# ---- block 1 ----
**Block 1: wiring by layer**

Scale bar: 50 um. Two of the layers only.
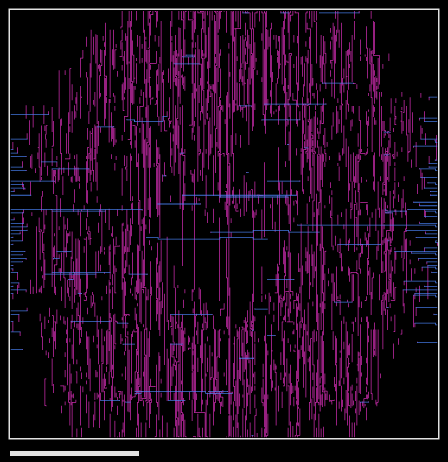

===== src/rtl/pipe_stage_skid.sv =====
// pipe_stage_skid: valid/ready pipeline stage register with a 2-entry skid
// buffer so that in_ready comes straight from a flop.
//
// Ports:
//   clk        rising-edge clock
//   reset      asynchronous active-low reset
//   in_valid   upstream payload valid
//   in_ready   stage can accept (registered, == !skid_valid)
//   in_data    upstream payload, DATA_W bits
//   flush      discard all held entries this cycle (highest priority)
//   out_valid  out_data valid (== main_valid)
//   out_ready  downstream accepts
//   out_data   main entry payload
//   occ        held entries: 0, 1 or 2
//   stall_cnt  cycles with out_valid & !out_ready  (PIPE_STAGE_PERF_EN only)
//   bubble_cnt cycles with !out_valid              (PIPE_STAGE_PERF_EN only)
//
// Parameters:
//   DATA_W      payload width
//   FLUSH_ZERO  1: flush zeroes both data registers; 0: data held
//   CNT_W       performance counter width (PIPE_STAGE_PERF_EN only)
//
// Optional feature macro: PIPE_STAGE_PERF_EN adds the saturating counters.

module pipe_stage_skid #(
  parameter int DATA_W     = 96,
  parameter int FLUSH_ZERO = 1,
  parameter int CNT_W      = 32
) (
  input  logic              clk,
  input  logic              reset,
  input  logic              in_valid,
  output logic              in_ready,
  input  logic [DATA_W-1:0] in_data,
  input  logic              flush,
  output logic              out_valid,
  input  logic              out_ready,
  output logic [DATA_W-1:0] out_data,
`ifdef PIPE_STAGE_PERF_EN
  output logic [CNT_W-1:0]  stall_cnt,
  output logic [CNT_W-1:0]  bubble_cnt,
`endif
  output logic [1:0]        occ
);

  // The state value doubles as the occupancy count.
  typedef enum logic [1:0] {
    EMPTY = 2'd0,
    ONE   = 2'd1,
    FULL  = 2'd2
  } state_e;

  state_e            state_q, state_d;
  logic [DATA_W-1:0] main_data_q, main_data_d;
  logic [DATA_W-1:0] skid_data_q, skid_data_d;

  logic main_valid;
  logic skid_valid;
  logic in_fire;
  logic out_fire;

  // Valid bits are decoded from the state flop, so in_ready and out_valid
  // have no combinational path from any input.
  assign main_valid = (state_q != EMPTY);
  assign skid_valid = (state_q == FULL);

  assign in_ready  = !skid_valid;
  assign out_valid = main_valid;
  assign out_data  = main_data_q;
  assign occ       = state_q;

  assign in_fire  = in_valid & in_ready;
  assign out_fire = out_valid & out_ready;

  always_comb begin
    state_d     = state_q;
    main_data_d = main_data_q;
    skid_data_d = skid_data_q;

    if (flush) begin
      // Same-cycle in_fire is dropped; same-cycle out_fire was delivered.
      state_d = EMPTY;
      if (FLUSH_ZERO != 0) begin
        main_data_d = '0;
        skid_data_d = '0;
      end
    end else begin
      unique case (state_q)
        EMPTY: begin
          if (in_fire) begin
            state_d     = ONE;
            main_data_d = in_data;
          end
        end
        ONE: begin
          if (in_fire && out_fire) begin
            main_data_d = in_data;
          end else if (in_fire) begin
            state_d     = FULL;
            skid_data_d = in_data;
          end else if (out_fire) begin
            state_d = EMPTY;
          end
        end
        FULL: begin
          // in_ready is low here, so only the drain path exists.
          if (out_fire) begin
            state_d     = ONE;
            main_data_d = skid_data_q;
          end
        end
        default: begin
          state_d = EMPTY;
        end
      endcase
    end
  end

  always_ff @(posedge clk or negedge reset) begin
    if (!reset) begin
      state_q     <= EMPTY;
      main_data_q <= '0;
      skid_data_q <= '0;
    end else begin
      state_q     <= state_d;
      main_data_q <= main_data_d;
      skid_data_q <= skid_data_d;
    end
  end

`ifdef PIPE_STAGE_PERF_EN
  logic [CNT_W-1:0] stall_cnt_q, stall_cnt_d;
  logic [CNT_W-1:0] bubble_cnt_q, bubble_cnt_d;

  // Saturating; flush deliberately does not touch the counters.
  always_comb begin
    stall_cnt_d  = stall_cnt_q;
    bubble_cnt_d = bubble_cnt_q;
    if (out_valid && !out_ready && (stall_cnt_q != '1)) begin
      stall_cnt_d = stall_cnt_q + CNT_W'(1);
    end
    if (!out_valid && (bubble_cnt_q != '1)) begin
      bubble_cnt_d = bubble_cnt_q + CNT_W'(1);
    end
  end

  always_ff @(posedge clk or negedge reset) begin
    if (!reset) begin
      stall_cnt_q  <= '0;
      bubble_cnt_q <= '0;
    end else begin
      stall_cnt_q  <= stall_cnt_d;
      bubble_cnt_q <= bubble_cnt_d;
    end
  end

  assign stall_cnt  = stall_cnt_q;
  assign bubble_cnt = bubble_cnt_q;
`endif

endmodule


===== config.mk =====
export PLATFORM = sky130hd
export DESIGN_NAME = pipe_stage_skid
export DESIGN_NICKNAME = d
export VERILOG_FILES = /design/src/rtl/pipe_stage_skid.sv
export SDC_FILE = /design/constraint.sdc
export NUM_CORES = 1
export LEC_CHECK = 0
export CAP_MARGIN = 40
export CORE_UTILIZATION = 35
export DETAILED_ROUTE_END_ITERATION = 7
export GPL_TIMING_DRIVEN = 0
export HOLD_SLACK_MARGIN = 0.12
export PLACE_DENSITY = 0.6
export SETUP_SLACK_MARGIN = 0.4
export SYNTH_ARGS = -nofsm -noshare
export SYNTH_HDL_FRONTEND = slang
export SYNTH_SLANG_ARGS = --single-unit

===== constraint.sdc =====
create_clock -name clk -period 2.5 [get_ports clk]
set_input_delay 0.375 -clock clk [delete_from_list [all_inputs] [get_ports clk]]
set_output_delay 0.375 -clock clk [all_outputs]
set_load 0.02 [all_outputs]

# ---- block 2 ----
### src/rtl/bp_pkg.sv
// rtl/bp_pkg.sv - shared branch predictor types and constants
package bp_pkg;

   localparam logic [6:0] BRANCH_OPCODE = 7'b1100011;

   localparam logic [1:0] SEL_STRONG_P1 = 2'd0;
   localparam logic [1:0] SEL_WEAK_P1   = 2'd1;
   localparam logic [1:0] SEL_WEAK_P2   = 2'd2;
   localparam logic [1:0] SEL_STRONG_P2 = 2'd3;

   typedef enum logic {
      INIT = 1'b0,
      RUN  = 1'b1
   } chooser_state_t;

endpackage

### src/rtl/sat_counter2.sv
// rtl/sat_counter2.sv - 2-bit saturating up/down counter update cell
module sat_counter2 (
   input  logic [1:0] cnt,
   input  logic       inc,
   input  logic       dec,
   output logic [1:0] cnt_next
);

   // step toward 3 on inc, toward 0 on dec; conflicting or idle requests hold
   always_comb begin
      cnt_next = cnt;
      if (inc && !dec && cnt != 2'd3) begin
         cnt_next = cnt + 2'd1;
      end else if (dec && !inc && cnt != 2'd0) begin
         cnt_next = cnt - 2'd1;
      end
   end

endmodule

### src/rtl/branch_chooser.sv
// rtl/branch_chooser.sv - tournament chooser table selecting between two predictors
module branch_chooser
   import bp_pkg::*;
#(
   parameter int IDX_BITS = 6,
   parameter int CNT_BITS = 16
) (
   input  logic                clk,
   input  logic                rst,
   input  logic [31:0]         fetch_pc,
   input  logic                predict1,
   input  logic                predict2,
   output logic                pprediction,
   output logic                use_p2,
   input  logic                upd_valid,
   input  logic [31:0]         upd_pc,
   input  logic                taken1,
   input  logic                taken2,
   input  logic                true_in,
   output logic                ready,
   output logic [CNT_BITS-1:0] mispredict_count
);

   localparam int DEPTH = 1 << IDX_BITS;

   chooser_state_t      state;
   chooser_state_t      state_next;
   logic [IDX_BITS-1:0] init_idx;
   logic [1:0]          sel_tbl [DEPTH];

   logic [IDX_BITS-1:0] look_idx;
   logic [IDX_BITS-1:0] upd_idx;
   logic [1:0]          sel;
   logic [1:0]          upd_cur;
   logic [1:0]          upd_next;
   logic                init_we;
   logic                upd_we;
   logic                miss_inc;
   logic                unused_bits;

   // PC word index selects the entry; upper PC bits alias by design (no tags)
   assign look_idx = fetch_pc[IDX_BITS+1:2];
   assign upd_idx  = upd_pc[IDX_BITS+1:2];
   assign sel      = sel_tbl[look_idx];
   assign upd_cur  = sel_tbl[upd_idx];

   assign unused_bits = ^{fetch_pc[31:IDX_BITS+2], fetch_pc[1:0],
                          upd_pc[31:IDX_BITS+2], upd_pc[1:0], sel[0]};

   // lookup reads the pre-update table, so a same-cycle write is seen next cycle
   assign use_p2      = ready & sel[1];
   assign pprediction = use_p2 ? predict2 : predict1;

   sat_counter2 u_sat (
      .cnt      (upd_cur),
      .inc      (taken2 & ~taken1),
      .dec      (taken1 & ~taken2),
      .cnt_next (upd_next)
   );

   // state register; ready tracks the registered state so it only moves on transitions
   always_ff @(posedge clk) begin
      if (rst) begin
         state    <= INIT;
         init_idx <= '0;
         ready    <= 1'b0;
      end else begin
         state <= state_next;
         ready <= (state_next == RUN);
         if (state == INIT) begin
            init_idx <= init_idx + 1'b1;
         end
      end
   end

   // leave the walk once the last entry has been written
   always_comb begin
      state_next = state;
      case (state)
         INIT:    if (init_idx == '1) state_next = RUN;
         RUN:     state_next = RUN;
         default: state_next = INIT;
      endcase
   end

   // table and counter enables; resolve traffic is ignored while the walk runs
   always_comb begin
      init_we  = (state == INIT) && !rst;
      upd_we   = (state == RUN) && !rst && upd_valid && (taken1 ^ taken2);
      miss_inc = (state == RUN) && upd_valid && !true_in && (mispredict_count != '1);
   end

   // selector table: init walk clears to weak-P1, training steps one entry
   always_ff @(posedge clk) begin
      if (init_we) begin
         sel_tbl[init_idx] <= SEL_WEAK_P1;
      end else if (upd_we) begin
         sel_tbl[upd_idx] <= upd_next;
      end
   end

   // saturating count of resolved branches whose final prediction was wrong
   always_ff @(posedge clk) begin
      if (rst) begin
         mispredict_count <= '0;
      end else if (miss_inc) begin
         mispredict_count <= mispredict_count + CNT_BITS'(1);
      end
   end

endmodule

### config.mk
export PLATFORM = sky130hd
export DESIGN_NAME = branch_chooser
export DESIGN_NICKNAME = d
export VERILOG_FILES = /design/src/rtl/bp_pkg.sv /design/src/rtl/sat_counter2.sv /design/src/rtl/branch_chooser.sv
export SDC_FILE = /design/constraint.sdc
export NUM_CORES = 1
export LEC_CHECK = 0
export CORE_AREA = 3 3 118 120
export CTS_CLUSTER_DIAMETER = 150
export DETAILED_ROUTE_END_ITERATION = 8
export DIE_AREA = 0 0 121 123
export GPL_TIMING_DRIVEN = 0
export PLACE_DENSITY = 0.79
export SLEW_MARGIN = 20
export SYNTH_ARGS = -nofsm -noshare
export SYNTH_HDL_FRONTEND = slang
export SYNTH_HIERARCHICAL = 1
export SYNTH_SLANG_ARGS = --single-unit
### constraint.sdc
create_clock -name clk -period 5.3 [get_ports clk]
set_input_delay 1.06 -clock clk [delete_from_list [all_inputs] [get_ports clk]]
set_output_delay 1.06 -clock clk [all_outputs]
set_load 0.05 [all_outputs]
# ---- block 3 ----
## src/rtl/exposure_timer_if.sv

```systemverilog
// Signal bundle between the exposure timer, the exposure buttons and the control FSM.
// The master side drives buttons and phase levels; the slave side returns the exposure time and the pulses.
interface exposure_timer_if #(
    parameter int EXP_W = 5
) ();
    logic             Exp_increase;
    logic             Exp_decrease;
    logic             Expose;
    logic             Readout;
    logic [EXP_W-1:0] Exp_time;
    logic             Ovf5;
    logic             Ovf4;
    logic             Busy;

    modport master (
        output Exp_increase,
        output Exp_decrease,
        output Expose,
        output Readout,
        input  Exp_time,
        input  Ovf5,
        input  Ovf4,
        input  Busy
    );

    modport slave (
        input  Exp_increase,
        input  Exp_decrease,
        input  Expose,
        input  Readout,
        output Exp_time,
        output Ovf5,
        output Ovf4,
        output Busy
    );
endinterface

```

## src/rtl/exposure_timer.sv

```systemverilog
// Exposure/readout timing source: holds the button-adjusted exposure time and produces
// the Ovf5 (end of exposure) and Ovf4 (end of readout phase) pulses for the control FSM.
module exposure_timer #(
    parameter int TICK_DIV    = 4,
    parameter int EXP_MIN     = 2,
    parameter int EXP_MAX     = 30,
    parameter int EXP_W       = 5,
    parameter int READ_CYCLES = 4
) (
    input  logic              Clk,
    input  logic              Reset,
    exposure_timer_if.slave   bus
);
    localparam int TICK_W = (TICK_DIV > 1) ? $clog2(TICK_DIV) : 1;
    localparam int CNT_W  = EXP_W + TICK_W;
    localparam int READ_W = (READ_CYCLES > 2) ? $clog2(READ_CYCLES) : 1;

    typedef enum logic {E_IDLE, E_RUN} eState_t;
    typedef enum logic {R_IDLE, R_RUN} rState_t;

    eState_t           eState_q, eState_d;
    rState_t           rState_q, rState_d;
    logic [CNT_W-1:0]  eCount_q, eCount_d;
    logic [READ_W-1:0] rCount_q, rCount_d;
    logic [EXP_W-1:0]  expTime_q, expTime_d;
    logic              ovf5_q, ovf5_d;
    logic              ovf4_q, ovf4_d;
    logic              busy_q, busy_d;
    logic              incPrev_q, decPrev_q, exposePrev_q, readoutPrev_q;

    logic              incRise, decRise;
    logic              exposeRise, exposeFall;
    logic              readoutRise, readoutFall;
    logic              timersActive;
    logic [CNT_W-1:0]  expProduct;

    assign incRise     = bus.Exp_increase & ~incPrev_q;
    assign decRise     = bus.Exp_decrease & ~decPrev_q;
    assign exposeRise  = bus.Expose  & ~exposePrev_q;
    assign exposeFall  = ~bus.Expose & exposePrev_q;
    assign readoutRise = bus.Readout  & ~readoutPrev_q;
    assign readoutFall = ~bus.Readout & readoutPrev_q;

    // Wide enough that EXP_MAX*TICK_DIV never truncates; EXP_MIN >= 1 keeps the -1 from wrapping.
    assign expProduct = CNT_W'(expTime_q) * CNT_W'(TICK_DIV) - CNT_W'(1);

    // Buttons are ignored on any edge where a timer is already running, so the
    // loaded exposure cannot be disturbed mid-run.
    assign timersActive = (eState_q == E_RUN) || (rState_q == R_RUN);

    always_ff @(posedge Clk) begin
        if (Reset) begin
            eState_q      <= E_IDLE;
            rState_q      <= R_IDLE;
            eCount_q      <= '0;
            rCount_q      <= '0;
            expTime_q     <= EXP_W'(EXP_MIN);
            ovf5_q        <= 1'b0;
            ovf4_q        <= 1'b0;
            busy_q        <= 1'b0;
            incPrev_q     <= 1'b0;
            decPrev_q     <= 1'b0;
            exposePrev_q  <= 1'b0;
            readoutPrev_q <= 1'b0;
        end else begin
            eState_q      <= eState_d;
            rState_q      <= rState_d;
            eCount_q      <= eCount_d;
            rCount_q      <= rCount_d;
            expTime_q     <= expTime_d;
            ovf5_q        <= ovf5_d;
            ovf4_q        <= ovf4_d;
            busy_q        <= busy_d;
            incPrev_q     <= bus.Exp_increase;
            decPrev_q     <= bus.Exp_decrease;
            exposePrev_q  <= bus.Expose;
            readoutPrev_q <= bus.Readout;
        end
    end

    // An abort on the terminal-count edge wins over the pulse.
    always_comb begin
        eState_d = eState_q;
        eCount_d = eCount_q;
        ovf5_d   = 1'b0;
        case (eState_q)
            E_IDLE: begin
                if (exposeRise) begin
                    eState_d = E_RUN;
                    eCount_d = expProduct;
                end
            end
            E_RUN: begin
                if (exposeFall) begin
                    eState_d = E_IDLE;
                end else if (eCount_q == '0) begin
                    eState_d = E_IDLE;
                    ovf5_d   = 1'b1;
                end else begin
                    eCount_d = eCount_q - CNT_W'(1);
                end
            end
            default: eState_d = E_IDLE;
        endcase
    end

    always_comb begin
        rState_d = rState_q;
        rCount_d = rCount_q;
        ovf4_d   = 1'b0;
        case (rState_q)
            R_IDLE: begin
                if (readoutRise) begin
                    rState_d = R_RUN;
                    rCount_d = READ_W'(READ_CYCLES - 1);
                end
            end
            R_RUN: begin
                if (readoutFall) begin
                    rState_d = R_IDLE;
                end else if (rCount_q == '0) begin
                    rState_d = R_IDLE;
                    ovf4_d   = 1'b1;
                end else begin
                    rCount_d = rCount_q - READ_W'(1);
                end
            end
            default: rState_d = R_IDLE;
        endcase
    end

    // Busy lags a start by one edge but drops on the same edge as the pulse or abort.
    always_comb begin
        busy_d    = ((eState_q == E_RUN) && (eState_d == E_RUN)) ||
                    ((rState_q == R_RUN) && (rState_d == R_RUN));
        expTime_d = expTime_q;
        if (!timersActive) begin
            if (incRise && !decRise && (expTime_q < EXP_W'(EXP_MAX))) begin
                expTime_d = expTime_q + EXP_W'(1);
            end else if (decRise && !incRise && (expTime_q > EXP_W'(EXP_MIN))) begin
                expTime_d = expTime_q - EXP_W'(1);
            end
        end
    end

    assign bus.Exp_time = expTime_q;
    assign bus.Ovf5     = ovf5_q;
    assign bus.Ovf4     = ovf4_q;
    assign bus.Busy     = busy_q;
endmodule

```

## src/flat_wrapper.sv

```systemverilog
// flat-port wrapper written by rule: the top's interface ports become plain ports
module exposure_timer_flat 
#(
    parameter int TICK_DIV    = 4,
    parameter int EXP_MIN     = 2,
    parameter int EXP_MAX     = 30,
    parameter int EXP_W       = 5,
    parameter int READ_CYCLES = 4
)
  (Clk, Reset, bus_Exp_increase, bus_Exp_decrease, bus_Expose, bus_Readout, bus_Exp_time, bus_Ovf5, bus_Ovf4, bus_Busy);
  exposure_timer_if #(.EXP_W(EXP_W)) bus_i ();
  input  logic Clk;
  input  logic Reset;
  input wire logic [$bits(bus_i.Exp_increase)-1:0] bus_Exp_increase;
  input wire logic [$bits(bus_i.Exp_decrease)-1:0] bus_Exp_decrease;
  input wire logic [$bits(bus_i.Expose)-1:0] bus_Expose;
  input wire logic [$bits(bus_i.Readout)-1:0] bus_Readout;
  output wire logic [$bits(bus_i.Exp_time)-1:0] bus_Exp_time;
  output wire logic [$bits(bus_i.Ovf5)-1:0] bus_Ovf5;
  output wire logic [$bits(bus_i.Ovf4)-1:0] bus_Ovf4;
  output wire logic [$bits(bus_i.Busy)-1:0] bus_Busy;
  assign bus_i.Exp_increase = bus_Exp_increase;
  assign bus_i.Exp_decrease = bus_Exp_decrease;
  assign bus_i.Expose = bus_Expose;
  assign bus_i.Readout = bus_Readout;
  assign bus_Exp_time = bus_i.Exp_time;
  assign bus_Ovf5 = bus_i.Ovf5;
  assign bus_Ovf4 = bus_i.Ovf4;
  assign bus_Busy = bus_i.Busy;
  exposure_timer #(.TICK_DIV(TICK_DIV), .EXP_MIN(EXP_MIN), .EXP_MAX(EXP_MAX), .EXP_W(EXP_W), .READ_CYCLES(READ_CYCLES)) u_core (.Clk(Clk), .Reset(Reset), .bus(bus_i));
endmodule
```

## config.mk

```make
export PLATFORM = sky130hd
export DESIGN_NAME = exposure_timer_flat
export DESIGN_NICKNAME = d
export VERILOG_FILES = /design/src/rtl/exposure_timer_if.sv /design/src/rtl/exposure_timer.sv /design/src/flat_wrapper.sv
export SDC_FILE = /design/constraint.sdc
export NUM_CORES = 1
export LEC_CHECK = 0
export CAP_MARGIN = 15
export CORE_MARGIN = 2
export CORE_UTILIZATION = 45
export DETAILED_ROUTE_END_ITERATION = 6
export PLACE_DENSITY = 0.66
export SLEW_MARGIN = 20
export SYNTH_ARGS = -nofsm -noshare
export SYNTH_HDL_FRONTEND = slang
export SYNTH_SLANG_ARGS = --single-unit
```

## constraint.sdc

```tcl
create_clock -name Clk -period 4.19 [get_ports Clk]
set_input_delay 0.838 -clock Clk [delete_from_list [all_inputs] [get_ports Clk]]
set_output_delay 0.838 -clock Clk [all_outputs]
set_load 0.01 [all_outputs]
```


## Gallery

Placement by cell class.
Fill, decap, tap and diode cells in gray.
Plate I
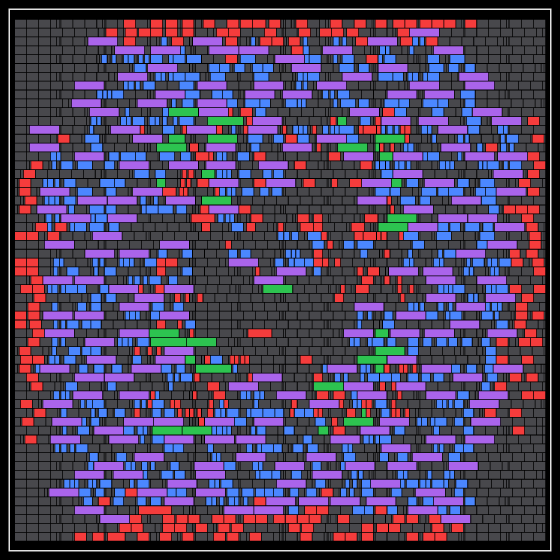
Plate II
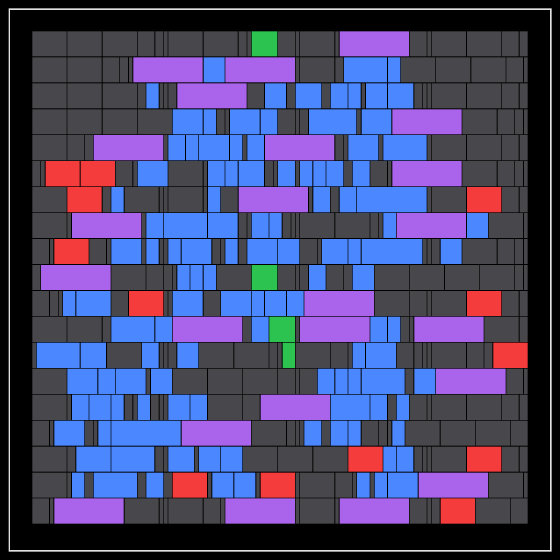
Plate III
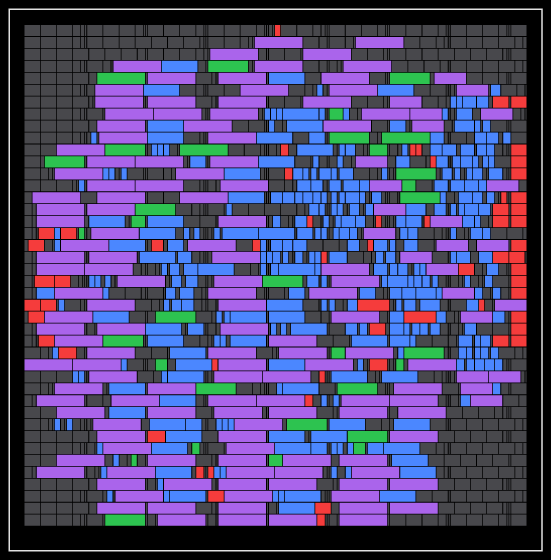
block 2 -> Plate III
block 3 -> Plate II
block 1 -> Plate I
- most sequential cells: Plate I

**Block 3: wiring by layer**

Scale bar: 20 um. Two of the layers only.
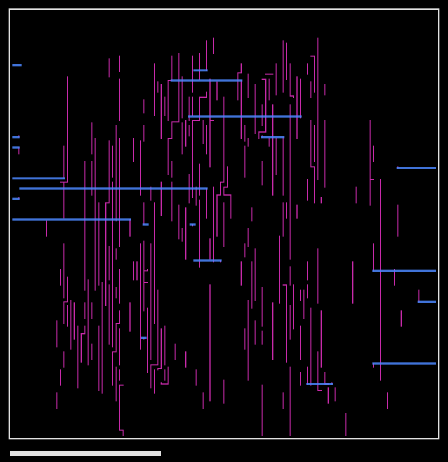
| layer | color | wire length |
|---|---|---|
| metal 2 | magenta | 1090 um |
| metal 3 | blue | 109 um |
total global-route track usage: 16.5%
average routed wire per standard cell: 12.7 um
wirelength, routed: 2400 um

==> reports/summary.txt, block 3 <==
largest cells by area after synthesis: dfxtp_1 37%, ha_1 7.0%, nor2_1 5.1%, a21oi_1 4.8%, nor2b_1 3.5%
post-route met1 wirelength: 1150 um
most instantiated logic cell after routing: dfxtp_1
met2 Use GR: 27.2%
fraction of registers with async set or reset after synthesis: 0%
post-layout power: 604 uW
number of ports placed on the die boundary: 14
cell type of the slowest stage on the worst timing path: fa_1
Nets: 173
post-synthesis share of cell area spent on xor and xnor gates: 4.92%
antenna violations before repair: 0
number of flops mapped to enable cells by yosys: 0
status: completed
TritonCTS Sinks: 23
number of well taps: 31
yosys stat chip area: 1240 um^2
worst ir drop on vdd: 177 uV
initial standard-cell utilization of the core: 46.3%
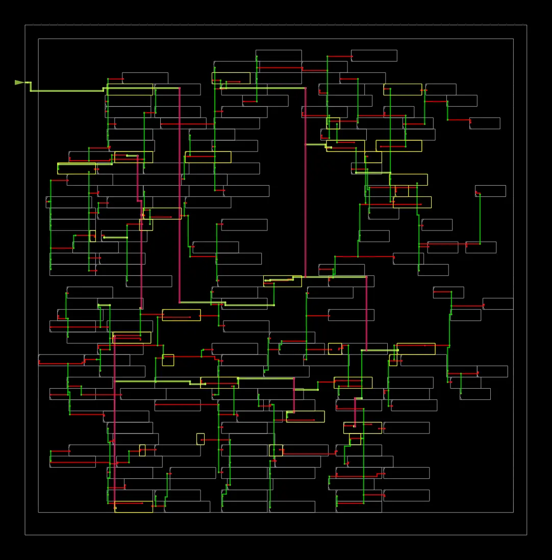
**Above:** block 2 (clock nets).
clock latency at the later pin of the worst-skew pair: 0.44 ns
Num CTS Buffers: 17
worst setup skew after layout: 0.0152 ns

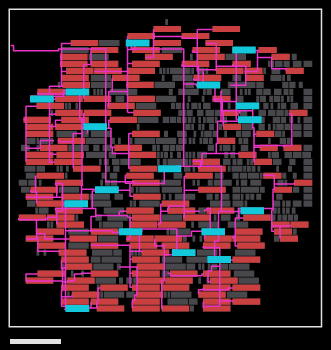
**Above:** block 2 (clock distribution).
Scale bar: 20 um.
[flip-flops] red | count: 151
[clock drivers] cyan | count: 17
[clock wires] magenta | length: 1790 um
routed clock nets: 18
flops lie: all over the die
Clock power frac: 46.5%
power of the clock network: 1.23 mW

==> reports/summary.txt, block 2 <==
flip-flop cell with the highest count after synthesis: edfxtp_1
Comb. pwr: 141 uW
Static Leakage: 2.91 nW
sum of met2 wire segment lengths after detailed routing: 8620 um
net switching fraction of the power: 21.6%
power dissipated in sequential cells: 1.28 mW
detailed-routing iteration count for the pre-antenna-repair pass: 5
Row Count: 42
Comb pwr share: 5.3%
final max-slew violation count: 0
horizontal extent of the die: 121 um
count of maximum capacitance violations: 0
global routing usage on met3: 6.86%
number of distinct library cells after synthesis: 47
status: completed
nets in the synthesized netlist: 575
highest routed layer: met4
number of ports placed on the die boundary: 91
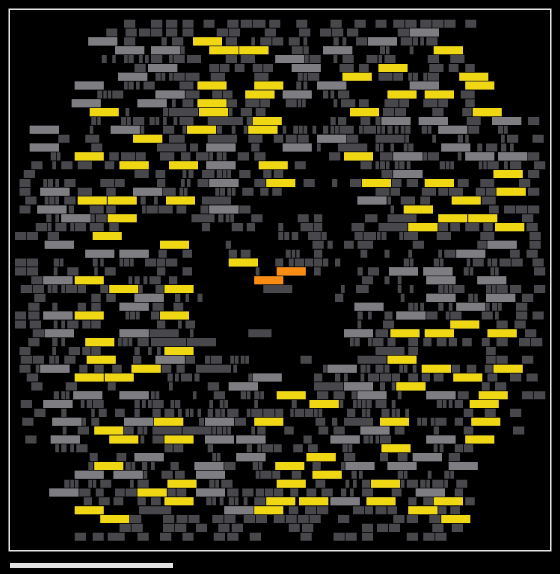
**Above:** block 1 (register map, names as in the netlist).
Scale bar: 50 um. Other sequential cells in the stronger gray, the rest of the logic in the fainter gray.
| signal | color | sequential cells |
|---|---|---|
| occ | orange | 2 |
| out_data | yellow | 96 |
not colored: 96
final standard cell utilization of the core: 48.2%
sequential fraction of total cell area: 38.5%

## Picture notes: 'wiring by layer' of block 1
| layer | color | wire length |
|---|---|---|
| metal 2 | magenta | 13600 um |
| metal 3 | blue | 1120 um |

==> reports/summary.txt, block 1 <==
worst ir drop on vdd: 440 uV
Comb pwr share: 17.8%
Top cells excl fill/tap: 195 x clkdlybuf4s50_1, 194 x nand2_1, 194 x dfrtp_1
worst-case reg-to-reg path depth: 6
cell accounting for the most synthesized area: dfrtp_1
net switching fraction of the power: 28.3%
nets in the synthesized netlist: 1000
status: complete, but fails checks
initial standard-cell utilization of the core: 35.9%
grt ovf: 0
detailed-route DRC error count: 11
cell chain of the critical path: buf_6 -> nor2b_2 -> buf_6 -> buf_12 -> buf_12 -> inv_1 -> buf_6
number of instances on the worst hold path: 2
number of well taps: 335
power of the clock network: 2.93 mW
Hold Startpoint: out_ready
placed cell areas: 11900 um^2
routed via count: 7952
violated checks: design-rule violations
tightest hold margin: 0.208 ns
total global-route track usage: 20.5%
largest cells by area after synthesis: dfrtp_1 52%, mux2i_1 10%, o2111ai_1 8.9%, nand2_1 7.7%, o31ai_2 5.3%
power dissipated in sequential cells: 3.43 mW
setup slack of the most critical reg-to-reg path: 0.57 ns
yosys stat cell total: 899

# ---- block 4 ----
**Block 4: register map, names as in the netlist**

Scale bar: 20 um. Other sequential cells in the stronger gray, the rest of the logic in the fainter gray.
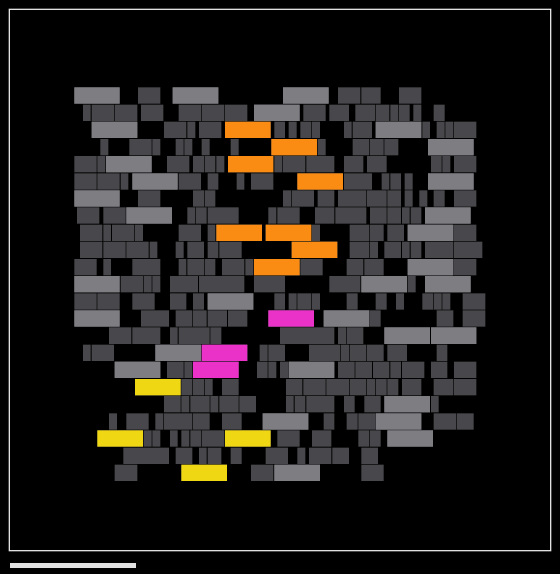

$ cat src/rtl/dff_bank_pkg.sv
// ---------------------------------------------------------------------------
// dff_bank_pkg
// Shared types and constants for the async-control DFF bank sequencer and
// the checkers that reuse its comparator.
//   op_e    : 2-bit command opcode (LOAD/CLEAR/PRESET/CHECK)
//   state_e : sequencer FSM states, fixed legacy encodings
//   DEF_*   : default membership patterns for an 8-bit bank
// ---------------------------------------------------------------------------
package dff_bank_pkg;

    typedef enum logic [1:0] {
        OP_LOAD   = 2'd0,
        OP_CLEAR  = 2'd1,
        OP_PRESET = 2'd2,
        OP_CHECK  = 2'd3
    } op_e;

    typedef enum logic [2:0] {
        ST_IDLE   = 3'd0,
        ST_DRIVE  = 3'd1,
        ST_SETTLE = 3'd2,
        ST_SAMPLE = 3'd3,
        ST_RESP   = 3'd4
    } state_e;

    localparam int unsigned DEF_W = 8;
    localparam logic [DEF_W-1:0] DEF_PAT_A = '0;
    localparam logic [DEF_W-1:0] DEF_PAT_B = '1;

    // Settle counter width; covers SETTLE_CYC in 0..15.
    localparam int unsigned SETTLE_W = 4;

endpackage

$ cat src/rtl/dff_bank_cmp.sv
// ---------------------------------------------------------------------------
// dff_bank_cmp
// Combinational read-side checker for a DFF bank.
//   q_i        : sampled bank outputs
//   exp_i      : value the bank is expected to hold
//   mismatch_o : q_i differs from exp_i
//   match_o    : q_i equals PAT_A or PAT_B
// ---------------------------------------------------------------------------
module dff_bank_cmp
    import dff_bank_pkg::*;
#(
    parameter int unsigned    W     = DEF_W,
    parameter logic [W-1:0]   PAT_A = '0,
    parameter logic [W-1:0]   PAT_B = '1
) (
    input  logic [W-1:0] q_i,
    input  logic [W-1:0] exp_i,
    output logic         mismatch_o,
    output logic         match_o
);

    assign mismatch_o = (q_i != exp_i);

    // Identical patterns collapse to one comparator.
    if (PAT_A == PAT_B) begin : g_single
        assign match_o = (q_i == PAT_A);
    end else begin : g_pair
        assign match_o = (q_i == PAT_A) || (q_i == PAT_B);
    end

endmodule

$ cat src/rtl/dff_bank_sequencer.sv
// ---------------------------------------------------------------------------
// dff_bank_sequencer
// Writer-plus-checker for the async-control DFF bank. Takes one command at a
// time, pulses the bank's load/clear/preset control for one cycle, waits
// SETTLE_CYC cycles for clk->q, samples bank_q and returns a response with an
// expected-value check and a pattern-membership flag.
//   clk, clr             : clock, synchronous active-high reset
//   cmd_valid/ready      : command handshake; cmd_op, cmd_data payload
//   bank_di/ce/clr/pr    : registered bank controls
//   bank_q               : bank outputs
//   rsp_valid/ready      : response handshake; rsp_q, rsp_err, rsp_match
//   err_cnt              : saturating count of responses with rsp_err=1
// ---------------------------------------------------------------------------
module dff_bank_sequencer
    import dff_bank_pkg::*;
#(
    parameter int unsigned  W          = 8,
    parameter int unsigned  SETTLE_CYC = 2,
    parameter logic [W-1:0] PAT_A      = {W{1'b0}},
    parameter logic [W-1:0] PAT_B      = {W{1'b1}},
    parameter int unsigned  ERRW       = 8
) (
    input  logic            clk,
    input  logic            clr,
    input  logic            cmd_valid,
    output logic            cmd_ready,
    input  logic [1:0]      cmd_op,
    input  logic [W-1:0]    cmd_data,
    output logic [W-1:0]    bank_di,
    output logic            bank_ce,
    output logic            bank_clr,
    output logic            bank_pr,
    input  logic [W-1:0]    bank_q,
    output logic            rsp_valid,
    input  logic            rsp_ready,
    output logic [W-1:0]    rsp_q,
    output logic            rsp_err,
    output logic            rsp_match,
    output logic [ERRW-1:0] err_cnt
);

    localparam bit                  HAS_SETTLE  = (SETTLE_CYC != 0);
    localparam logic [SETTLE_W-1:0] SETTLE_LOAD = HAS_SETTLE ? SETTLE_W'(SETTLE_CYC - 1) : '0;
    localparam logic [SETTLE_W-1:0] SETTLE_ONE  = SETTLE_W'(1);
    localparam logic [ERRW-1:0]     ERR_ONE     = ERRW'(1);

    state_e               state_q,     state_d;
    logic [SETTLE_W-1:0]  cnt_q,       cnt_d;
    logic [W-1:0]         exp_q,       exp_d;
    logic                 cmd_ready_q, cmd_ready_d;
    logic [W-1:0]         bank_di_q,   bank_di_d;
    logic                 bank_ce_q,   bank_ce_d;
    logic                 bank_clr_q,  bank_clr_d;
    logic                 bank_pr_q,   bank_pr_d;
    logic                 rsp_valid_q, rsp_valid_d;
    logic [W-1:0]         rsp_data_q,  rsp_data_d;
    logic                 rsp_err_q,   rsp_err_d;
    logic                 rsp_match_q, rsp_match_d;
    logic [ERRW-1:0]      err_cnt_q,   err_cnt_d;

    op_e  cmd_op_e;
    logic mismatch;
    logic pat_match;

    assign cmd_op_e = op_e'(cmd_op);

    dff_bank_cmp #(
        .W     (W),
        .PAT_A (PAT_A),
        .PAT_B (PAT_B)
    ) u_cmp (
        .q_i        (bank_q),
        .exp_i      (exp_q),
        .mismatch_o (mismatch),
        .match_o    (pat_match)
    );

    always_comb begin
        state_d     = state_q;
        cnt_d       = cnt_q;
        exp_d       = exp_q;
        bank_di_d   = bank_di_q;
        bank_ce_d   = 1'b0;
        bank_clr_d  = 1'b0;
        bank_pr_d   = 1'b0;
        rsp_valid_d = rsp_valid_q;
        rsp_data_d  = rsp_data_q;
        rsp_err_d   = rsp_err_q;
        rsp_match_d = rsp_match_q;
        err_cnt_d   = err_cnt_q;

        case (state_q)
            ST_IDLE: begin
                // Controls are registered, so the pulse for the accepted op
                // is set up here and is visible during the DRIVE cycle.
                if (cmd_valid && cmd_ready_q) begin
                    state_d = ST_DRIVE;
                    case (cmd_op_e)
                        OP_LOAD: begin
                            bank_di_d = cmd_data;
                            bank_ce_d = 1'b1;
                            exp_d     = cmd_data;
                        end
                        OP_CLEAR: begin
                            bank_clr_d = 1'b1;
                            exp_d      = '0;
                        end
                        OP_PRESET: begin
                            bank_pr_d = 1'b1;
                            exp_d     = '1;
                        end
                        default: ;
                    endcase
                end
            end
            ST_DRIVE: begin
                if (HAS_SETTLE) begin
                    state_d = ST_SETTLE;
                    cnt_d   = SETTLE_LOAD;
                end else begin
                    state_d = ST_SAMPLE;
                end
            end
            ST_SETTLE: begin
                if (cnt_q == '0) begin
                    state_d = ST_SAMPLE;
                end else begin
                    cnt_d = cnt_q - SETTLE_ONE;
                end
            end
            ST_SAMPLE: begin
                rsp_data_d  = bank_q;
                rsp_err_d   = mismatch;
                rsp_match_d = pat_match;
                rsp_valid_d = 1'b1;
                if (mismatch && (err_cnt_q != '1)) begin
                    err_cnt_d = err_cnt_q + ERR_ONE;
                end
                state_d = ST_RESP;
            end
            ST_RESP: begin
                if (rsp_ready) begin
                    rsp_valid_d = 1'b0;
                    state_d     = ST_IDLE;
                end
            end
            default: state_d = ST_IDLE;
        endcase

        cmd_ready_d = (state_d == ST_IDLE);
    end

    always_ff @(posedge clk) begin
        if (clr) begin
            state_q     <= ST_IDLE;
            cnt_q       <= '0;
            exp_q       <= '0;
            cmd_ready_q <= 1'b0;
            bank_di_q   <= '0;
            bank_ce_q   <= 1'b0;
            // Clear the bank together with the sequencer.
            bank_clr_q  <= 1'b1;
            bank_pr_q   <= 1'b0;
            rsp_valid_q <= 1'b0;
            rsp_data_q  <= '0;
            rsp_err_q   <= 1'b0;
            rsp_match_q <= 1'b0;
            err_cnt_q   <= '0;
        end else begin
            state_q     <= state_d;
            cnt_q       <= cnt_d;
            exp_q       <= exp_d;
            cmd_ready_q <= cmd_ready_d;
            bank_di_q   <= bank_di_d;
            bank_ce_q   <= bank_ce_d;
            bank_clr_q  <= bank_clr_d;
            bank_pr_q   <= bank_pr_d;
            rsp_valid_q <= rsp_valid_d;
            rsp_data_q  <= rsp_data_d;
            rsp_err_q   <= rsp_err_d;
            rsp_match_q <= rsp_match_d;
            err_cnt_q   <= err_cnt_d;
        end
    end

    assign cmd_ready = cmd_ready_q;
    assign bank_di   = bank_di_q;
    assign bank_ce   = bank_ce_q;
    assign bank_clr  = bank_clr_q;
    assign bank_pr   = bank_pr_q;
    assign rsp_valid = rsp_valid_q;
    assign rsp_q     = rsp_data_q;
    assign rsp_err   = rsp_err_q;
    assign rsp_match = rsp_match_q;
    assign err_cnt   = err_cnt_q;

endmodule
$ cat config.mk
export PLATFORM = sky130hd
export DESIGN_NAME = dff_bank_sequencer
export DESIGN_NICKNAME = d
export VERILOG_FILES = /design/src/rtl/dff_bank_pkg.sv /design/src/rtl/dff_bank_cmp.sv /design/src/rtl/dff_bank_sequencer.sv
export SDC_FILE = /design/constraint.sdc
export NUM_CORES = 1
export LEC_CHECK = 0
export CAP_MARGIN = 20
export CORE_MARGIN = 10
export CORE_UTILIZATION = 48
export DETAILED_ROUTE_END_ITERATION = 10
export MAX_ROUTING_LAYER = met4
export PLACE_DENSITY = 0.76
export REMOVE_ABC_BUFFERS = 1
export SYNTH_ARGS = -nofsm -noshare
export SYNTH_HDL_FRONTEND = slang
export SYNTH_HIERARCHICAL = 1
export SYNTH_SLANG_ARGS = --single-unit
$ cat constraint.sdc
create_clock -name clk -period 2 [get_ports clk]
set_input_delay 0.4 -clock clk [delete_from_list [all_inputs] [get_ports clk]]
set_output_delay 0.4 -clock clk [all_outputs]
set_load 0.05 [all_outputs]
# ---- block 5 ----
File: config.mk
export PLATFORM = sky130hd
export DESIGN_NAME = joystick_cursor
export DESIGN_NICKNAME = d
export VERILOG_FILES = /design/src/rtl/joystick_pkg.sv /design/src/rtl/joy_axis.sv /design/src/rtl/joystick_cursor.sv
export SDC_FILE = /design/constraint.sdc
export NUM_CORES = 1
export LEC_CHECK = 0
export CORE_AREA = 5 5 128 93
export DETAILED_ROUTE_END_ITERATION = 8
export DIE_AREA = 0 0 133 98
export PLACE_DENSITY_LB_ADDON = 0.1
export SETUP_SLACK_MARGIN = 0.4
export SKIP_LAST_GASP = 1
export SYNTH_ARGS = -nofsm -noshare
export SYNTH_HDL_FRONTEND = slang
export SYNTH_HIERARCHICAL = 1
export SYNTH_SLANG_ARGS = --single-unit
File: constraint.sdc
create_clock -name clk -period 8.6 [get_ports clk]
set_input_delay 1.72 -clock clk [delete_from_list [all_inputs] [get_ports clk]]
set_output_delay 1.72 -clock clk [all_outputs]
set_load 0.005 [all_outputs]
File: src/rtl/joystick_pkg.sv
// Shared constants for the joystick cursor engine: packet field layout,
// raw sample geometry and FSM state codes.
package joystick_pkg;

  localparam int PKT_W  = 40;
  localparam int RAW_W  = 10;
  localparam int CENTER = 512;
  localparam int BTN_W  = 3;

  // Packet layout {xlo, xhi, ylo, yhi, btn}
  localparam int X_LO_LSB = 32;
  localparam int X_HI_LSB = 24;
  localparam int Y_LO_LSB = 16;
  localparam int Y_HI_LSB = 8;
  localparam int BTN_LSB  = 0;

  // FSM state codes
  localparam logic [1:0] ST_IDLE   = 2'd0;
  localparam logic [1:0] ST_DECODE = 2'd1;
  localparam logic [1:0] ST_UPDATE = 2'd2;
  localparam logic [1:0] ST_DONE   = 2'd3;

  function automatic logic [RAW_W-1:0] get_raw_x(input logic [PKT_W-1:0] p);
    return {p[X_HI_LSB +: 2], p[X_LO_LSB +: 8]};
  endfunction

  function automatic logic [RAW_W-1:0] get_raw_y(input logic [PKT_W-1:0] p);
    return {p[Y_HI_LSB +: 2], p[Y_LO_LSB +: 8]};
  endfunction

endpackage

File: src/rtl/joy_axis.sv
// One cursor axis: deadzone/velocity decode, direction, fixed-point
// integrator with clamping to [0, MAX]. INVERT flips the direction so the
// y axis moves up the screen for positive deflection.
// Optional acceleration counter built when JOYSTICK_ACCEL_EN is defined.
module joy_axis
  import joystick_pkg::*;
#(
  parameter int COORD_W     = 10,
  parameter int MAX         = 639,
  parameter int FRAC_BITS   = 4,
  parameter int DEADZONE    = 32,
  parameter int SPEED_SHIFT = 3,
`ifdef JOYSTICK_ACCEL_EN
  parameter int ACCEL_HOLD  = 16,
`endif
  parameter bit INVERT      = 1'b0
) (
  input  logic               clk,
  input  logic               rst,
  input  logic               decode,
  input  logic               update,
  input  logic [RAW_W-1:0]   raw,
  output logic [COORD_W-1:0] coord,
  output logic [COORD_W-1:0] coord_next
);

  localparam int MAG_W = RAW_W - 1;
  localparam int POS_W = COORD_W + FRAC_BITS + 1;
  localparam logic signed [POS_W-1:0] MAX_POS   = POS_W'(MAX * (1 << FRAC_BITS));
  localparam logic [POS_W-2:0]        RESET_POS = (POS_W-1)'((MAX / 2) * (1 << FRAC_BITS));

  logic [MAG_W-1:0]        mag;
  logic [MAG_W-1:0]        v_base;
  logic [RAW_W-1:0]        v_apply;
  logic                    inc;
  logic [RAW_W-1:0]        v_q;
  logic                    inc_q;
  logic [POS_W-2:0]        pos;
  logic [POS_W-2:0]        pos_next;
  logic signed [POS_W-1:0] sum;

  // Deflection magnitude around center, velocity after deadzone and scaling
  always_comb begin
    if (raw >= RAW_W'(CENTER)) mag = MAG_W'(raw - RAW_W'(CENTER));
    else                       mag = MAG_W'(RAW_W'(CENTER - 1) - raw);
    if (mag < MAG_W'(DEADZONE)) v_base = '0;
    else                        v_base = (mag - MAG_W'(DEADZONE)) >> SPEED_SHIFT;
    inc = (raw >= RAW_W'(CENTER)) ^ INVERT;
  end

`ifdef JOYSTICK_ACCEL_EN
  localparam int CNT_W = $clog2(ACCEL_HOLD + 1);

  logic [CNT_W-1:0] hold_cnt;
  logic [CNT_W-1:0] hold_next;
  logic             last_act;
  logic             last_inc;

  // Sustained same-direction deflection counts up; anything else restarts it
  always_comb begin
    hold_next = '0;
    if (v_base != '0 && last_act && inc == last_inc) begin
      if (hold_cnt == CNT_W'(ACCEL_HOLD)) hold_next = hold_cnt;
      else                                hold_next = hold_cnt + 1'b1;
    end
    if (hold_next == CNT_W'(ACCEL_HOLD)) v_apply = {v_base, 1'b0};
    else                                 v_apply = {1'b0, v_base};
  end

  // Hold counter history advances once per decoded packet
  always_ff @(posedge clk) begin
    if (rst) begin
      hold_cnt <= '0;
      last_act <= 1'b0;
      last_inc <= 1'b0;
    end else if (decode) begin
      hold_cnt <= hold_next;
      last_act <= (v_base != '0);
      last_inc <= inc;
    end
  end
`else
  assign v_apply = {1'b0, v_base};
`endif

  // Signed step, then clamp so the cursor never wraps
  always_comb begin
    if (inc_q) sum = signed'({1'b0, pos}) + signed'(POS_W'(v_q));
    else       sum = signed'({1'b0, pos}) - signed'(POS_W'(v_q));
    if (sum < 0)            pos_next = '0;
    else if (sum > MAX_POS) pos_next = MAX_POS[POS_W-2:0];
    else                    pos_next = sum[POS_W-2:0];
  end

  // Velocity is captured in DECODE, position integrated in UPDATE
  always_ff @(posedge clk) begin
    if (rst) begin
      v_q   <= '0;
      inc_q <= 1'b0;
      pos   <= RESET_POS;
    end else begin
      if (decode) begin
        v_q   <= v_apply;
        inc_q <= inc;
      end
      if (update) pos <= pos_next;
    end
  end

  assign coord      = pos[FRAC_BITS +: COORD_W];
  assign coord_next = pos_next[FRAC_BITS +: COORD_W];

endmodule

File: src/rtl/joystick_cursor.sv
// PmodJSTK cursor engine top: packet latch, IDLE->DECODE->UPDATE->DONE FSM,
// button edge detect, drop counter, and two joy_axis integrators.
// Build option: JOYSTICK_ACCEL_EN enables per-axis speed doubling after
// ACCEL_HOLD packets of sustained deflection.
//
// Handshake: valid is a one-cycle strobe with no back-pressure. A packet is
// accepted only in IDLE; a strobe in any other state is discarded and counted
// in drop_cnt. out_valid pulses for one cycle (in DONE) with fresh x/y/btn,
// and moved/btn_press are meaningful only while out_valid is high.
module joystick_cursor
  import joystick_pkg::*;
#(
  parameter int COORD_W     = 10,
  parameter int X_MAX       = 639,
  parameter int Y_MAX       = 479,
  parameter int FRAC_BITS   = 4,
  parameter int DEADZONE    = 32,
  parameter int SPEED_SHIFT = 3
`ifdef JOYSTICK_ACCEL_EN
  , parameter int ACCEL_HOLD = 16
`endif
) (
  input  logic               clk,
  input  logic               rst,
  input  logic               valid,
  input  logic [PKT_W-1:0]   data,
  output logic [COORD_W-1:0] x,
  output logic [COORD_W-1:0] y,
  output logic               out_valid,
  output logic               moved,
  output logic [BTN_W-1:0]   btn,
  output logic [BTN_W-1:0]   btn_press,
  output logic               busy,
  output logic [7:0]         drop_cnt
);

  logic [1:0]         state;
  logic [RAW_W-1:0]   raw_x_q;
  logic [RAW_W-1:0]   raw_y_q;
  logic [BTN_W-1:0]   btn_q;
  logic [COORD_W-1:0] x_next;
  logic [COORD_W-1:0] y_next;
  logic               decode;
  logic               update;

  // Reserved packet bits carry nothing for the cursor
  logic unused_bits;
  assign unused_bits = ^{data[31:26], data[15:10], data[7:3]};

  assign decode = (state == ST_DECODE);
  assign update = (state == ST_UPDATE);
  assign busy   = (state != ST_IDLE);

  // Sequencer: latch packet, step the axes, publish results in DONE
  always_ff @(posedge clk) begin
    if (rst) begin
      state     <= ST_IDLE;
      raw_x_q   <= RAW_W'(CENTER);
      raw_y_q   <= RAW_W'(CENTER);
      btn_q     <= '0;
      btn       <= '0;
      btn_press <= '0;
      out_valid <= 1'b0;
      moved     <= 1'b0;
    end else begin
      out_valid <= 1'b0;
      moved     <= 1'b0;
      btn_press <= '0;
      case (state)
        ST_IDLE: begin
          if (valid) begin
            raw_x_q <= get_raw_x(data);
            raw_y_q <= get_raw_y(data);
            btn_q   <= data[BTN_LSB +: BTN_W];
            state   <= ST_DECODE;
          end
        end
        ST_DECODE: state <= ST_UPDATE;
        ST_UPDATE: begin
          out_valid <= 1'b1;
          moved     <= (x_next != x) || (y_next != y);
          btn       <= btn_q;
          btn_press <= btn_q & ~btn;
          state     <= ST_DONE;
        end
        default: state <= ST_IDLE;
      endcase
    end
  end

  // Saturating count of strobes that arrive while a packet is in flight
  always_ff @(posedge clk) begin
    if (rst) drop_cnt <= '0;
    else if (valid && busy && drop_cnt != 8'hff) drop_cnt <= drop_cnt + 8'd1;
  end

  joy_axis #(
    .COORD_W     (COORD_W),
    .MAX         (X_MAX),
    .FRAC_BITS   (FRAC_BITS),
    .DEADZONE    (DEADZONE),
    .SPEED_SHIFT (SPEED_SHIFT),
`ifdef JOYSTICK_ACCEL_EN
    .ACCEL_HOLD  (ACCEL_HOLD),
`endif
    .INVERT      (1'b0)
  ) u_axis_x (
    .clk        (clk),
    .rst        (rst),
    .decode     (decode),
    .update     (update),
    .raw        (raw_x_q),
    .coord      (x),
    .coord_next (x_next)
  );

  joy_axis #(
    .COORD_W     (COORD_W),
    .MAX         (Y_MAX),
    .FRAC_BITS   (FRAC_BITS),
    .DEADZONE    (DEADZONE),
    .SPEED_SHIFT (SPEED_SHIFT),
`ifdef JOYSTICK_ACCEL_EN
    .ACCEL_HOLD  (ACCEL_HOLD),
`endif
    .INVERT      (1'b1)
  ) u_axis_y (
    .clk        (clk),
    .rst        (rst),
    .decode     (decode),
    .update     (update),
    .raw        (raw_y_q),
    .coord      (y),
    .coord_next (y_next)
  );

endmodule


==> screenshots <==
Clock distribution.
picture 1
Scale bar: 20 um.
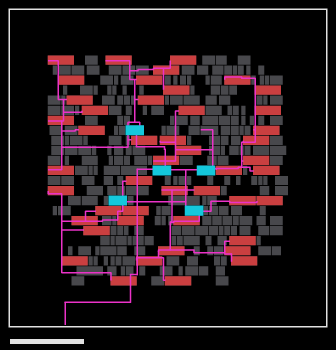
picture 2
Scale bar: 50 um.
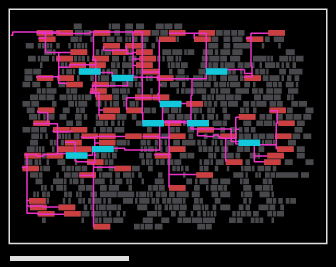
| picture | from |
|---|---|
| picture 2 | block 5 |
| picture 1 | block 4 |
Of these, most sequential cells: picture 2
Of these, largest die: picture 2

Key to picture 2:
[flip-flops] red | count: 77
[clock wires] magenta | length: 1020 um
[clock drivers] cyan | count: 9
routed clock nets: 10

**Block 4: clock nets**

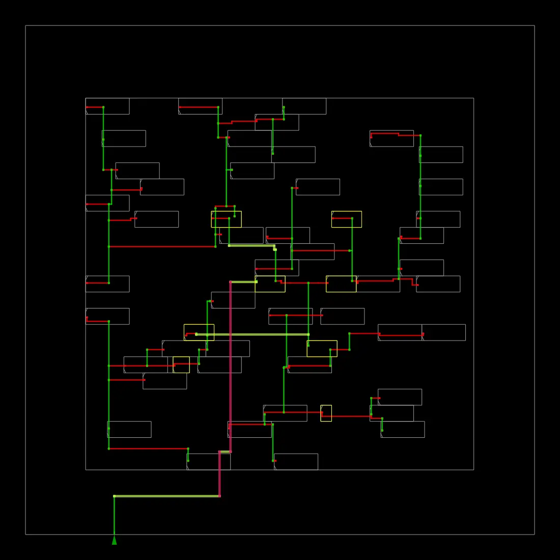
worst setup skew after layout: 0.0128 ns
clock latency at the later pin of the worst-skew pair: 0.29 ns
Num CTS Buffers: 5
num sequential: 46

About 'register map, names as in the netlist' of block 4:
| signal | color | sequential cells |
|---|---|---|
| state_q | magenta | 3 |
| exp_q | orange | 8 |
| cnt_q | yellow | 4 |
final standard cell utilization of the core: 69.1%
Register Area: 921 um^2
sequential fraction of total cell area: 32.6%

==> reports/summary.txt, block 4 <==
status: completed
mux frac, synth: 8.71%
total negative slack: 0 ns
Nets: 327
area of combinational cells with multiple inputs: 1050 um^2
Hold EP: rsp_q[4]$_SDFFE_PP0P_
slew at the pin closest to its max-slew limit: 0.633 ns
Worst Setup Path Type: reg -> out
Layout clock buffers: 6
Crit. path cell count: 1
Row Count: 23
timing-limited maximum frequency: 517 MHz
Period Utilization, post-route: 96.7%
buffer and inverter count on the worst path: 1
terminus of the critical flop-to-flop path: err_cnt[5]$_SDFFE_PP0P_
yosys stat cell total: 237
Clock Root Buffer: clkbuf_8
Crit path max-delay family: buffers and inverters
detailed-route DRC error count: 0
clock transition time at the flip-flop clock pins of the worst setup and hold paths: 0.09 ns
detailed-placement wirelength estimate: 3510 um
final RePlAce weighted congestion: 0.807
Cells after Synth: 237
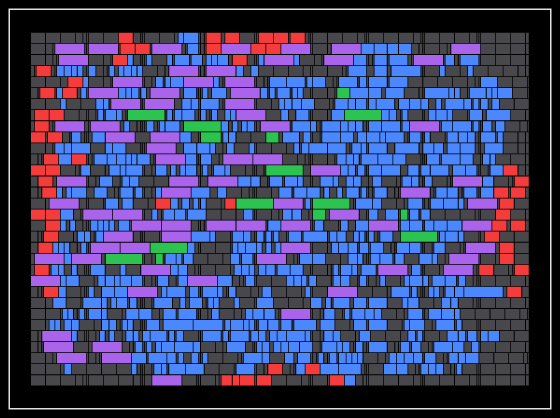
**Above:** block 5 (placement by cell class).
Fill, decap, tap and diode cells in gray.
| class | color | cells |
|---|---|---|
| combinational and other logic | blue | 588 |
| remaining buffers and delay cells | red | 58 |
| sequential cells | purple | 77 |
| clock drivers and dummy loads | green | 15 |

==> reports/summary.txt, block 5 <==
antenna violations before repair: 0
wirelength, routed: 14300 um
Crit. path cell count: 16
Iteration-0 DRC Markers: 265
Row Count: 32
post-route met1 wirelength: 7400 um
placed cell areas: 6240 um^2
warning count from the yosys run: 6
Cells after Synth: 732
slew at the pin closest to its max-slew limit: 1.13 ns
Layout clock buffers: 10
status: completed
number of warnings in the stage logs: 55
worst-case reg-to-reg path depth: 16
number of global-route vias before repair: 4795
detailed-routing iteration count for the pre-antenna-repair pass: 7
# resized after CTS: 0
Worst Setup Path Type: reg -> reg
critical path peak fanout: 28
Top cells excl fill/tap: 77 x dfxtp_1, 69 x nand2_1, 69 x nor2_1
final cell area excluding filler cells: 6520 um^2

# ---- block 6 ----
**Block 6: placement by cell class**

Fill, decap, tap and diode cells in gray.
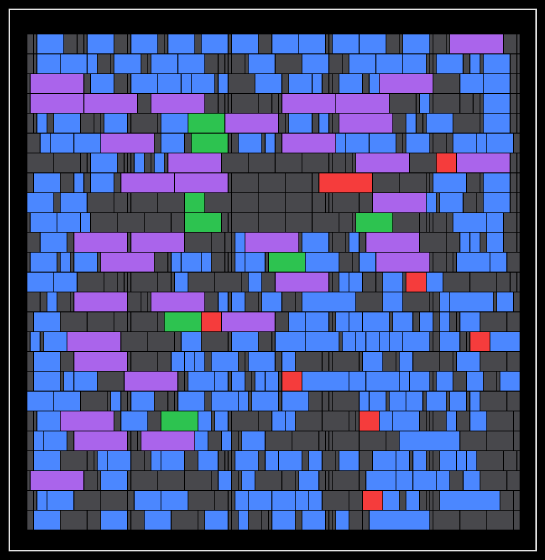

**src/rtl/ialu_issue_arbiter.sv**
```systemverilog
// Round-robin arbiter feeding one IALU execute port through a single registered stage.
// One cycle issue-to-execute; the stage holds under Fu_Ready=0, and kills/flushes free it early.
`ifndef SPEC_STATES
`define SPEC_STATES 4
`endif
`ifndef PORT_S2E_KILLMASK
`define PORT_S2E_KILLMASK 3:0
`endif
`ifndef PORT_S2E_LEN
`define PORT_S2E_LEN 32
`endif

module ialu_issue_arbiter #(
  parameter int NUM_REQ     = 4,
  parameter int PAYLOAD_LEN = `PORT_S2E_LEN
) (
  input  logic                           clk,
  input  logic                           rst,
  input  logic                           Flush,
  input  logic                           Kill_Enable,
  input  logic [`SPEC_STATES-1:0]        Kill_VKillMask,
  input  logic                           Resolve_Enable,
  input  logic [`SPEC_STATES-1:0]        Resolve_Mask,
  input  logic [NUM_REQ-1:0]             Req_Valid,
  input  logic [NUM_REQ*PAYLOAD_LEN-1:0] Req_S2E,
  output logic [NUM_REQ-1:0]             Req_Grant,
  input  logic                           Fu_Ready,
  output logic                           Port_Valid,
  output logic [PAYLOAD_LEN-1:0]         Port_S2E,
  output logic                           Busy_Stall
);
  localparam int PW = $clog2(NUM_REQ);

  function automatic logic killed_by(input logic [PAYLOAD_LEN-1:0] p,
                                     input logic en,
                                     input logic [`SPEC_STATES-1:0] vmask);
    return en & (|(p[`PORT_S2E_KILLMASK] & vmask));
  endfunction

  function automatic logic [PAYLOAD_LEN-1:0] clear_resolved(input logic [PAYLOAD_LEN-1:0] p,
                                                            input logic en,
                                                            input logic [`SPEC_STATES-1:0] rmask);
    logic [PAYLOAD_LEN-1:0] r;
    r = p;
    if (en) r[`PORT_S2E_KILLMASK] = p[`PORT_S2E_KILLMASK] & ~rmask;
    return r;
  endfunction

  logic [PW-1:0]          rr_ptr;
  logic [NUM_REQ-1:0]     eligible;
  logic                   held_killed;
  logic                   stage_free;
  logic                   grant_any;
  logic [PW-1:0]          grant_idx;
  logic [PW:0]            scan_idx;
  logic [PAYLOAD_LEN-1:0] grant_payload;

  for (genvar i = 0; i < NUM_REQ; i++) begin : g_elig
    assign eligible[i] = Req_Valid[i] & ~Flush & ~rst &
                         ~killed_by(Req_S2E[i*PAYLOAD_LEN +: PAYLOAD_LEN], Kill_Enable, Kill_VKillMask);
  end

  // A held micro-op that is being killed will be dropped anyway, so its slot is free now.
  assign held_killed = killed_by(Port_S2E, Kill_Enable, Kill_VKillMask);
  assign stage_free  = ~Port_Valid | Fu_Ready | held_killed;

  always_comb begin
    grant_any = 1'b0;
    grant_idx = '0;
    scan_idx  = '0;
    Req_Grant = '0;
    for (int k = 0; k < NUM_REQ; k++) begin
      scan_idx = {1'b0, rr_ptr} + (PW+1)'(k);
      if (scan_idx >= (PW+1)'(NUM_REQ)) scan_idx = scan_idx - (PW+1)'(NUM_REQ);
      if (!grant_any && stage_free && eligible[scan_idx[PW-1:0]]) begin
        grant_any = 1'b1;
        grant_idx = scan_idx[PW-1:0];
      end
    end
    if (grant_any) Req_Grant[grant_idx] = 1'b1;
  end

  assign grant_payload = Req_S2E[int'(grant_idx)*PAYLOAD_LEN +: PAYLOAD_LEN];
  assign Busy_Stall    = (|Req_Valid) & ~grant_any & ~Flush & ~rst;

  always_ff @(posedge clk) begin
    if (rst) begin
      rr_ptr <= '0;
    end else if (grant_any) begin
      rr_ptr <= (int'(grant_idx) == NUM_REQ-1) ? '0 : grant_idx + 1'b1;
    end
  end

  always_ff @(posedge clk) begin
    if (rst || Flush) begin
      Port_Valid <= 1'b0;
      Port_S2E   <= '0;
    end else if (grant_any) begin
      Port_Valid <= 1'b1;
      Port_S2E   <= clear_resolved(grant_payload, Resolve_Enable, Resolve_Mask);
    end else if (stage_free) begin
      Port_Valid <= 1'b0;
    end else begin
      Port_S2E   <= clear_resolved(Port_S2E, Resolve_Enable, Resolve_Mask);
    end
  end
endmodule

```
**config.mk**
```make
export PLATFORM = sky130hd
export DESIGN_NAME = ialu_issue_arbiter
export DESIGN_NICKNAME = d
export VERILOG_FILES = /design/src/rtl/ialu_issue_arbiter.sv
export SDC_FILE = /design/constraint.sdc
export NUM_CORES = 1
export LEC_CHECK = 0
export CAP_MARGIN = 30
export CORE_AREA = 2 2 70 72
export DETAILED_ROUTE_END_ITERATION = 16
export DIE_AREA = 0 0 72 74
export DONT_BUFFER_PORTS = 1
export GPL_ROUTABILITY_DRIVEN = 0
export HOLD_SLACK_MARGIN = 0.15
export PLACE_DENSITY_LB_ADDON = 0.05
export SKIP_CTS_REPAIR_TIMING = 1
export SKIP_LAST_GASP = 1
export SYNTH_ARGS = -nofsm -noshare
export SYNTH_HDL_FRONTEND = slang
export SYNTH_SLANG_ARGS = --single-unit
```
**constraint.sdc**
```tcl
create_clock -name clk -period 4 [get_ports clk]
set_input_delay 0.4 -clock clk [delete_from_list [all_inputs] [get_ports clk]]
set_output_delay 0.4 -clock clk [all_outputs]
set_load 0.01 [all_outputs]
```
# ---- block 7 ----
[src/rtl/decode_issue_pkg.sv]
// decode_issue_pkg
//   Shared definitions for the decode/issue stage: FSM state codes, opcode
//   encodings, instruction class codes, the r_zero register index and the
//   combinational instruction decoder used by the issue logic.
package decode_issue_pkg;

  // Issue-stage FSM states.
  typedef enum logic [1:0] {
    EMPTY = 2'd0,
    HOLD  = 2'd1,
    ISSUE = 2'd2
  } state_e;

  // Instruction classes.
  typedef enum logic [2:0] {
    CLS_NOP = 3'd0,
    CLS_R   = 3'd1,
    CLS_LI  = 3'd2,
    CLS_ST  = 3'd3,
    CLS_BR  = 3'd4
  } class_e;

  // Opcodes 0x0..OP_R_LAST are all R-type; every unlisted opcode is a NOP.
  localparam logic [3:0] OP_R_LAST = 4'h7;
  localparam logic [3:0] OP_LI     = 4'hC;
  localparam logic [3:0] OP_ST     = 4'hD;
  localparam logic [3:0] OP_BR     = 4'hE;

  // Hard-wired zero register: never written, never tracked as pending.
  localparam logic [3:0] R_ZERO = 4'h0;

  // Decoded view of a held instruction.
  typedef struct packed {
    logic        use_rs;    // rs is a read source
    logic        use_src2;  // second read port is a real source
    logic [3:0]  src2;      // second read index (rt, or rd for stores)
    logic        we;        // instruction writes rd
    logic [15:0] imm;       // sign-extended immediate
  } decode_t;

  function automatic class_e classify(input logic [3:0] opcode);
    class_e cls;
    if (opcode <= OP_R_LAST)   cls = CLS_R;
    else if (opcode == OP_LI)  cls = CLS_LI;
    else if (opcode == OP_ST)  cls = CLS_ST;
    else if (opcode == OP_BR)  cls = CLS_BR;
    else                       cls = CLS_NOP;
    return cls;
  endfunction

  // Stores read the data register through the second port, so src2 becomes
  // rd for them; every other class keeps rt there.
  function automatic decode_t decode_instr(input logic [15:0] instr);
    decode_t    d;
    logic [3:0] rd;
    rd         = instr[11:8];
    d.use_rs   = 1'b0;
    d.use_src2 = 1'b0;
    d.src2     = instr[3:0];
    d.we       = 1'b0;
    d.imm      = {{12{instr[3]}}, instr[3:0]};
    case (classify(instr[15:12]))
      CLS_R: begin
        d.use_rs   = 1'b1;
        d.use_src2 = 1'b1;
        d.we       = (rd != R_ZERO);
      end
      CLS_LI: begin
        d.we  = (rd != R_ZERO);
        d.imm = {{8{instr[7]}}, instr[7:0]};
      end
      CLS_ST: begin
        d.use_rs   = 1'b1;
        d.use_src2 = 1'b1;
        d.src2     = rd;
      end
      CLS_BR: begin
        d.use_rs   = 1'b1;
        d.use_src2 = 1'b1;
      end
      default: ;
    endcase
    return d;
  endfunction

endpackage

[src/rtl/decode_issue_scoreboard.sv]
// scoreboard
//   Pending-write tracker: one busy bit per architectural register.
//   Ports:
//     clk, rst            clock and synchronous active-high reset
//     set_en, set_idx     mark a register as having a write in flight
//     clr_en, clr_idx     writeback commit clears the register's bit
//     busy[15:0]          registered pending-write vector
module scoreboard
  import decode_issue_pkg::*;
(
  input  logic        clk,
  input  logic        rst,
  input  logic        set_en,
  input  logic [3:0]  set_idx,
  input  logic        clr_en,
  input  logic [3:0]  clr_idx,
  output logic [15:0] busy
);

  logic [15:0] busy_q, busy_d;
  logic [15:0] set_mask, clr_mask;

  // The zero register is filtered from both paths so its bit stays clear.
  // The set is applied after the clear, so a same-edge set and clear of one
  // register leaves it pending (the new write is still outstanding).
  always_comb begin
    set_mask = '0;
    clr_mask = '0;
    if (set_en && (set_idx != R_ZERO)) set_mask[set_idx] = 1'b1;
    if (clr_en && (clr_idx != R_ZERO)) clr_mask[clr_idx] = 1'b1;
    busy_d = (busy_q & ~clr_mask) | set_mask;
  end

  always_ff @(posedge clk) begin
    if (rst) busy_q <= '0;
    else     busy_q <= busy_d;
  end

  assign busy = busy_q;

endmodule

[src/rtl/decode_issue.sv]
// decode_issue
//   Single-entry decode/issue stage with scoreboard-based hazard stalling.
//   An accepted instruction is held, its sources go to the register file,
//   and it is issued downstream once none of its sources or its destination
//   have a write in flight.
//   Ports:
//     clk, rst                    clock, synchronous active-high reset
//     instr_in, instr_valid,
//     instr_ready                 upstream instruction handshake
//     read_reg1, read_reg2        register-file read indices
//     issue_valid, issue_ready    downstream handshake
//     issue_opcode, issue_rd,
//     issue_imm, issue_we         decoded fields of the issued instruction
//     wb_valid, wb_reg            writeback commit notification
//     stall_count                 saturating count of hazard-stalled cycles
module decode_issue
  import decode_issue_pkg::*;
(
  input  logic        clk,
  input  logic        rst,
  input  logic [15:0] instr_in,
  input  logic        instr_valid,
  output logic        instr_ready,
  output logic [3:0]  read_reg1,
  output logic [3:0]  read_reg2,
  output logic        issue_valid,
  input  logic        issue_ready,
  output logic [3:0]  issue_opcode,
  output logic [3:0]  issue_rd,
  output logic [15:0] issue_imm,
  output logic        issue_we,
  input  logic        wb_valid,
  input  logic [3:0]  wb_reg,
  output logic [15:0] stall_count
);

  state_e      state_q, state_d;
  logic [15:0] instr_q, instr_d;
  logic        issue_valid_q, issue_valid_d;
  logic [15:0] stall_q, stall_d;

  decode_t     dec;
  logic [15:0] busy;
  logic        hazard;
  logic        up_hs;
  logic        dn_hs;

  assign dec = decode_instr(instr_q);

  // Only the registered busy vector is consulted; a writeback landing this
  // cycle is seen one cycle later. WAW counts as a hazard too.
  assign hazard = (dec.use_rs   & busy[instr_q[7:4]])
                | (dec.use_src2 & busy[dec.src2])
                | (dec.we       & busy[instr_q[11:8]]);

  // In ISSUE a new instruction can only enter on the same edge the current
  // one leaves, which keeps the single holding register sufficient.
  assign instr_ready = (state_q == EMPTY) | ((state_q == ISSUE) & issue_ready);
  assign up_hs       = instr_valid & instr_ready;
  assign dn_hs       = issue_valid_q & issue_ready;

  scoreboard u_sb (
    .clk     (clk),
    .rst     (rst),
    .set_en  (dn_hs & dec.we),
    .set_idx (instr_q[11:8]),
    .clr_en  (wb_valid),
    .clr_idx (wb_reg),
    .busy    (busy)
  );

  always_comb begin
    state_d = state_q;
    instr_d = instr_q;
    stall_d = stall_q;
    case (state_q)
      EMPTY: begin
        if (up_hs) begin
          state_d = HOLD;
          instr_d = instr_in;
        end
      end
      HOLD: begin
        if (!hazard) begin
          state_d = ISSUE;
        end else if (stall_q != 16'hFFFF) begin
          stall_d = stall_q + 16'd1;
        end
      end
      ISSUE: begin
        if (dn_hs) begin
          if (up_hs) begin
            state_d = HOLD;
            instr_d = instr_in;
          end else begin
            state_d = EMPTY;
          end
        end
      end
      default: state_d = EMPTY;
    endcase
    issue_valid_d = (state_d == ISSUE);
  end

  always_ff @(posedge clk) begin
    if (rst) begin
      state_q       <= EMPTY;
      instr_q       <= '0;
      issue_valid_q <= 1'b0;
      stall_q       <= '0;
    end else begin
      state_q       <= state_d;
      instr_q       <= instr_d;
      issue_valid_q <= issue_valid_d;
      stall_q       <= stall_d;
    end
  end

  // Everything below derives from the holding register, so the outputs stay
  // stable for as long as the instruction is held.
  assign read_reg1    = instr_q[7:4];
  assign read_reg2    = dec.src2;
  assign issue_valid  = issue_valid_q;
  assign issue_opcode = instr_q[15:12];
  assign issue_rd     = instr_q[11:8];
  assign issue_imm    = dec.imm;
  assign issue_we     = dec.we;
  assign stall_count  = stall_q;

endmodule
[config.mk]
export PLATFORM = sky130hd
export DESIGN_NAME = decode_issue
export DESIGN_NICKNAME = d
export VERILOG_FILES = /design/src/rtl/decode_issue_pkg.sv /design/src/rtl/decode_issue_scoreboard.sv /design/src/rtl/decode_issue.sv
export SDC_FILE = /design/constraint.sdc
export NUM_CORES = 1
export LEC_CHECK = 0
export ABC_CLOCK_PERIOD_IN_PS = 3900
export CORE_ASPECT_RATIO = 1.2
export CORE_UTILIZATION = 50
export DETAILED_ROUTE_END_ITERATION = 10
export GPL_TIMING_DRIVEN = 0
export PLACE_DENSITY = 0.8
export SETUP_SLACK_MARGIN = 0.3
export SYNTH_ARGS = -nofsm -noshare
export SYNTH_HDL_FRONTEND = slang
export SYNTH_SLANG_ARGS = --single-unit
[constraint.sdc]
create_clock -name clk -period 3.9 [get_ports clk]
set_clock_uncertainty 0.1 [all_clocks]
set_input_delay 0.78 -clock clk [delete_from_list [all_inputs] [get_ports clk]]
set_output_delay 0.78 -clock clk [all_outputs]
set_load 0.02 [all_outputs]
# ---- block 8 ----
--- config.mk ---
export PLATFORM = sky130hd
export DESIGN_NAME = mio_bus_bridge
export DESIGN_NICKNAME = d
export VERILOG_FILES = /design/src/rtl/mio_bus_bridge.sv
export SDC_FILE = /design/constraint.sdc
export NUM_CORES = 1
export LEC_CHECK = 0
export CAP_MARGIN = 20
export CORE_MARGIN = 4
export CORE_UTILIZATION = 31
export CTS_BUF_LIST = sky130_fd_sc_hd__clkbuf_16
export CTS_CLUSTER_DIAMETER = 200
export DETAILED_ROUTE_END_ITERATION = 8
export PLACE_DENSITY = 0.68
export SLEW_MARGIN = 25
export SYNTH_ARGS = -nofsm -noshare
export SYNTH_HDL_FRONTEND = slang
export SYNTH_SLANG_ARGS = --single-unit
--- constraint.sdc ---
create_clock -name clk -period 4.6 [get_ports clk]
set_clock_uncertainty 0.05 [all_clocks]
set_input_delay 0.92 -clock clk [delete_from_list [all_inputs] [get_ports clk]]
set_output_delay 0.92 -clock clk [all_outputs]
set_load 0.02 [all_outputs]
--- src/rtl/mio_bus_bridge.sv ---
// Registered CPU-to-peripheral bridge: priority address decode, req/ready handshake,
// slave wait states via slv_ack, timeout and decode-miss errors with a saturating error counter.
module mio_bus_bridge #(
    parameter int                      NUM_SLV  = 4,
    parameter int                      ADDR_W   = 10,
    parameter logic [32*NUM_SLV-1:0]   SLV_BASE = {32'hF000_0004, 32'hF000_0000, 32'hE000_0000, 32'h0000_0000},
    parameter logic [32*NUM_SLV-1:0]   SLV_MASK = {32'hF000_0004, 32'hF000_0004, 32'hF000_0000, 32'hF000_0000},
    parameter int                      TIMEOUT  = 16,
    parameter int                      CNT_W    = 16
) (
    input  logic                   clk,
    input  logic                   rst,
    input  logic                   cpu_req,
    input  logic                   mem_w,
    input  logic [31:0]            addr_bus,
    input  logic [31:0]            Cpu_data2bus,
    output logic [31:0]            Cpu_data4bus,
    output logic                   bus_ready,
    output logic                   bus_err,
    output logic [CNT_W-1:0]       err_cnt,
    output logic [NUM_SLV-1:0]     slv_sel,
    output logic                   slv_we,
    output logic [ADDR_W-1:0]      slv_addr,
    output logic [31:0]            slv_wdata,
    input  logic [32*NUM_SLV-1:0]  slv_rdata,
    input  logic [NUM_SLV-1:0]     slv_ack
);

    localparam int WAIT_W = (TIMEOUT > 0) ? $clog2(TIMEOUT + 1) : 1;

    typedef enum logic [1:0] {
        IDLE   = 2'd0,
        ACCESS = 2'd1,
        RESP   = 2'd2
    } state_t;

    state_t              state_q, state_d;
    logic [NUM_SLV-1:0]  sel_q, sel_d;
    logic                we_q, we_d;
    logic [ADDR_W-1:0]   addr_q, addr_d;
    logic [31:0]         wdata_q, wdata_d;
    logic [31:0]         rdata_q, rdata_d;
    logic                ready_q, ready_d;
    logic                err_q, err_d;
    logic [CNT_W-1:0]    cnt_q, cnt_d;
    logic [WAIT_W-1:0]   wait_q, wait_d;

    logic [NUM_SLV-1:0]  dec_sel;
    logic                dec_found;
    logic [31:0]         sel_rdata;
    logic                ack_hit;
    logic                timeout_hit;
    logic [CNT_W-1:0]    cnt_inc;

    // Lowest-index matching region wins; dec_sel stays one-hot or zero on a miss.
    always_comb begin
        dec_sel   = '0;
        dec_found = 1'b0;
        for (int k = 0; k < NUM_SLV; k++) begin
            if (!dec_found &&
                ((addr_bus & SLV_MASK[32*k +: 32]) == SLV_BASE[32*k +: 32])) begin
                dec_sel[k] = 1'b1;
                dec_found  = 1'b1;
            end
        end
    end

    always_comb begin
        sel_rdata = '0;
        for (int k = 0; k < NUM_SLV; k++) begin
            if (sel_q[k]) begin
                sel_rdata = sel_rdata | slv_rdata[32*k +: 32];
            end
        end
    end

    assign ack_hit     = |(slv_ack & sel_q);
    assign timeout_hit = (TIMEOUT != 0) && (wait_q == WAIT_W'(TIMEOUT));
    assign cnt_inc     = (cnt_q == '1) ? cnt_q : cnt_q + CNT_W'(1);

    always_comb begin
        state_d = state_q;
        sel_d   = sel_q;
        we_d    = we_q;
        addr_d  = addr_q;
        wdata_d = wdata_q;
        rdata_d = rdata_q;
        ready_d = 1'b0;
        err_d   = 1'b0;
        cnt_d   = cnt_q;
        wait_d  = wait_q;

        case (state_q)
            IDLE: begin
                if (cpu_req) begin
                    addr_d  = addr_bus[ADDR_W+1:2];
                    wdata_d = Cpu_data2bus;
                    wait_d  = '0;
                    if (dec_found) begin
                        sel_d   = dec_sel;
                        we_d    = mem_w;
                        state_d = ACCESS;
                    end else begin
                        ready_d = 1'b1;
                        err_d   = 1'b1;
                        rdata_d = '0;
                        cnt_d   = cnt_inc;
                        state_d = RESP;
                    end
                end
            end

            // An ack landing in the same cycle as timeout expiry takes precedence.
            ACCESS: begin
                if (ack_hit) begin
                    rdata_d = we_q ? 32'h0 : sel_rdata;
                    ready_d = 1'b1;
                    sel_d   = '0;
                    we_d    = 1'b0;
                    state_d = RESP;
                end else if (timeout_hit) begin
                    rdata_d = '0;
                    ready_d = 1'b1;
                    err_d   = 1'b1;
                    cnt_d   = cnt_inc;
                    sel_d   = '0;
                    we_d    = 1'b0;
                    state_d = RESP;
                end else if (TIMEOUT != 0) begin
                    wait_d = wait_q + WAIT_W'(1);
                end
            end

            RESP: begin
                state_d = IDLE;
            end

            default: begin
                sel_d   = '0;
                we_d    = 1'b0;
                state_d = IDLE;
            end
        endcase
    end

    always_ff @(posedge clk or negedge rst) begin
        if (!rst) begin
            state_q <= IDLE;
            sel_q   <= '0;
            we_q    <= 1'b0;
            addr_q  <= '0;
            wdata_q <= '0;
            rdata_q <= '0;
            ready_q <= 1'b0;
            err_q   <= 1'b0;
            cnt_q   <= '0;
            wait_q  <= '0;
        end else begin
            state_q <= state_d;
            sel_q   <= sel_d;
            we_q    <= we_d;
            addr_q  <= addr_d;
            wdata_q <= wdata_d;
            rdata_q <= rdata_d;
            ready_q <= ready_d;
            err_q   <= err_d;
            cnt_q   <= cnt_d;
            wait_q  <= wait_d;
        end
    end

    assign Cpu_data4bus = rdata_q;
    assign bus_ready    = ready_q;
    assign bus_err      = err_q;
    assign err_cnt      = cnt_q;
    assign slv_sel      = sel_q;
    assign slv_we       = we_q;
    assign slv_addr     = addr_q;
    assign slv_wdata    = wdata_q;

endmodule

## Gallery

Wiring by layer.
(a)
Scale bar: 20 um. Two of the layers only.
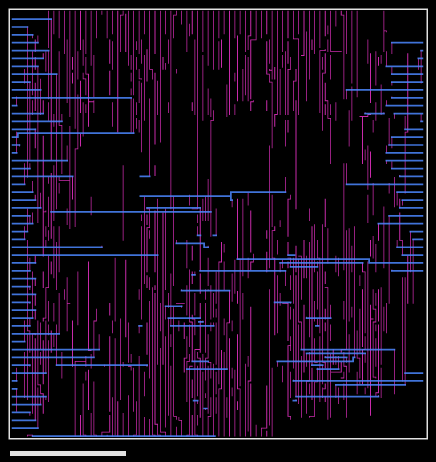
(b)
Scale bar: 20 um. Two of the layers only.
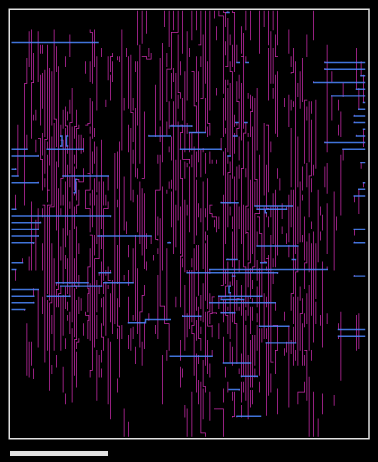
(c)
Scale bar: 50 um. Two of the layers only.
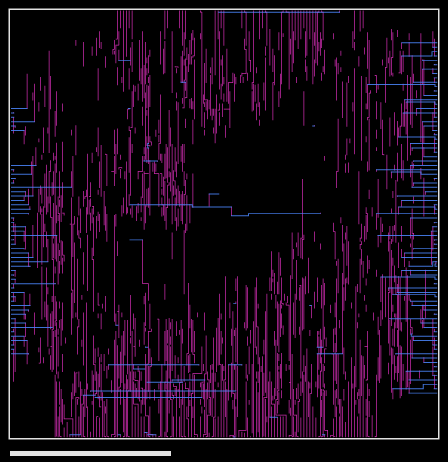
block 7: (b)
block 6: (a)
block 8: (c)

Key to (a):
| layer | color | wire length |
|---|---|---|
| metal 2 | magenta | 3770 um |
| metal 3 | blue | 778 um |

**Block 8: clock distribution**

Scale bar: 50 um.
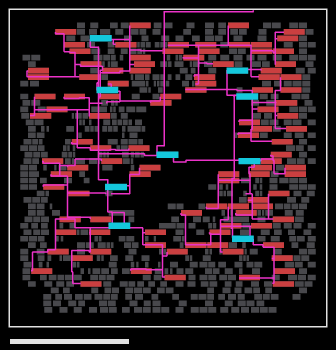
[flip-flops] red | count: 104
[clock wires] magenta | length: 1370 um
[clock drivers] cyan | count: 9
flops lie: all over the die
routed clock nets: 10
Clock power frac: 21.5%
clock latency at the later pin of the worst-skew pair: 0.34 ns
power of the clock network: 822 uW

==> reports/summary.txt, block 8 <==
Setup Viol. Count Final: 0
final standard cell utilization of the core: 53.4%
terminus of the critical flop-to-flop path: err_cnt[10]$_DFFE_PN0P_
final instance count without filler cells: 901
detailed-route DRC error count: 0
placed cells: 885
sequential cell fraction of total power: 34.9%
final cell area excluding filler cells: 8140 um^2
mean number of vias per cell: 4.98
dominant kind of combinational cell: AND-OR/OR-AND gates
number of ports placed on the die boundary: 297
net switching fraction of the power: 34.0%
layout overhead on the synthesized area: 68.3%
tightest hold margin: 0.431 ns
number of well taps: 211
total of hold buffers inserted after clock tree synthesis: 0
sequential fraction of total cell area: 32.0%
worst setup path endpoint: Cpu_data4bus[9]$_DFFE_PN0P_
flip-flop cell with the highest count after synthesis: dfrtp_1
combinational share of cell area: 25.5%
Cells after Synth: 418
Combinational Gates: 277
status: completed
number of I/O port buffers: 278
setup ws final: 1.56 ns
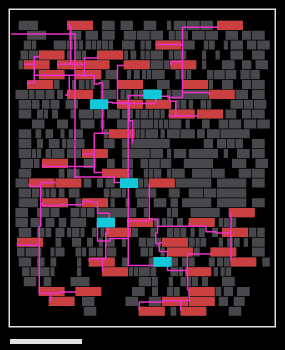
**Above:** block 7 (clock distribution).
Scale bar: 20 um.
[clock drivers] cyan | count: 5
[flip-flops] red | count: 51
[clock wires] magenta | length: 618 um
routed clock nets: 6
clock latency at the later pin of the worst-skew pair: 0.31 ns
Clock power frac: 32.6%

==> reports/summary.txt, block 7 <==
post-synthesis sequential area ratio: 33.8%
net switching fraction of the power: 29.3%
status: completed
fin crit period: 3.43 ns
slew at the pin closest to its max-slew limit: 0.710 ns
number of flops mapped to enable cells by yosys: 0
total global-route track usage: 27.9%
number of I/O port buffers: 75
global routing usage on met3: 3.70%
Hold Startpoint: stall_count[8]$_SDFFE_PP0P_
terminus of the critical flop-to-flop path: stall_count[7]$_SDFFE_PP0P_
final hold vios: 0
Nets: 461
routed via count: 3012
Slew HR: 52.2%
required time of the critical path: 3.02 ns
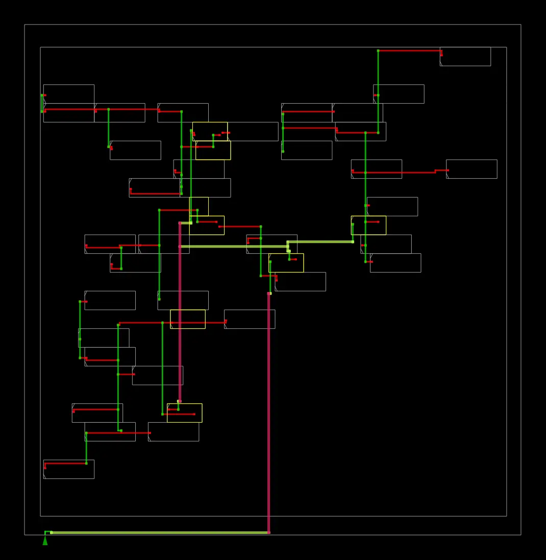
**Above:** block 6 (clock nets).
clock latency at the later pin of the worst-skew pair: 0.28 ns
Num CTS Buffers: 5
Layout clock buffers: 7
TritonCTS Sinks: 35
power of the clock network: 282 uW

About 'placement by cell class' of block 6:
| class | color | cells |
|---|---|---|
| clock drivers and dummy loads | green | 8 |
| combinational and other logic | blue | 245 |
| remaining buffers and delay cells | red | 8 |
| sequential cells | purple | 35 |

==> reports/summary.txt, block 6 <==
number of fill cells in the layout: 421
Register Area: 701 um^2
yosys stat chip area: 2690 um^2
wire length of the first global-routing pass: 11100 um
worst min-delay path class: in -> reg
status: completed
Combinational Gates: 238
grt ovf: 0
Post-Syn Area per Cell: 8.92 um^2
Nets: 445
final cell area excluding filler cells: 2810 um^2
signal arrival time at the worst endpoint: 3.36 ns
fin crit period: 3.76 ns
Worst Setup Path Type: reg -> out
warning count from the yosys run: 0
detailed-route DRC error count: 0
Clock H-tree levels: 2

# ---- block 9 ----
**Block 9: wiring by layer**

Scale bar: 20 um. Two of the layers only.
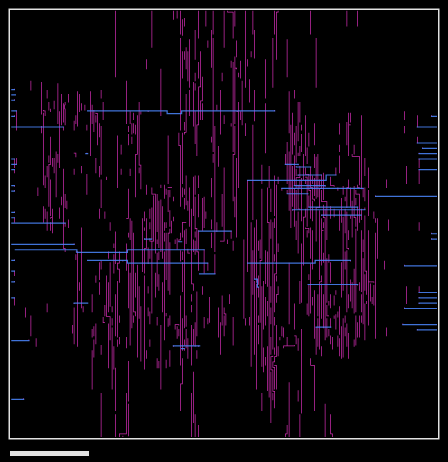

===== src/rtl/vga_pkg.sv =====
// Shared raster constants (640x480@60 defaults, text-cell geometry) and a
// helper that derives an axis total from its four segment lengths.
package vga_pkg;

  localparam int unsigned DEF_H_VISIBLE  = 640;
  localparam int unsigned DEF_H_FRONT    = 16;
  localparam int unsigned DEF_H_SYNC     = 96;
  localparam int unsigned DEF_H_BACK     = 48;
  localparam int unsigned DEF_V_VISIBLE  = 480;
  localparam int unsigned DEF_V_FRONT    = 10;
  localparam int unsigned DEF_V_SYNC     = 2;
  localparam int unsigned DEF_V_BACK     = 33;
  localparam int unsigned DEF_CELL_W     = 8;
  localparam int unsigned DEF_CELL_H     = 16;
  localparam int unsigned DEF_FETCH_LEAD = 3;
  localparam int unsigned DEF_CNT_W      = 12;

  function automatic int unsigned axisTotal(input int unsigned visLen,
                                            input int unsigned frontLen,
                                            input int unsigned syncLen,
                                            input int unsigned backLen);
    return visLen + frontLen + syncLen + backLen;
  endfunction

endpackage


===== src/rtl/vga_timing_gen_if.sv =====
// Bundle between the timing generator and its consumers: run/scroll controls
// in, raster position, sync, fetch and cell tracking out.
interface vga_timing_gen_if
  import vga_pkg::*;
#(
  parameter int unsigned CNT_W = DEF_CNT_W,
  parameter int unsigned ROW_W = $clog2(DEF_CELL_H)
);
  logic             enable;
  logic [ROW_W-1:0] scrollIn;
  logic             scrollLoad;
  logic             hSync;
  logic             vSync;
  logic             hVis;
  logic             vVis;
  logic             nVis;
  logic [CNT_W-1:0] hCount;
  logic [CNT_W-1:0] vCount;
  logic             lineStart;
  logic             frameStart;
  logic             fetch;
  logic [CNT_W-1:0] fetchCol;
  logic [ROW_W-1:0] rowInCell;
  logic [CNT_W-1:0] charRow;

  modport master (
    input  enable, scrollIn, scrollLoad,
    output hSync, vSync, hVis, vVis, nVis, hCount, vCount,
           lineStart, frameStart, fetch, fetchCol, rowInCell, charRow
  );

  modport slave (
    output enable, scrollIn, scrollLoad,
    input  hSync, vSync, hVis, vVis, nVis, hCount, vCount,
           lineStart, frameStart, fetch, fetchCol, rowInCell, charRow
  );
endinterface


===== src/rtl/vga_axis_counter.sv =====
// One raster axis: wrapping position counter with registered visible and
// sync decodes, both taken from the next position so they align with count.
module vga_axis_counter
  import vga_pkg::*;
#(
  parameter int unsigned VIS_LEN   = DEF_H_VISIBLE,
  parameter int unsigned FRONT_LEN = DEF_H_FRONT,
  parameter int unsigned SYNC_LEN  = DEF_H_SYNC,
  parameter int unsigned BACK_LEN  = DEF_H_BACK,
  parameter bit          POL       = 1'b0,
  parameter int unsigned CNT_W     = DEF_CNT_W
)(
  input  logic             clk,
  input  logic             nrst,
  input  logic             enable,
  input  logic             run,
  input  logic             inc,
  output logic [CNT_W-1:0] count,
  output logic [CNT_W-1:0] cntNext,
  output logic             wrap,
  output logic             vis,
  output logic             sync
);
  localparam int unsigned      TOTAL   = axisTotal(VIS_LEN, FRONT_LEN, SYNC_LEN, BACK_LEN);
  localparam logic [CNT_W-1:0] LAST    = CNT_W'(TOTAL - 1);
  localparam logic [CNT_W-1:0] VIS_END = CNT_W'(VIS_LEN);
  localparam logic [CNT_W-1:0] SYNC_LO = CNT_W'(VIS_LEN + FRONT_LEN);
  localparam logic [CNT_W-1:0] SYNC_HI = CNT_W'(VIS_LEN + FRONT_LEN + SYNC_LEN - 1);

  always_comb begin
    wrap = run & inc & (count == LAST);
    if (!run || wrap) begin
      cntNext = '0;
    end else if (inc) begin
      cntNext = count + CNT_W'(1);
    end else begin
      cntNext = count;
    end
  end

  always_ff @(posedge clk) begin
    if (!nrst || !enable) begin
      count <= '0;
      vis   <= 1'b0;
      sync  <= ~POL;
    end else begin
      count <= cntNext;
      vis   <= (cntNext < VIS_END);
      sync  <= ((cntNext >= SYNC_LO) && (cntNext <= SYNC_HI)) ? POL : ~POL;
    end
  end
endmodule


===== src/rtl/vga_timing_gen.sv =====
// Raster timing generator: two axis counters plus the VRAM prefetch window,
// frame-latched fine scroll and character-cell row tracking.
module vga_timing_gen
  import vga_pkg::*;
#(
  parameter int unsigned H_VISIBLE  = DEF_H_VISIBLE,
  parameter int unsigned H_FRONT    = DEF_H_FRONT,
  parameter int unsigned H_SYNC     = DEF_H_SYNC,
  parameter int unsigned H_BACK     = DEF_H_BACK,
  parameter int unsigned V_VISIBLE  = DEF_V_VISIBLE,
  parameter int unsigned V_FRONT    = DEF_V_FRONT,
  parameter int unsigned V_SYNC     = DEF_V_SYNC,
  parameter int unsigned V_BACK     = DEF_V_BACK,
  parameter bit          HSYNC_POL  = 1'b0,
  parameter bit          VSYNC_POL  = 1'b0,
  parameter int unsigned CELL_W     = DEF_CELL_W,
  parameter int unsigned CELL_H     = DEF_CELL_H,
  parameter int unsigned FETCH_LEAD = DEF_FETCH_LEAD,
  parameter int unsigned CNT_W      = DEF_CNT_W
)(
  input logic              clk,
  input logic              nrst,
  vga_timing_gen_if.master bus
);
  localparam int unsigned      H_TOTAL    = axisTotal(H_VISIBLE, H_FRONT, H_SYNC, H_BACK);
  localparam int unsigned      V_TOTAL    = axisTotal(V_VISIBLE, V_FRONT, V_SYNC, V_BACK);
  localparam int unsigned      ROW_W      = $clog2(CELL_H);
  localparam int unsigned      COL_SHIFT  = $clog2(CELL_W);
  localparam logic [CNT_W:0]   FETCH_OPEN = (CNT_W+1)'(H_TOTAL - FETCH_LEAD);
  localparam logic [CNT_W-1:0] H_VIS_END  = CNT_W'(H_VISIBLE);
  localparam logic [CNT_W-1:0] V_VIS_END  = CNT_W'(V_VISIBLE);
  localparam logic [CNT_W-1:0] V_LAST     = CNT_W'(V_TOTAL - 1);
  localparam logic [CNT_W-1:0] LEAD       = CNT_W'(FETCH_LEAD);
  localparam logic [ROW_W-1:0] ROW_LAST   = ROW_W'(CELL_H - 1);

  if ((H_TOTAL > (32'd1 << CNT_W)) || (V_TOTAL > (32'd1 << CNT_W))) begin : gTotalChk
    $error("vga_timing_gen: H_TOTAL/V_TOTAL exceed 2**CNT_W");
  end
  if ((CELL_W == 0) || ((CELL_W & (CELL_W - 1)) != 0) ||
      (CELL_H < 2) || ((CELL_H & (CELL_H - 1)) != 0)) begin : gCellChk
    $error("vga_timing_gen: CELL_W/CELL_H must be powers of two");
  end
  if (FETCH_LEAD >= H_FRONT + H_SYNC + H_BACK) begin : gLeadChk
    $error("vga_timing_gen: FETCH_LEAD must be shorter than horizontal blanking");
  end

  logic             run;
  logic [CNT_W-1:0] hCount, vCount, hNext, vNext;
  logic             hWrap, vWrap, hVis, vVis, hSync, vSync;
  logic [CNT_W-1:0] fetchDots, fetchLine;
  logic             fetchNext;
  logic [ROW_W-1:0] scrollShadow, scrollSrc;
  logic             lineStart, frameStart, nVis, fetch;
  logic [CNT_W-1:0] fetchCol, charRow;
  logic [ROW_W-1:0] rowInCell;

  vga_axis_counter #(
    .VIS_LEN(H_VISIBLE), .FRONT_LEN(H_FRONT), .SYNC_LEN(H_SYNC), .BACK_LEN(H_BACK),
    .POL(HSYNC_POL), .CNT_W(CNT_W)
  ) uHAxis (
    .clk(clk), .nrst(nrst), .enable(bus.enable), .run(run), .inc(1'b1),
    .count(hCount), .cntNext(hNext), .wrap(hWrap), .vis(hVis), .sync(hSync)
  );

  vga_axis_counter #(
    .VIS_LEN(V_VISIBLE), .FRONT_LEN(V_FRONT), .SYNC_LEN(V_SYNC), .BACK_LEN(V_BACK),
    .POL(VSYNC_POL), .CNT_W(CNT_W)
  ) uVAxis (
    .clk(clk), .nrst(nrst), .enable(bus.enable), .run(run), .inc(hWrap),
    .count(vCount), .cntNext(vNext), .wrap(vWrap), .vis(vVis), .sync(vSync)
  );

  // The window for line L opens FETCH_LEAD dots before L begins, so dots in
  // the tail of a line belong to the following line's window.
  always_comb begin
    fetchDots = '0;
    fetchLine = '0;
    if ({1'b0, hNext} >= FETCH_OPEN) begin
      fetchDots = hNext - FETCH_OPEN[CNT_W-1:0];
      fetchLine = (vNext == V_LAST) ? '0 : vNext + CNT_W'(1);
    end else begin
      fetchDots = hNext + LEAD;
      fetchLine = vNext;
    end
    fetchNext = (fetchDots < H_VIS_END) && (fetchLine < V_VIS_END);
  end

  // A load sampled on the same edge that opens the frame still counts as
  // arriving before the boundary, hence the bypass.
  assign scrollSrc = bus.scrollLoad ? bus.scrollIn : scrollShadow;

  always_ff @(posedge clk) begin
    if (!nrst) begin
      run          <= 1'b0;
      scrollShadow <= '0;
      lineStart    <= 1'b0;
      frameStart   <= 1'b0;
      nVis         <= 1'b1;
      fetch        <= 1'b0;
      fetchCol     <= '0;
      rowInCell    <= '0;
      charRow      <= '0;
    end else begin
      run <= bus.enable;
      if (bus.scrollLoad) begin
        scrollShadow <= bus.scrollIn;
      end
      if (!bus.enable) begin
        lineStart  <= 1'b0;
        frameStart <= 1'b0;
        nVis       <= 1'b1;
        fetch      <= 1'b0;
        fetchCol   <= '0;
        rowInCell  <= '0;
        charRow    <= '0;
      end else begin
        lineStart  <= !run || hWrap;
        frameStart <= !run || vWrap;
        nVis       <= !((hNext < H_VIS_END) && (vNext < V_VIS_END));
        fetch      <= fetchNext;
        fetchCol   <= fetchNext ? (fetchDots >> COL_SHIFT) : '0;
        if (!run || vWrap) begin
          rowInCell <= scrollSrc;
          charRow   <= '0;
        end else if (hWrap && (vNext < V_VIS_END)) begin
          rowInCell <= rowInCell + ROW_W'(1);
          if (rowInCell == ROW_LAST) begin
            charRow <= charRow + CNT_W'(1);
          end
        end
      end
    end
  end

  assign bus.hCount     = hCount;
  assign bus.vCount     = vCount;
  assign bus.hVis       = hVis;
  assign bus.vVis       = vVis;
  assign bus.hSync      = hSync;
  assign bus.vSync      = vSync;
  assign bus.nVis       = nVis;
  assign bus.lineStart  = lineStart;
  assign bus.frameStart = frameStart;
  assign bus.fetch      = fetch;
  assign bus.fetchCol   = fetchCol;
  assign bus.rowInCell  = rowInCell;
  assign bus.charRow    = charRow;
endmodule


===== src/flat_wrapper.sv =====
// flat-port wrapper written by rule: the top's interface ports become plain ports
module vga_timing_gen_flat import vga_pkg::*;
#(
  parameter int unsigned H_VISIBLE  = DEF_H_VISIBLE,
  parameter int unsigned H_FRONT    = DEF_H_FRONT,
  parameter int unsigned H_SYNC     = DEF_H_SYNC,
  parameter int unsigned H_BACK     = DEF_H_BACK,
  parameter int unsigned V_VISIBLE  = DEF_V_VISIBLE,
  parameter int unsigned V_FRONT    = DEF_V_FRONT,
  parameter int unsigned V_SYNC     = DEF_V_SYNC,
  parameter int unsigned V_BACK     = DEF_V_BACK,
  parameter bit          HSYNC_POL  = 1'b0,
  parameter bit          VSYNC_POL  = 1'b0,
  parameter int unsigned CELL_W     = DEF_CELL_W,
  parameter int unsigned CELL_H     = DEF_CELL_H,
  parameter int unsigned FETCH_LEAD = DEF_FETCH_LEAD,
  parameter int unsigned CNT_W      = DEF_CNT_W
)
  (clk, nrst, bus_enable, bus_scrollIn, bus_scrollLoad, bus_hSync, bus_vSync, bus_hVis, bus_vVis, bus_nVis, bus_hCount, bus_vCount, bus_lineStart, bus_frameStart, bus_fetch, bus_fetchCol, bus_rowInCell, bus_charRow);
  vga_timing_gen_if #(.CNT_W(CNT_W)) bus_i ();
  input logic clk;
  input logic nrst;
  input wire logic [$bits(bus_i.enable)-1:0] bus_enable;
  input wire logic [$bits(bus_i.scrollIn)-1:0] bus_scrollIn;
  input wire logic [$bits(bus_i.scrollLoad)-1:0] bus_scrollLoad;
  output wire logic [$bits(bus_i.hSync)-1:0] bus_hSync;
  output wire logic [$bits(bus_i.vSync)-1:0] bus_vSync;
  output wire logic [$bits(bus_i.hVis)-1:0] bus_hVis;
  output wire logic [$bits(bus_i.vVis)-1:0] bus_vVis;
  output wire logic [$bits(bus_i.nVis)-1:0] bus_nVis;
  output wire logic [$bits(bus_i.hCount)-1:0] bus_hCount;
  output wire logic [$bits(bus_i.vCount)-1:0] bus_vCount;
  output wire logic [$bits(bus_i.lineStart)-1:0] bus_lineStart;
  output wire logic [$bits(bus_i.frameStart)-1:0] bus_frameStart;
  output wire logic [$bits(bus_i.fetch)-1:0] bus_fetch;
  output wire logic [$bits(bus_i.fetchCol)-1:0] bus_fetchCol;
  output wire logic [$bits(bus_i.rowInCell)-1:0] bus_rowInCell;
  output wire logic [$bits(bus_i.charRow)-1:0] bus_charRow;
  assign bus_i.enable = bus_enable;
  assign bus_i.scrollIn = bus_scrollIn;
  assign bus_i.scrollLoad = bus_scrollLoad;
  assign bus_hSync = bus_i.hSync;
  assign bus_vSync = bus_i.vSync;
  assign bus_hVis = bus_i.hVis;
  assign bus_vVis = bus_i.vVis;
  assign bus_nVis = bus_i.nVis;
  assign bus_hCount = bus_i.hCount;
  assign bus_vCount = bus_i.vCount;
  assign bus_lineStart = bus_i.lineStart;
  assign bus_frameStart = bus_i.frameStart;
  assign bus_fetch = bus_i.fetch;
  assign bus_fetchCol = bus_i.fetchCol;
  assign bus_rowInCell = bus_i.rowInCell;
  assign bus_charRow = bus_i.charRow;
  vga_timing_gen #(.H_VISIBLE(H_VISIBLE), .H_FRONT(H_FRONT), .H_SYNC(H_SYNC), .H_BACK(H_BACK), .V_VISIBLE(V_VISIBLE), .V_FRONT(V_FRONT), .V_SYNC(V_SYNC), .V_BACK(V_BACK), .HSYNC_POL(HSYNC_POL), .VSYNC_POL(VSYNC_POL), .CELL_W(CELL_W), .CELL_H(CELL_H), .FETCH_LEAD(FETCH_LEAD), .CNT_W(CNT_W)) u_core (.clk(clk), .nrst(nrst), .bus(bus_i));
endmodule

===== config.mk =====
export PLATFORM = sky130hd
export DESIGN_NAME = vga_timing_gen_flat
export DESIGN_NICKNAME = d
export VERILOG_FILES = /design/src/rtl/vga_pkg.sv /design/src/rtl/vga_timing_gen_if.sv /design/src/rtl/vga_axis_counter.sv /design/src/rtl/vga_timing_gen.sv /design/src/flat_wrapper.sv
export SDC_FILE = /design/constraint.sdc
export NUM_CORES = 1
export LEC_CHECK = 0
export CAP_MARGIN = 20
export CORE_UTILIZATION = 30
export CTS_CLUSTER_SIZE = 16
export DETAILED_ROUTE_END_ITERATION = 12
export PLACE_DENSITY = 0.51
export SLEW_MARGIN = 20
export SYNTH_ARGS = -nofsm -noshare
export SYNTH_HDL_FRONTEND = slang
export SYNTH_SLANG_ARGS = --single-unit

===== constraint.sdc =====
create_clock -name clk -period 7.8 [get_ports clk]
set_input_delay 1.56 -clock clk [delete_from_list [all_inputs] [get_ports clk]]
set_output_delay 1.56 -clock clk [all_outputs]
set_load 0.01 [all_outputs]

# ---- block 10 ----
$ cat config.mk
export PLATFORM = sky130hd
export DESIGN_NAME = ast_tensor_job_sequencer
export DESIGN_NICKNAME = d
export VERILOG_FILES = /design/src/rtl/ast_tensor_job_sequencer.sv
export SDC_FILE = /design/constraint.sdc
export NUM_CORES = 1
export LEC_CHECK = 0
export ABC_AREA = 1
export CORE_MARGIN = 4
export CORE_UTILIZATION = 25
export CTS_BUF_LIST = sky130_fd_sc_hd__clkbuf_8
export CTS_CLUSTER_DIAMETER = 120
export DETAILED_ROUTE_END_ITERATION = 16
export GPL_ROUTABILITY_DRIVEN = 0
export SETUP_SLACK_MARGIN = 0.5
export SYNTH_ARGS = -nofsm -noshare
export SYNTH_HDL_FRONTEND = slang
export SYNTH_SLANG_ARGS = --single-unit
$ cat constraint.sdc
create_clock -name clk -period 2.8 [get_ports clk]
set_clock_uncertainty 0.15 [all_clocks]
set_input_delay 0.56 -clock clk [delete_from_list [all_inputs] [get_ports clk]]
set_output_delay 0.56 -clock clk [all_outputs]
set_load 0.005 [all_outputs]
$ cat src/rtl/ast_tensor_job_sequencer.sv
// ast_tensor_job_sequencer: runs one matrix-multiply job by programming the DMA
// register file (load A, load B, store C) around a tensor start/done handshake.
`default_nettype none

module ast_tensor_job_sequencer #(
    parameter int SIZE      = 4,
    parameter int DATAWIDTH = 14,
    parameter int TIMEOUT   = 1024
) (
    input  logic                       clk,
    input  logic                       reset,
    input  logic                       job_valid,
    output logic                       job_ready,
    input  logic [DATAWIDTH-1:0]       addr_a,
    input  logic [DATAWIDTH-1:0]       addr_b,
    input  logic [DATAWIDTH-1:0]       addr_c,
    input  logic [$clog2(SIZE):0]      dim,
    input  logic                       relu_en,
    output logic                       dma_write,
    output logic [2:0]                 dma_select,
    output logic [DATAWIDTH-1:0]       dma_data,
    input  logic                       dma_fin_transfer,
    output logic                       tensor_start,
    output logic                       tensor_relu,
    input  logic                       tensor_done,
    output logic                       job_busy,
    output logic                       job_done,
    output logic [1:0]                 job_err
);

    localparam int DW = $clog2(SIZE) + 1;
    localparam int CW = $clog2(TIMEOUT + 1);
    localparam logic [CW-1:0] CNT_LAST = CW'(TIMEOUT - 1);
    localparam logic [DW-1:0] DIM_MAX  = DW'(SIZE);

    typedef enum logic [2:0] {
        S_IDLE, S_WRITE, S_WAIT_DMA, S_START, S_WAIT_T, S_DONE
    } state_t;

    state_t               state, state_n;
    logic [1:0]           phase, phase_n;
    logic [2:0]           idx, idx_n;
    logic [CW-1:0]        cnt, cnt_n;
    logic [DW-1:0]        dim_q, dim_n;
    logic [DATAWIDTH-1:0] a_q, a_n, b_q, b_n, c_q, c_n;
    logic                 relu_q, relu_n;
    logic [1:0]           err_n;
    logic [2:0]           sel_c;
    logic [DATAWIDTH-1:0] data_c, base_c;
    logic                 wr_n;

    always_comb begin
        state_n = state;
        phase_n = phase;
        idx_n   = idx;
        cnt_n   = cnt;
        dim_n   = dim_q;
        a_n     = a_q;
        b_n     = b_q;
        c_n     = c_q;
        relu_n  = relu_q;
        err_n   = job_err;
        case (state)
            S_IDLE: begin
                if (job_valid) begin
                    dim_n   = dim;
                    a_n     = addr_a;
                    b_n     = addr_b;
                    c_n     = addr_c;
                    relu_n  = relu_en;
                    phase_n = 2'd0;
                    idx_n   = 3'd0;
                    if (dim == '0 || dim > DIM_MAX) begin
                        state_n = S_DONE;
                        err_n   = 2'd1;
                    end else begin
                        state_n = S_WRITE;
                        err_n   = 2'd0;
                    end
                end
            end
            S_WRITE: begin
                if (idx == 3'd4) begin
                    state_n = S_WAIT_DMA;
                    cnt_n   = '0;
                end else begin
                    idx_n = idx + 3'd1;
                end
            end
            // The first wait cycle (cnt==0) still shows the previous transfer's status.
            S_WAIT_DMA: begin
                if (cnt != '0 && dma_fin_transfer) begin
                    case (phase)
                        2'd0: begin
                            state_n = S_WRITE;
                            phase_n = 2'd1;
                            idx_n   = 3'd0;
                        end
                        2'd1:    state_n = S_START;
                        default: state_n = S_DONE;
                    endcase
                end else if (cnt == CNT_LAST) begin
                    state_n = S_DONE;
                    err_n   = 2'd2;
                end else begin
                    cnt_n = cnt + CW'(1);
                end
            end
            S_START: begin
                state_n = S_WAIT_T;
                cnt_n   = '0;
            end
            S_WAIT_T: begin
                if (cnt != '0 && tensor_done) begin
                    state_n = S_WRITE;
                    phase_n = 2'd2;
                    idx_n   = 3'd0;
                end else if (cnt == CNT_LAST) begin
                    state_n = S_DONE;
                    err_n   = 2'd3;
                end else begin
                    cnt_n = cnt + CW'(1);
                end
            end
            S_DONE:  state_n = S_IDLE;
            default: state_n = S_IDLE;
        endcase

        case (phase_n)
            2'd0:    base_c = a_n;
            2'd1:    base_c = b_n;
            default: base_c = c_n;
        endcase
        // Register order is depth, width, mode, address, then go (select 3) last.
        case (idx_n)
            3'd0:    begin sel_c = 3'd0; data_c = DATAWIDTH'(dim_n);   end
            3'd1:    begin sel_c = 3'd1; data_c = DATAWIDTH'(dim_n);   end
            3'd2:    begin sel_c = 3'd2; data_c = DATAWIDTH'(phase_n); end
            3'd3:    begin sel_c = 3'd4; data_c = base_c;              end
            default: begin sel_c = 3'd3; data_c = DATAWIDTH'(1);       end
        endcase
        wr_n = (state_n == S_WRITE);
    end

    always_ff @(posedge clk or negedge reset) begin
        if (!reset) begin
            state        <= S_IDLE;
            phase        <= 2'd0;
            idx          <= 3'd0;
            cnt          <= '0;
            dim_q        <= '0;
            a_q          <= '0;
            b_q          <= '0;
            c_q          <= '0;
            relu_q       <= 1'b0;
            job_ready    <= 1'b1;
            job_busy     <= 1'b0;
            job_done     <= 1'b0;
            job_err      <= 2'd0;
            dma_write    <= 1'b0;
            dma_select   <= 3'd0;
            dma_data     <= '0;
            tensor_start <= 1'b0;
            tensor_relu  <= 1'b0;
        end else begin
            state        <= state_n;
            phase        <= phase_n;
            idx          <= idx_n;
            cnt          <= cnt_n;
            dim_q        <= dim_n;
            a_q          <= a_n;
            b_q          <= b_n;
            c_q          <= c_n;
            relu_q       <= relu_n;
            job_ready    <= (state_n == S_IDLE);
            job_busy     <= (state_n != S_IDLE);
            job_done     <= (state_n == S_DONE);
            job_err      <= err_n;
            dma_write    <= wr_n;
            if (wr_n) begin
                dma_select <= sel_c;
                dma_data   <= data_c;
            end
            tensor_start <= (state_n == S_START);
            tensor_relu  <= (state_n != S_IDLE) && relu_n;
        end
    end

endmodule

`default_nettype wire


==> notes/layouts.md <==
Pictures saved along the way, in no particular order.

Clock nets.
shot_01.png
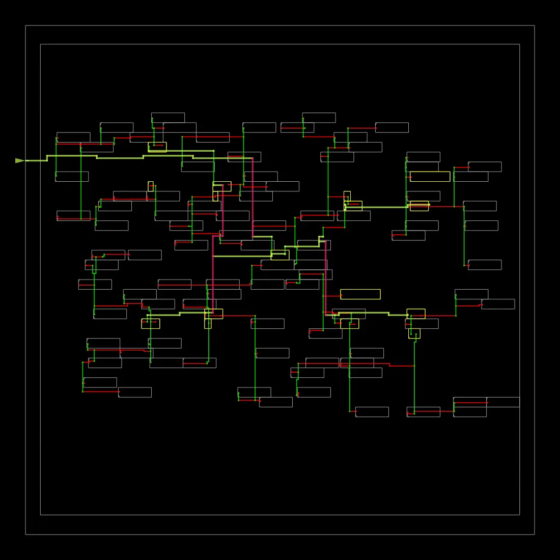
shot_02.png
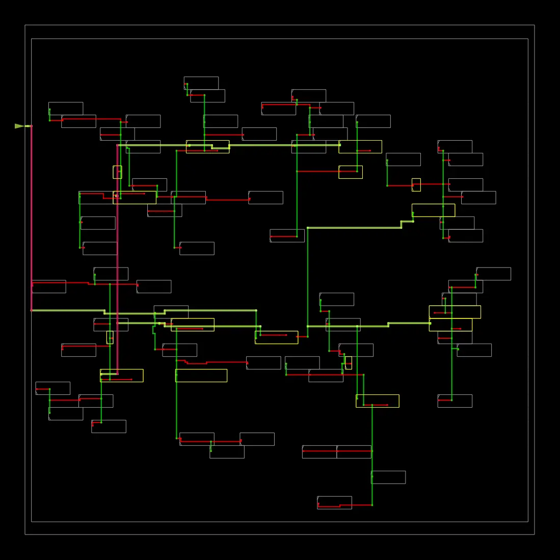
shot_01.png is block 10.
shot_02.png is block 9.

**Block 9: register map, names as in the netlist**

Scale bar: 20 um. Other sequential cells in the stronger gray, the rest of the logic in the fainter gray.
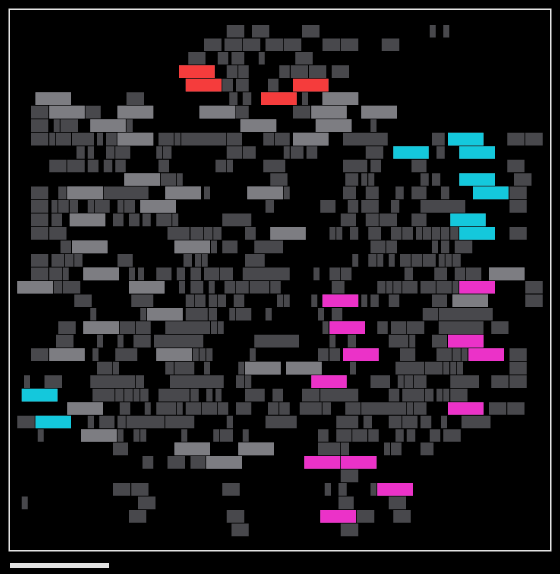
| signal | color | sequential cells |
|---|---|---|
| u_core.scrollShadow | red | 4 |
| u_core.uHAxis.count | magenta | 12 |
| u_core.bus.fetchCol | cyan | 9 |

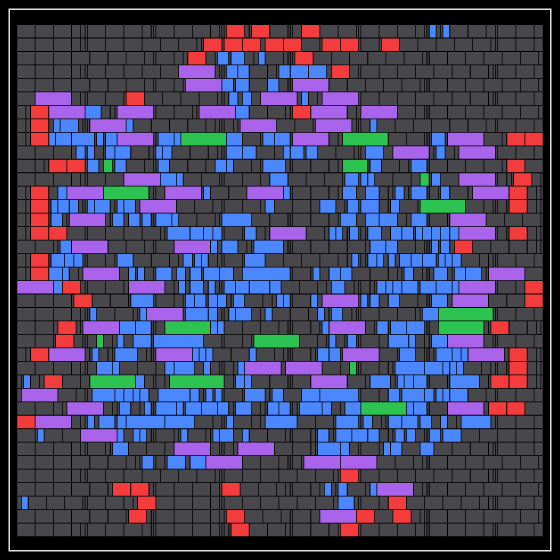
**Above:** block 9 (placement by cell class).
Fill, decap, tap and diode cells in gray.
| class | color | cells |
|---|---|---|
| clock drivers and dummy loads | green | 16 |
| remaining buffers and delay cells | red | 64 |
| combinational and other logic | blue | 316 |
| sequential cells | purple | 62 |

About 'wiring by layer' of block 9:
| layer | color | wire length |
|---|---|---|
| metal 2 | magenta | 4120 um |
| metal 3 | blue | 464 um |

==> reports/summary.txt, block 9 <==
yosys stat chip area: 3440 um^2
total global-route track usage: 16.5%
Nets: 466
net switching power: 159 uW
cell accounting for the most synthesized area: dfxtp_1
horizontal extent of the die: 109 um
met3 WL post-DR: 463 um
status: completed
sum of met2 wire segment lengths after detailed routing: 4120 um
TritonCTS Sinks: 62
Crit path max-delay family: simple AND/OR/NAND/NOR gates
number of I/O port buffers: 64
number of flops mapped to enable cells by yosys: 0
dominant kind of combinational cell: simple AND/OR/NAND/NOR gates
detailed-route DRC error count: 0
Combinational Gates: 308
final hold vios: 0
placed cells: 582
# resized after CTS: 0
post-synthesis share of cell area spent on xor and xnor gates: 9.14%
Comb pwr share: 3.5%
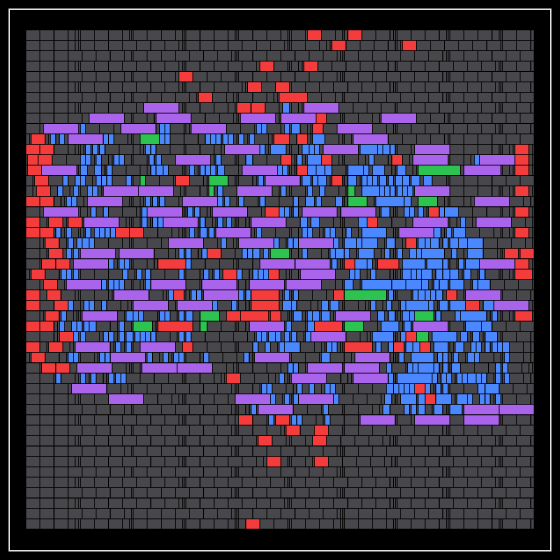
**Above:** block 10 (placement by cell class).
Fill, decap, tap and diode cells in gray.
| class | color | cells |
|---|---|---|
| sequential cells | purple | 90 |
| remaining buffers and delay cells | red | 108 |
| combinational and other logic | blue | 455 |
| clock drivers and dummy loads | green | 16 |
Row Count: 48
final cell area excluding filler cells: 6100 um^2
sequential fraction of total cell area: 36.9%

==> reports/summary.txt, block 10 <==
Num CTS Buffers: 9
combinational share of cell area: 33.6%
cell accounting for the most synthesized area: dfrtp_1
violated checks: negative hold slack
yosys stat cell total: 561
worst min-delay path class: in -> async
tightest hold margin: -0.00963 ns
setup slack of the most critical reg-to-reg path: 0.55 ns
yosys stat chip area: 4440 um^2
slew at the pin closest to its max-slew limit: 0.496 ns
final hold vios: 5
global routing usage on met3: 4.14%
Crit path max-delay family: simple AND/OR/NAND/NOR gates
status: complete, but fails checks
critical path peak fanout: 4

# ---- block 11 ----
**Block 11: register map, names as in the netlist**

Scale bar: 20 um. Other sequential cells in the stronger gray, the rest of the logic in the fainter gray.
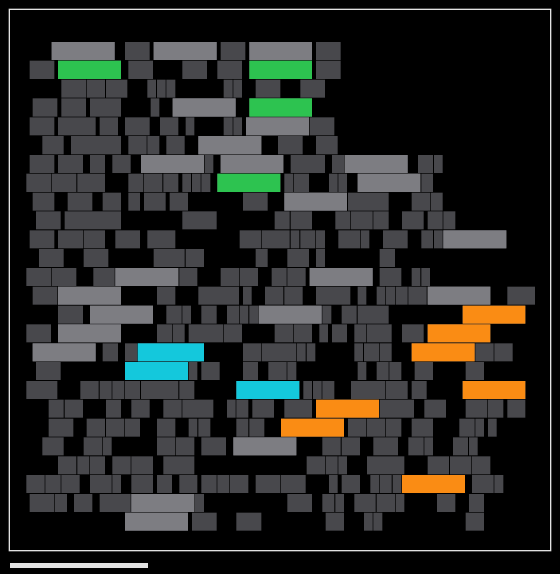
**Block 11: clock nets**

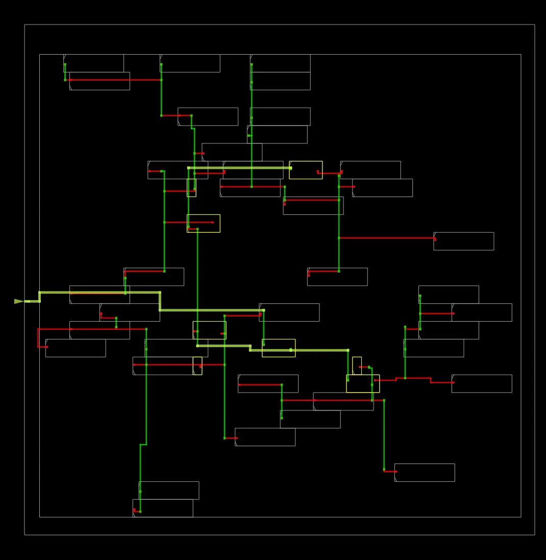
**Block 11: wiring by layer**

Scale bar: 20 um. Two of the layers only.
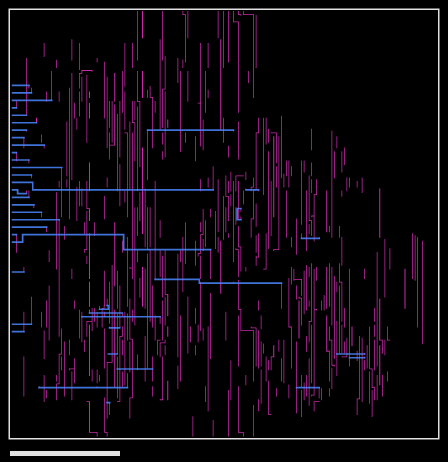
<file path="src/rtl/control_puertas_pkg.sv">
// Shared types and encodings for the elevator door controller.
package control_puertas_pkg;

  typedef enum logic [2:0] {
    CERRADA  = 3'd0,
    ABRIENDO = 3'd1,
    ABIERTA  = 3'd2,
    CERRANDO = 3'd3,
    FALLA    = 3'd4
  } estado_t;

  localparam logic [1:0] NADA   = 2'b00;
  localparam logic [1:0] ABRIR  = 2'b01;
  localparam logic [1:0] CERRAR = 2'b10;

  localparam int BTN_ABRIR  = 1;
  localparam int BTN_CERRAR = 0;

  // Both timers share one width, wide enough for the larger of the two loads.
  function automatic int ancho_tmr(input int t_abierta, input int t_mov);
    return $clog2(((t_abierta > t_mov) ? t_abierta : t_mov) + 1);
  endfunction

endpackage

</file>
<file path="src/rtl/control_puertas_n_temporizador.sv">
// Load/decrement counter that saturates at zero and flags when empty.
module temporizador #(
  parameter int W = 4
) (
  input  logic         clk,
  input  logic         reset,
  input  logic         cargar,
  input  logic         decrementar,
  input  logic [W-1:0] valor,
  output logic         cero
);

  logic [W-1:0] cuenta_q, cuenta_d;

  always_comb begin
    cuenta_d = cuenta_q;
    if (cargar)
      cuenta_d = valor;
    else if (decrementar && (cuenta_q != '0))
      cuenta_d = cuenta_q - 1'b1;
  end

  always_ff @(posedge clk or posedge reset) begin
    if (reset) cuenta_q <= '0;
    else       cuenta_q <= cuenta_d;
  end

  assign cero = (cuenta_q == '0);

endmodule

</file>
<file path="src/rtl/control_puertas_n.sv">
// Registered elevator door FSM: request matching, hold-open timer,
// reopen on obstruction and a motor watchdog with a latched fault.
module control_puertas_n
  import control_puertas_pkg::*;
#(
  parameter int N_PISOS   = 4,
  parameter int T_ABIERTA = 100,
  parameter int T_MOV     = 8
) (
  input  logic                       clk,
  input  logic                       reset,
  input  logic [$clog2(N_PISOS)-1:0] piso,
  input  logic                       direccion,
  input  logic                       detenido,
  input  logic [N_PISOS-1:0]         pedido_cabina,
  input  logic [N_PISOS-1:0]         pedido_subir,
  input  logic [N_PISOS-1:0]         pedido_bajar,
  input  logic [1:0]                 boton,
  input  logic                       fin_abierta,
  input  logic                       fin_cerrada,
  input  logic                       sensor,
  output logic [1:0]                 salida_puertas,
  output logic [N_PISOS-1:0]         aviso,
  output logic [N_PISOS-1:0]         limpiar_cabina,
  output logic [N_PISOS-1:0]         limpiar_subir,
  output logic [N_PISOS-1:0]         limpiar_bajar,
  output logic                       trabajando,
  output logic                       falla
);

  localparam int PW = $clog2(N_PISOS);
  localparam int TW = ancho_tmr(T_ABIERTA, T_MOV);
  localparam logic [TW-1:0] CARGA_ABIERTA = TW'(T_ABIERTA - 1);
  localparam logic [TW-1:0] CARGA_MOV     = TW'(T_MOV - 1);

  estado_t              estado_q, estado_d;
  logic [1:0]           salida_q, salida_d;
  logic [N_PISOS-1:0]   aviso_q, aviso_d, lc_q, lc_d, ls_q, ls_d, lb_q, lb_d;
  logic                 trab_q, trab_d, falla_q, falla_d;

  logic                 piso_ok, m_cab, m_sub, m_baj, servir, fines;
  logic [PW-1:0]        idx;
  logic [N_PISOS-1:0]   uno;
  logic                 hold_cargar, hold_dec, hold_cero;
  logic                 wd_cargar, wd_dec, wd_cero;

  temporizador #(.W(TW)) u_hold (
    .clk(clk), .reset(reset), .cargar(hold_cargar), .decrementar(hold_dec),
    .valor(CARGA_ABIERTA), .cero(hold_cero)
  );

  // Watchdog counts down from T_MOV-1; expiring at zero equals T_MOV cycles.
  temporizador #(.W(TW)) u_wd (
    .clk(clk), .reset(reset), .cargar(wd_cargar), .decrementar(wd_dec),
    .valor(CARGA_MOV), .cero(wd_cero)
  );

  always_comb begin
    piso_ok = (int'(piso) < N_PISOS);
    idx     = piso_ok ? piso : '0;
    uno     = {{(N_PISOS-1){1'b0}}, 1'b1} << idx;
    m_cab   = pedido_cabina[idx];
    m_sub   = pedido_subir[idx] && (!direccion || (idx == '0));
    m_baj   = pedido_bajar[idx] && (direccion || (int'(idx) == N_PISOS - 1));
    servir  = detenido && piso_ok && (m_cab || m_sub || m_baj);
    fines   = fin_abierta && fin_cerrada;
  end

  always_comb begin
    estado_d    = estado_q;
    hold_cargar = 1'b0;
    hold_dec    = 1'b0;
    wd_cargar   = 1'b0;
    wd_dec      = 1'b0;
    aviso_d     = '0;
    lc_d        = '0;
    ls_d        = '0;
    lb_d        = '0;
    case (estado_q)
      CERRADA: begin
        if (fines) estado_d = FALLA;
        else if (servir) begin
          estado_d  = ABRIENDO;
          wd_cargar = 1'b1;
          aviso_d   = uno;
          lc_d      = m_cab ? uno : '0;
          ls_d      = m_sub ? uno : '0;
          lb_d      = m_baj ? uno : '0;
        end else if (detenido && boton[BTN_ABRIR]) begin
          estado_d  = ABRIENDO;
          wd_cargar = 1'b1;
        end
      end
      ABRIENDO: begin
        if (fines) estado_d = FALLA;
        else if (fin_abierta) begin
          estado_d    = ABIERTA;
          hold_cargar = 1'b1;
        end else if (wd_cero) estado_d = FALLA;
        else wd_dec = 1'b1;
      end
      ABIERTA: begin
        if (fines) estado_d = FALLA;
        else if (sensor || boton[BTN_ABRIR]) hold_cargar = 1'b1;
        else if (boton[BTN_CERRAR] || hold_cero) begin
          estado_d  = CERRANDO;
          wd_cargar = 1'b1;
        end else hold_dec = 1'b1;
      end
      CERRANDO: begin
        if (fines) estado_d = FALLA;
        else if (sensor || boton[BTN_ABRIR]) begin
          estado_d  = ABRIENDO;
          wd_cargar = 1'b1;
        end else if (fin_cerrada) estado_d = CERRADA;
        else if (wd_cero) estado_d = FALLA;
        else wd_dec = 1'b1;
      end
      default: estado_d = FALLA;
    endcase

    salida_d = (estado_d == ABRIENDO) ? ABRIR :
               (estado_d == CERRANDO) ? CERRAR : NADA;
    trab_d   = (estado_d != CERRADA);
    falla_d  = (estado_d == FALLA);
  end

  always_ff @(posedge clk or posedge reset) begin
    if (reset) begin
      estado_q <= CERRADA;
      salida_q <= NADA;
      aviso_q  <= '0;
      lc_q     <= '0;
      ls_q     <= '0;
      lb_q     <= '0;
      trab_q   <= 1'b0;
      falla_q  <= 1'b0;
    end else begin
      estado_q <= estado_d;
      salida_q <= salida_d;
      aviso_q  <= aviso_d;
      lc_q     <= lc_d;
      ls_q     <= ls_d;
      lb_q     <= lb_d;
      trab_q   <= trab_d;
      falla_q  <= falla_d;
    end
  end

  assign salida_puertas = salida_q;
  assign aviso          = aviso_q;
  assign limpiar_cabina = lc_q;
  assign limpiar_subir  = ls_q;
  assign limpiar_bajar  = lb_q;
  assign trabajando     = trab_q;
  assign falla          = falla_q;

endmodule

</file>
<file path="config.mk">
export PLATFORM = sky130hd
export DESIGN_NAME = control_puertas_n
export DESIGN_NICKNAME = d
export VERILOG_FILES = /design/src/rtl/control_puertas_pkg.sv /design/src/rtl/control_puertas_n_temporizador.sv /design/src/rtl/control_puertas_n.sv
export SDC_FILE = /design/constraint.sdc
export NUM_CORES = 1
export LEC_CHECK = 0
export CORE_MARGIN = 2
export CORE_UTILIZATION = 40
export CTS_CLUSTER_DIAMETER = 80
export DETAILED_ROUTE_END_ITERATION = 10
export PLACE_DENSITY = 0.67
export SETUP_SLACK_MARGIN = 0.5
export SYNTH_ARGS = -nofsm -noshare
export SYNTH_HDL_FRONTEND = slang
export SYNTH_HIERARCHICAL = 1
export SYNTH_SLANG_ARGS = --single-unit
export TNS_END_PERCENT = 5
</file>
<file path="constraint.sdc">
create_clock -name clk -period 2.45 [get_ports clk]
set_input_delay 0.49 -clock clk [delete_from_list [all_inputs] [get_ports clk]]
set_output_delay 0.49 -clock clk [all_outputs]
set_load 0.02 [all_outputs]
</file>
==> reports/summary.txt <==
die outline height: 78.0 um
final standard cell utilization of the core: 59.7%
post-synthesis share of cell area spent on xor and xnor gates: 0%
register bit count reported by yosys: 37
status: completed
met2 Use GR: 29.1%
Crit. path cell count: 9
# resized after CTS: 5
largest registers ranked by flip-flop count: u_hold/cuenta_q: 7 flops, u_wd/cuenta_q: 7 flops
number of distinct library cells after synthesis: 56
global routing usage on met3: 4.77%
post-layout power: 1.50 mW
detailed-route DRC error count: 0
initial standard-cell utilization of the core: 42.1%
yosys stat chip area: 2190 um^2
cell with the most instances after synthesis: dfrtp_1
count of maximum capacitance violations: 0
setup slack of the most critical reg-to-reg path: 0.20 ns
mux frac, synth: 2.17%
largest cells by area after synthesis: dfrtp_1 42%, nor2_1 4.5%, a21oi_1 3.4%, nor2b_1 2.9%, nand2b_1 2.6%
About 'register map, names as in the netlist' of block 11:
| signal | color | sequential cells |
|---|---|---|
| u_hold/cuenta_q | orange | 7 |
| limpiar_bajar | green | 4 |
| estado_q | cyan | 3 |
not colored: 23

About 'clock nets' of block 11:
worst setup skew after layout: 0.00311 ns
clock latency at the later pin of the worst-skew pair: 0.28 ns
Num CTS Buffers: 5
power of the clock network: 406 uW
TritonCTS Sinks: 37

About 'wiring by layer' of block 11:
| layer | color | wire length |
|---|---|---|
| metal 3 | blue | 273 um |
| metal 2 | magenta | 2540 um |



==> notes/layouts.md <==
Pictures saved along the way, in no particular order.

Register map, names as in the netlist.
panel A
Scale bar: 50 um. Other sequential cells in the stronger gray, the rest of the logic in the fainter gray.
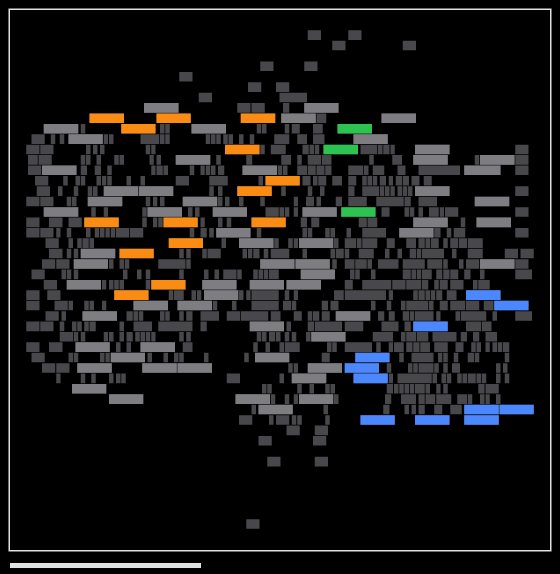
panel B
Scale bar: 20 um. Other sequential cells in the stronger gray, the rest of the logic in the fainter gray.
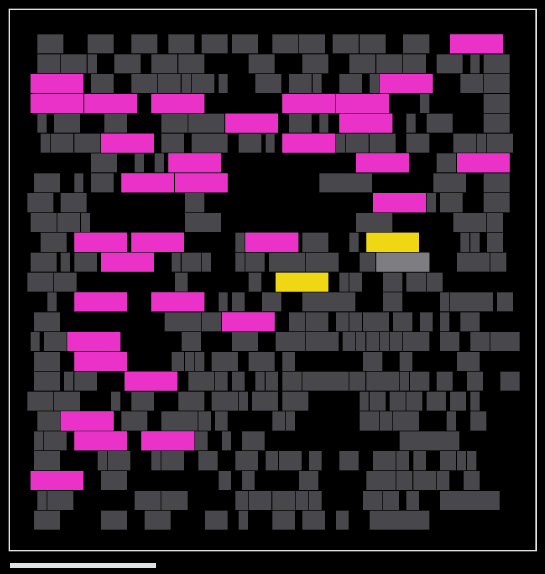
panel C
Scale bar: 20 um. Other sequential cells in the stronger gray, the rest of the logic in the fainter gray.
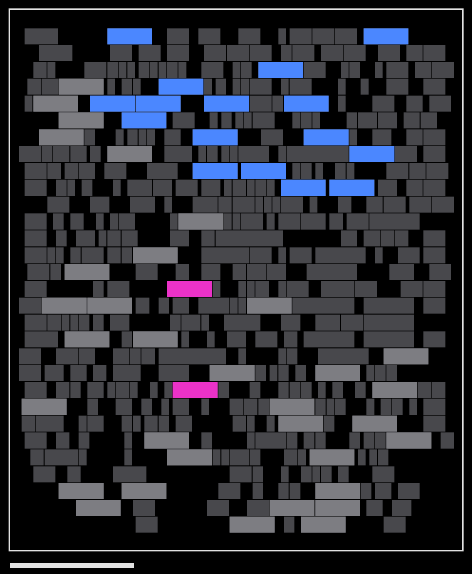
panel D
Scale bar: 50 um. Other sequential cells in the stronger gray, the rest of the logic in the fainter gray.
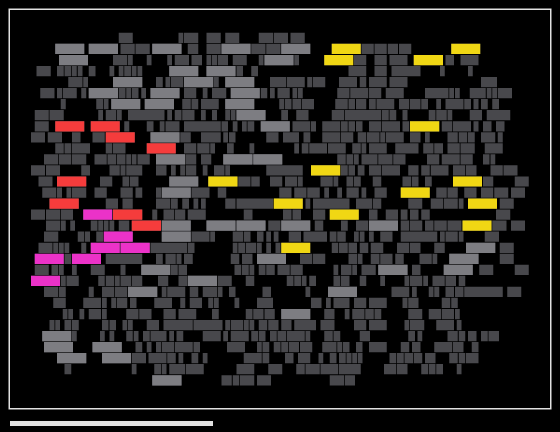
panel E
Scale bar: 20 um. Other sequential cells in the stronger gray, the rest of the logic in the fainter gray.
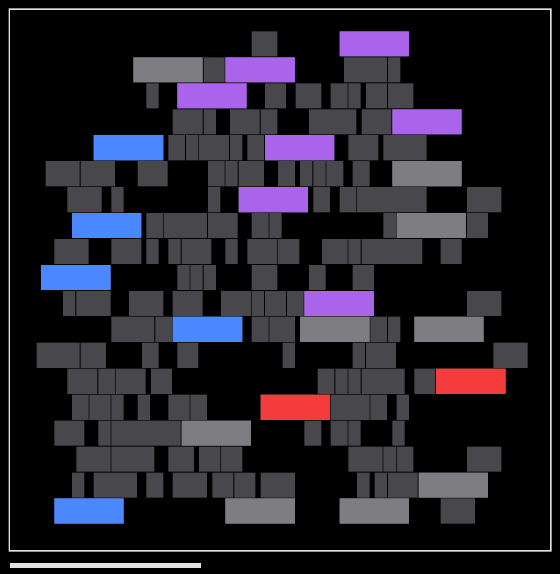
panel F
Scale bar: 20 um. Other sequential cells in the stronger gray, the rest of the logic in the fainter gray.
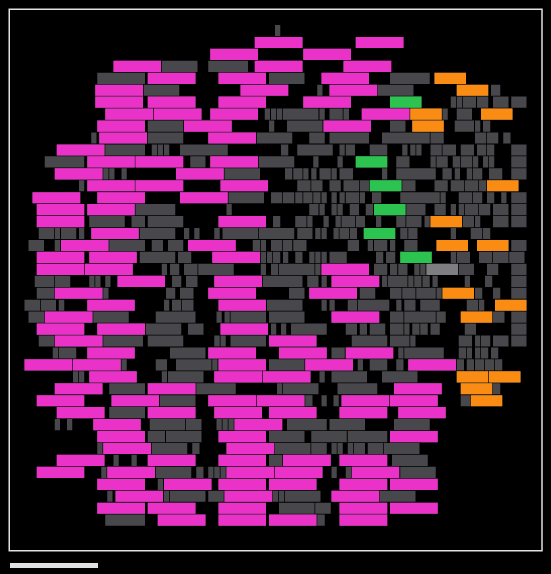
The one with the largest die is panel A.
| picture | from |
|---|---|
| panel C | block 7 |
| panel E | block 3 |
| panel A | block 10 |
| panel B | block 6 |
| panel D | block 5 |
| panel F | block 2 |


## Gallery

Placement by cell class.
Fill, decap, tap and diode cells in gray.
image #1
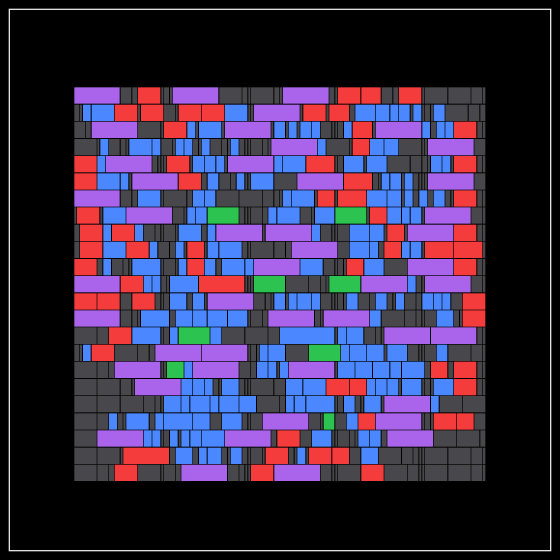
image #2
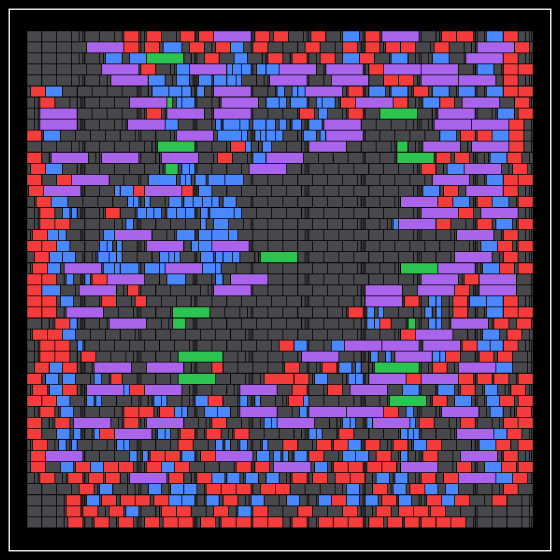
image #3
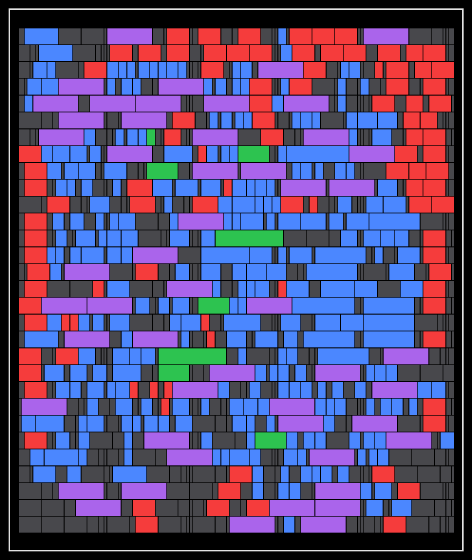
image #4
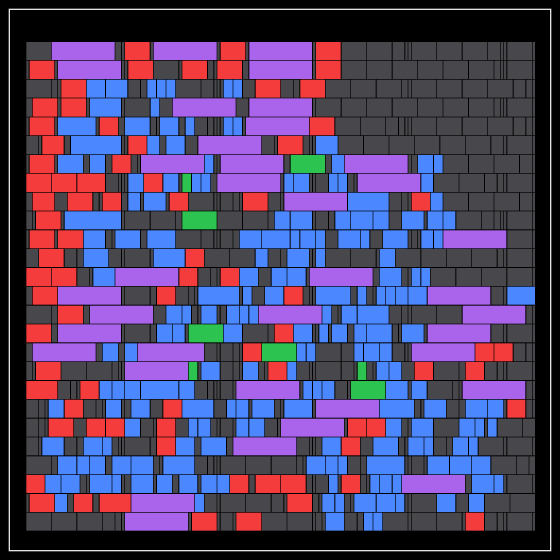
- image #3 = block 7
- image #1 = block 4
- image #2 = block 8
- image #4 = block 11
- most cells: image #2

Power and IR drop assume default switching activity.
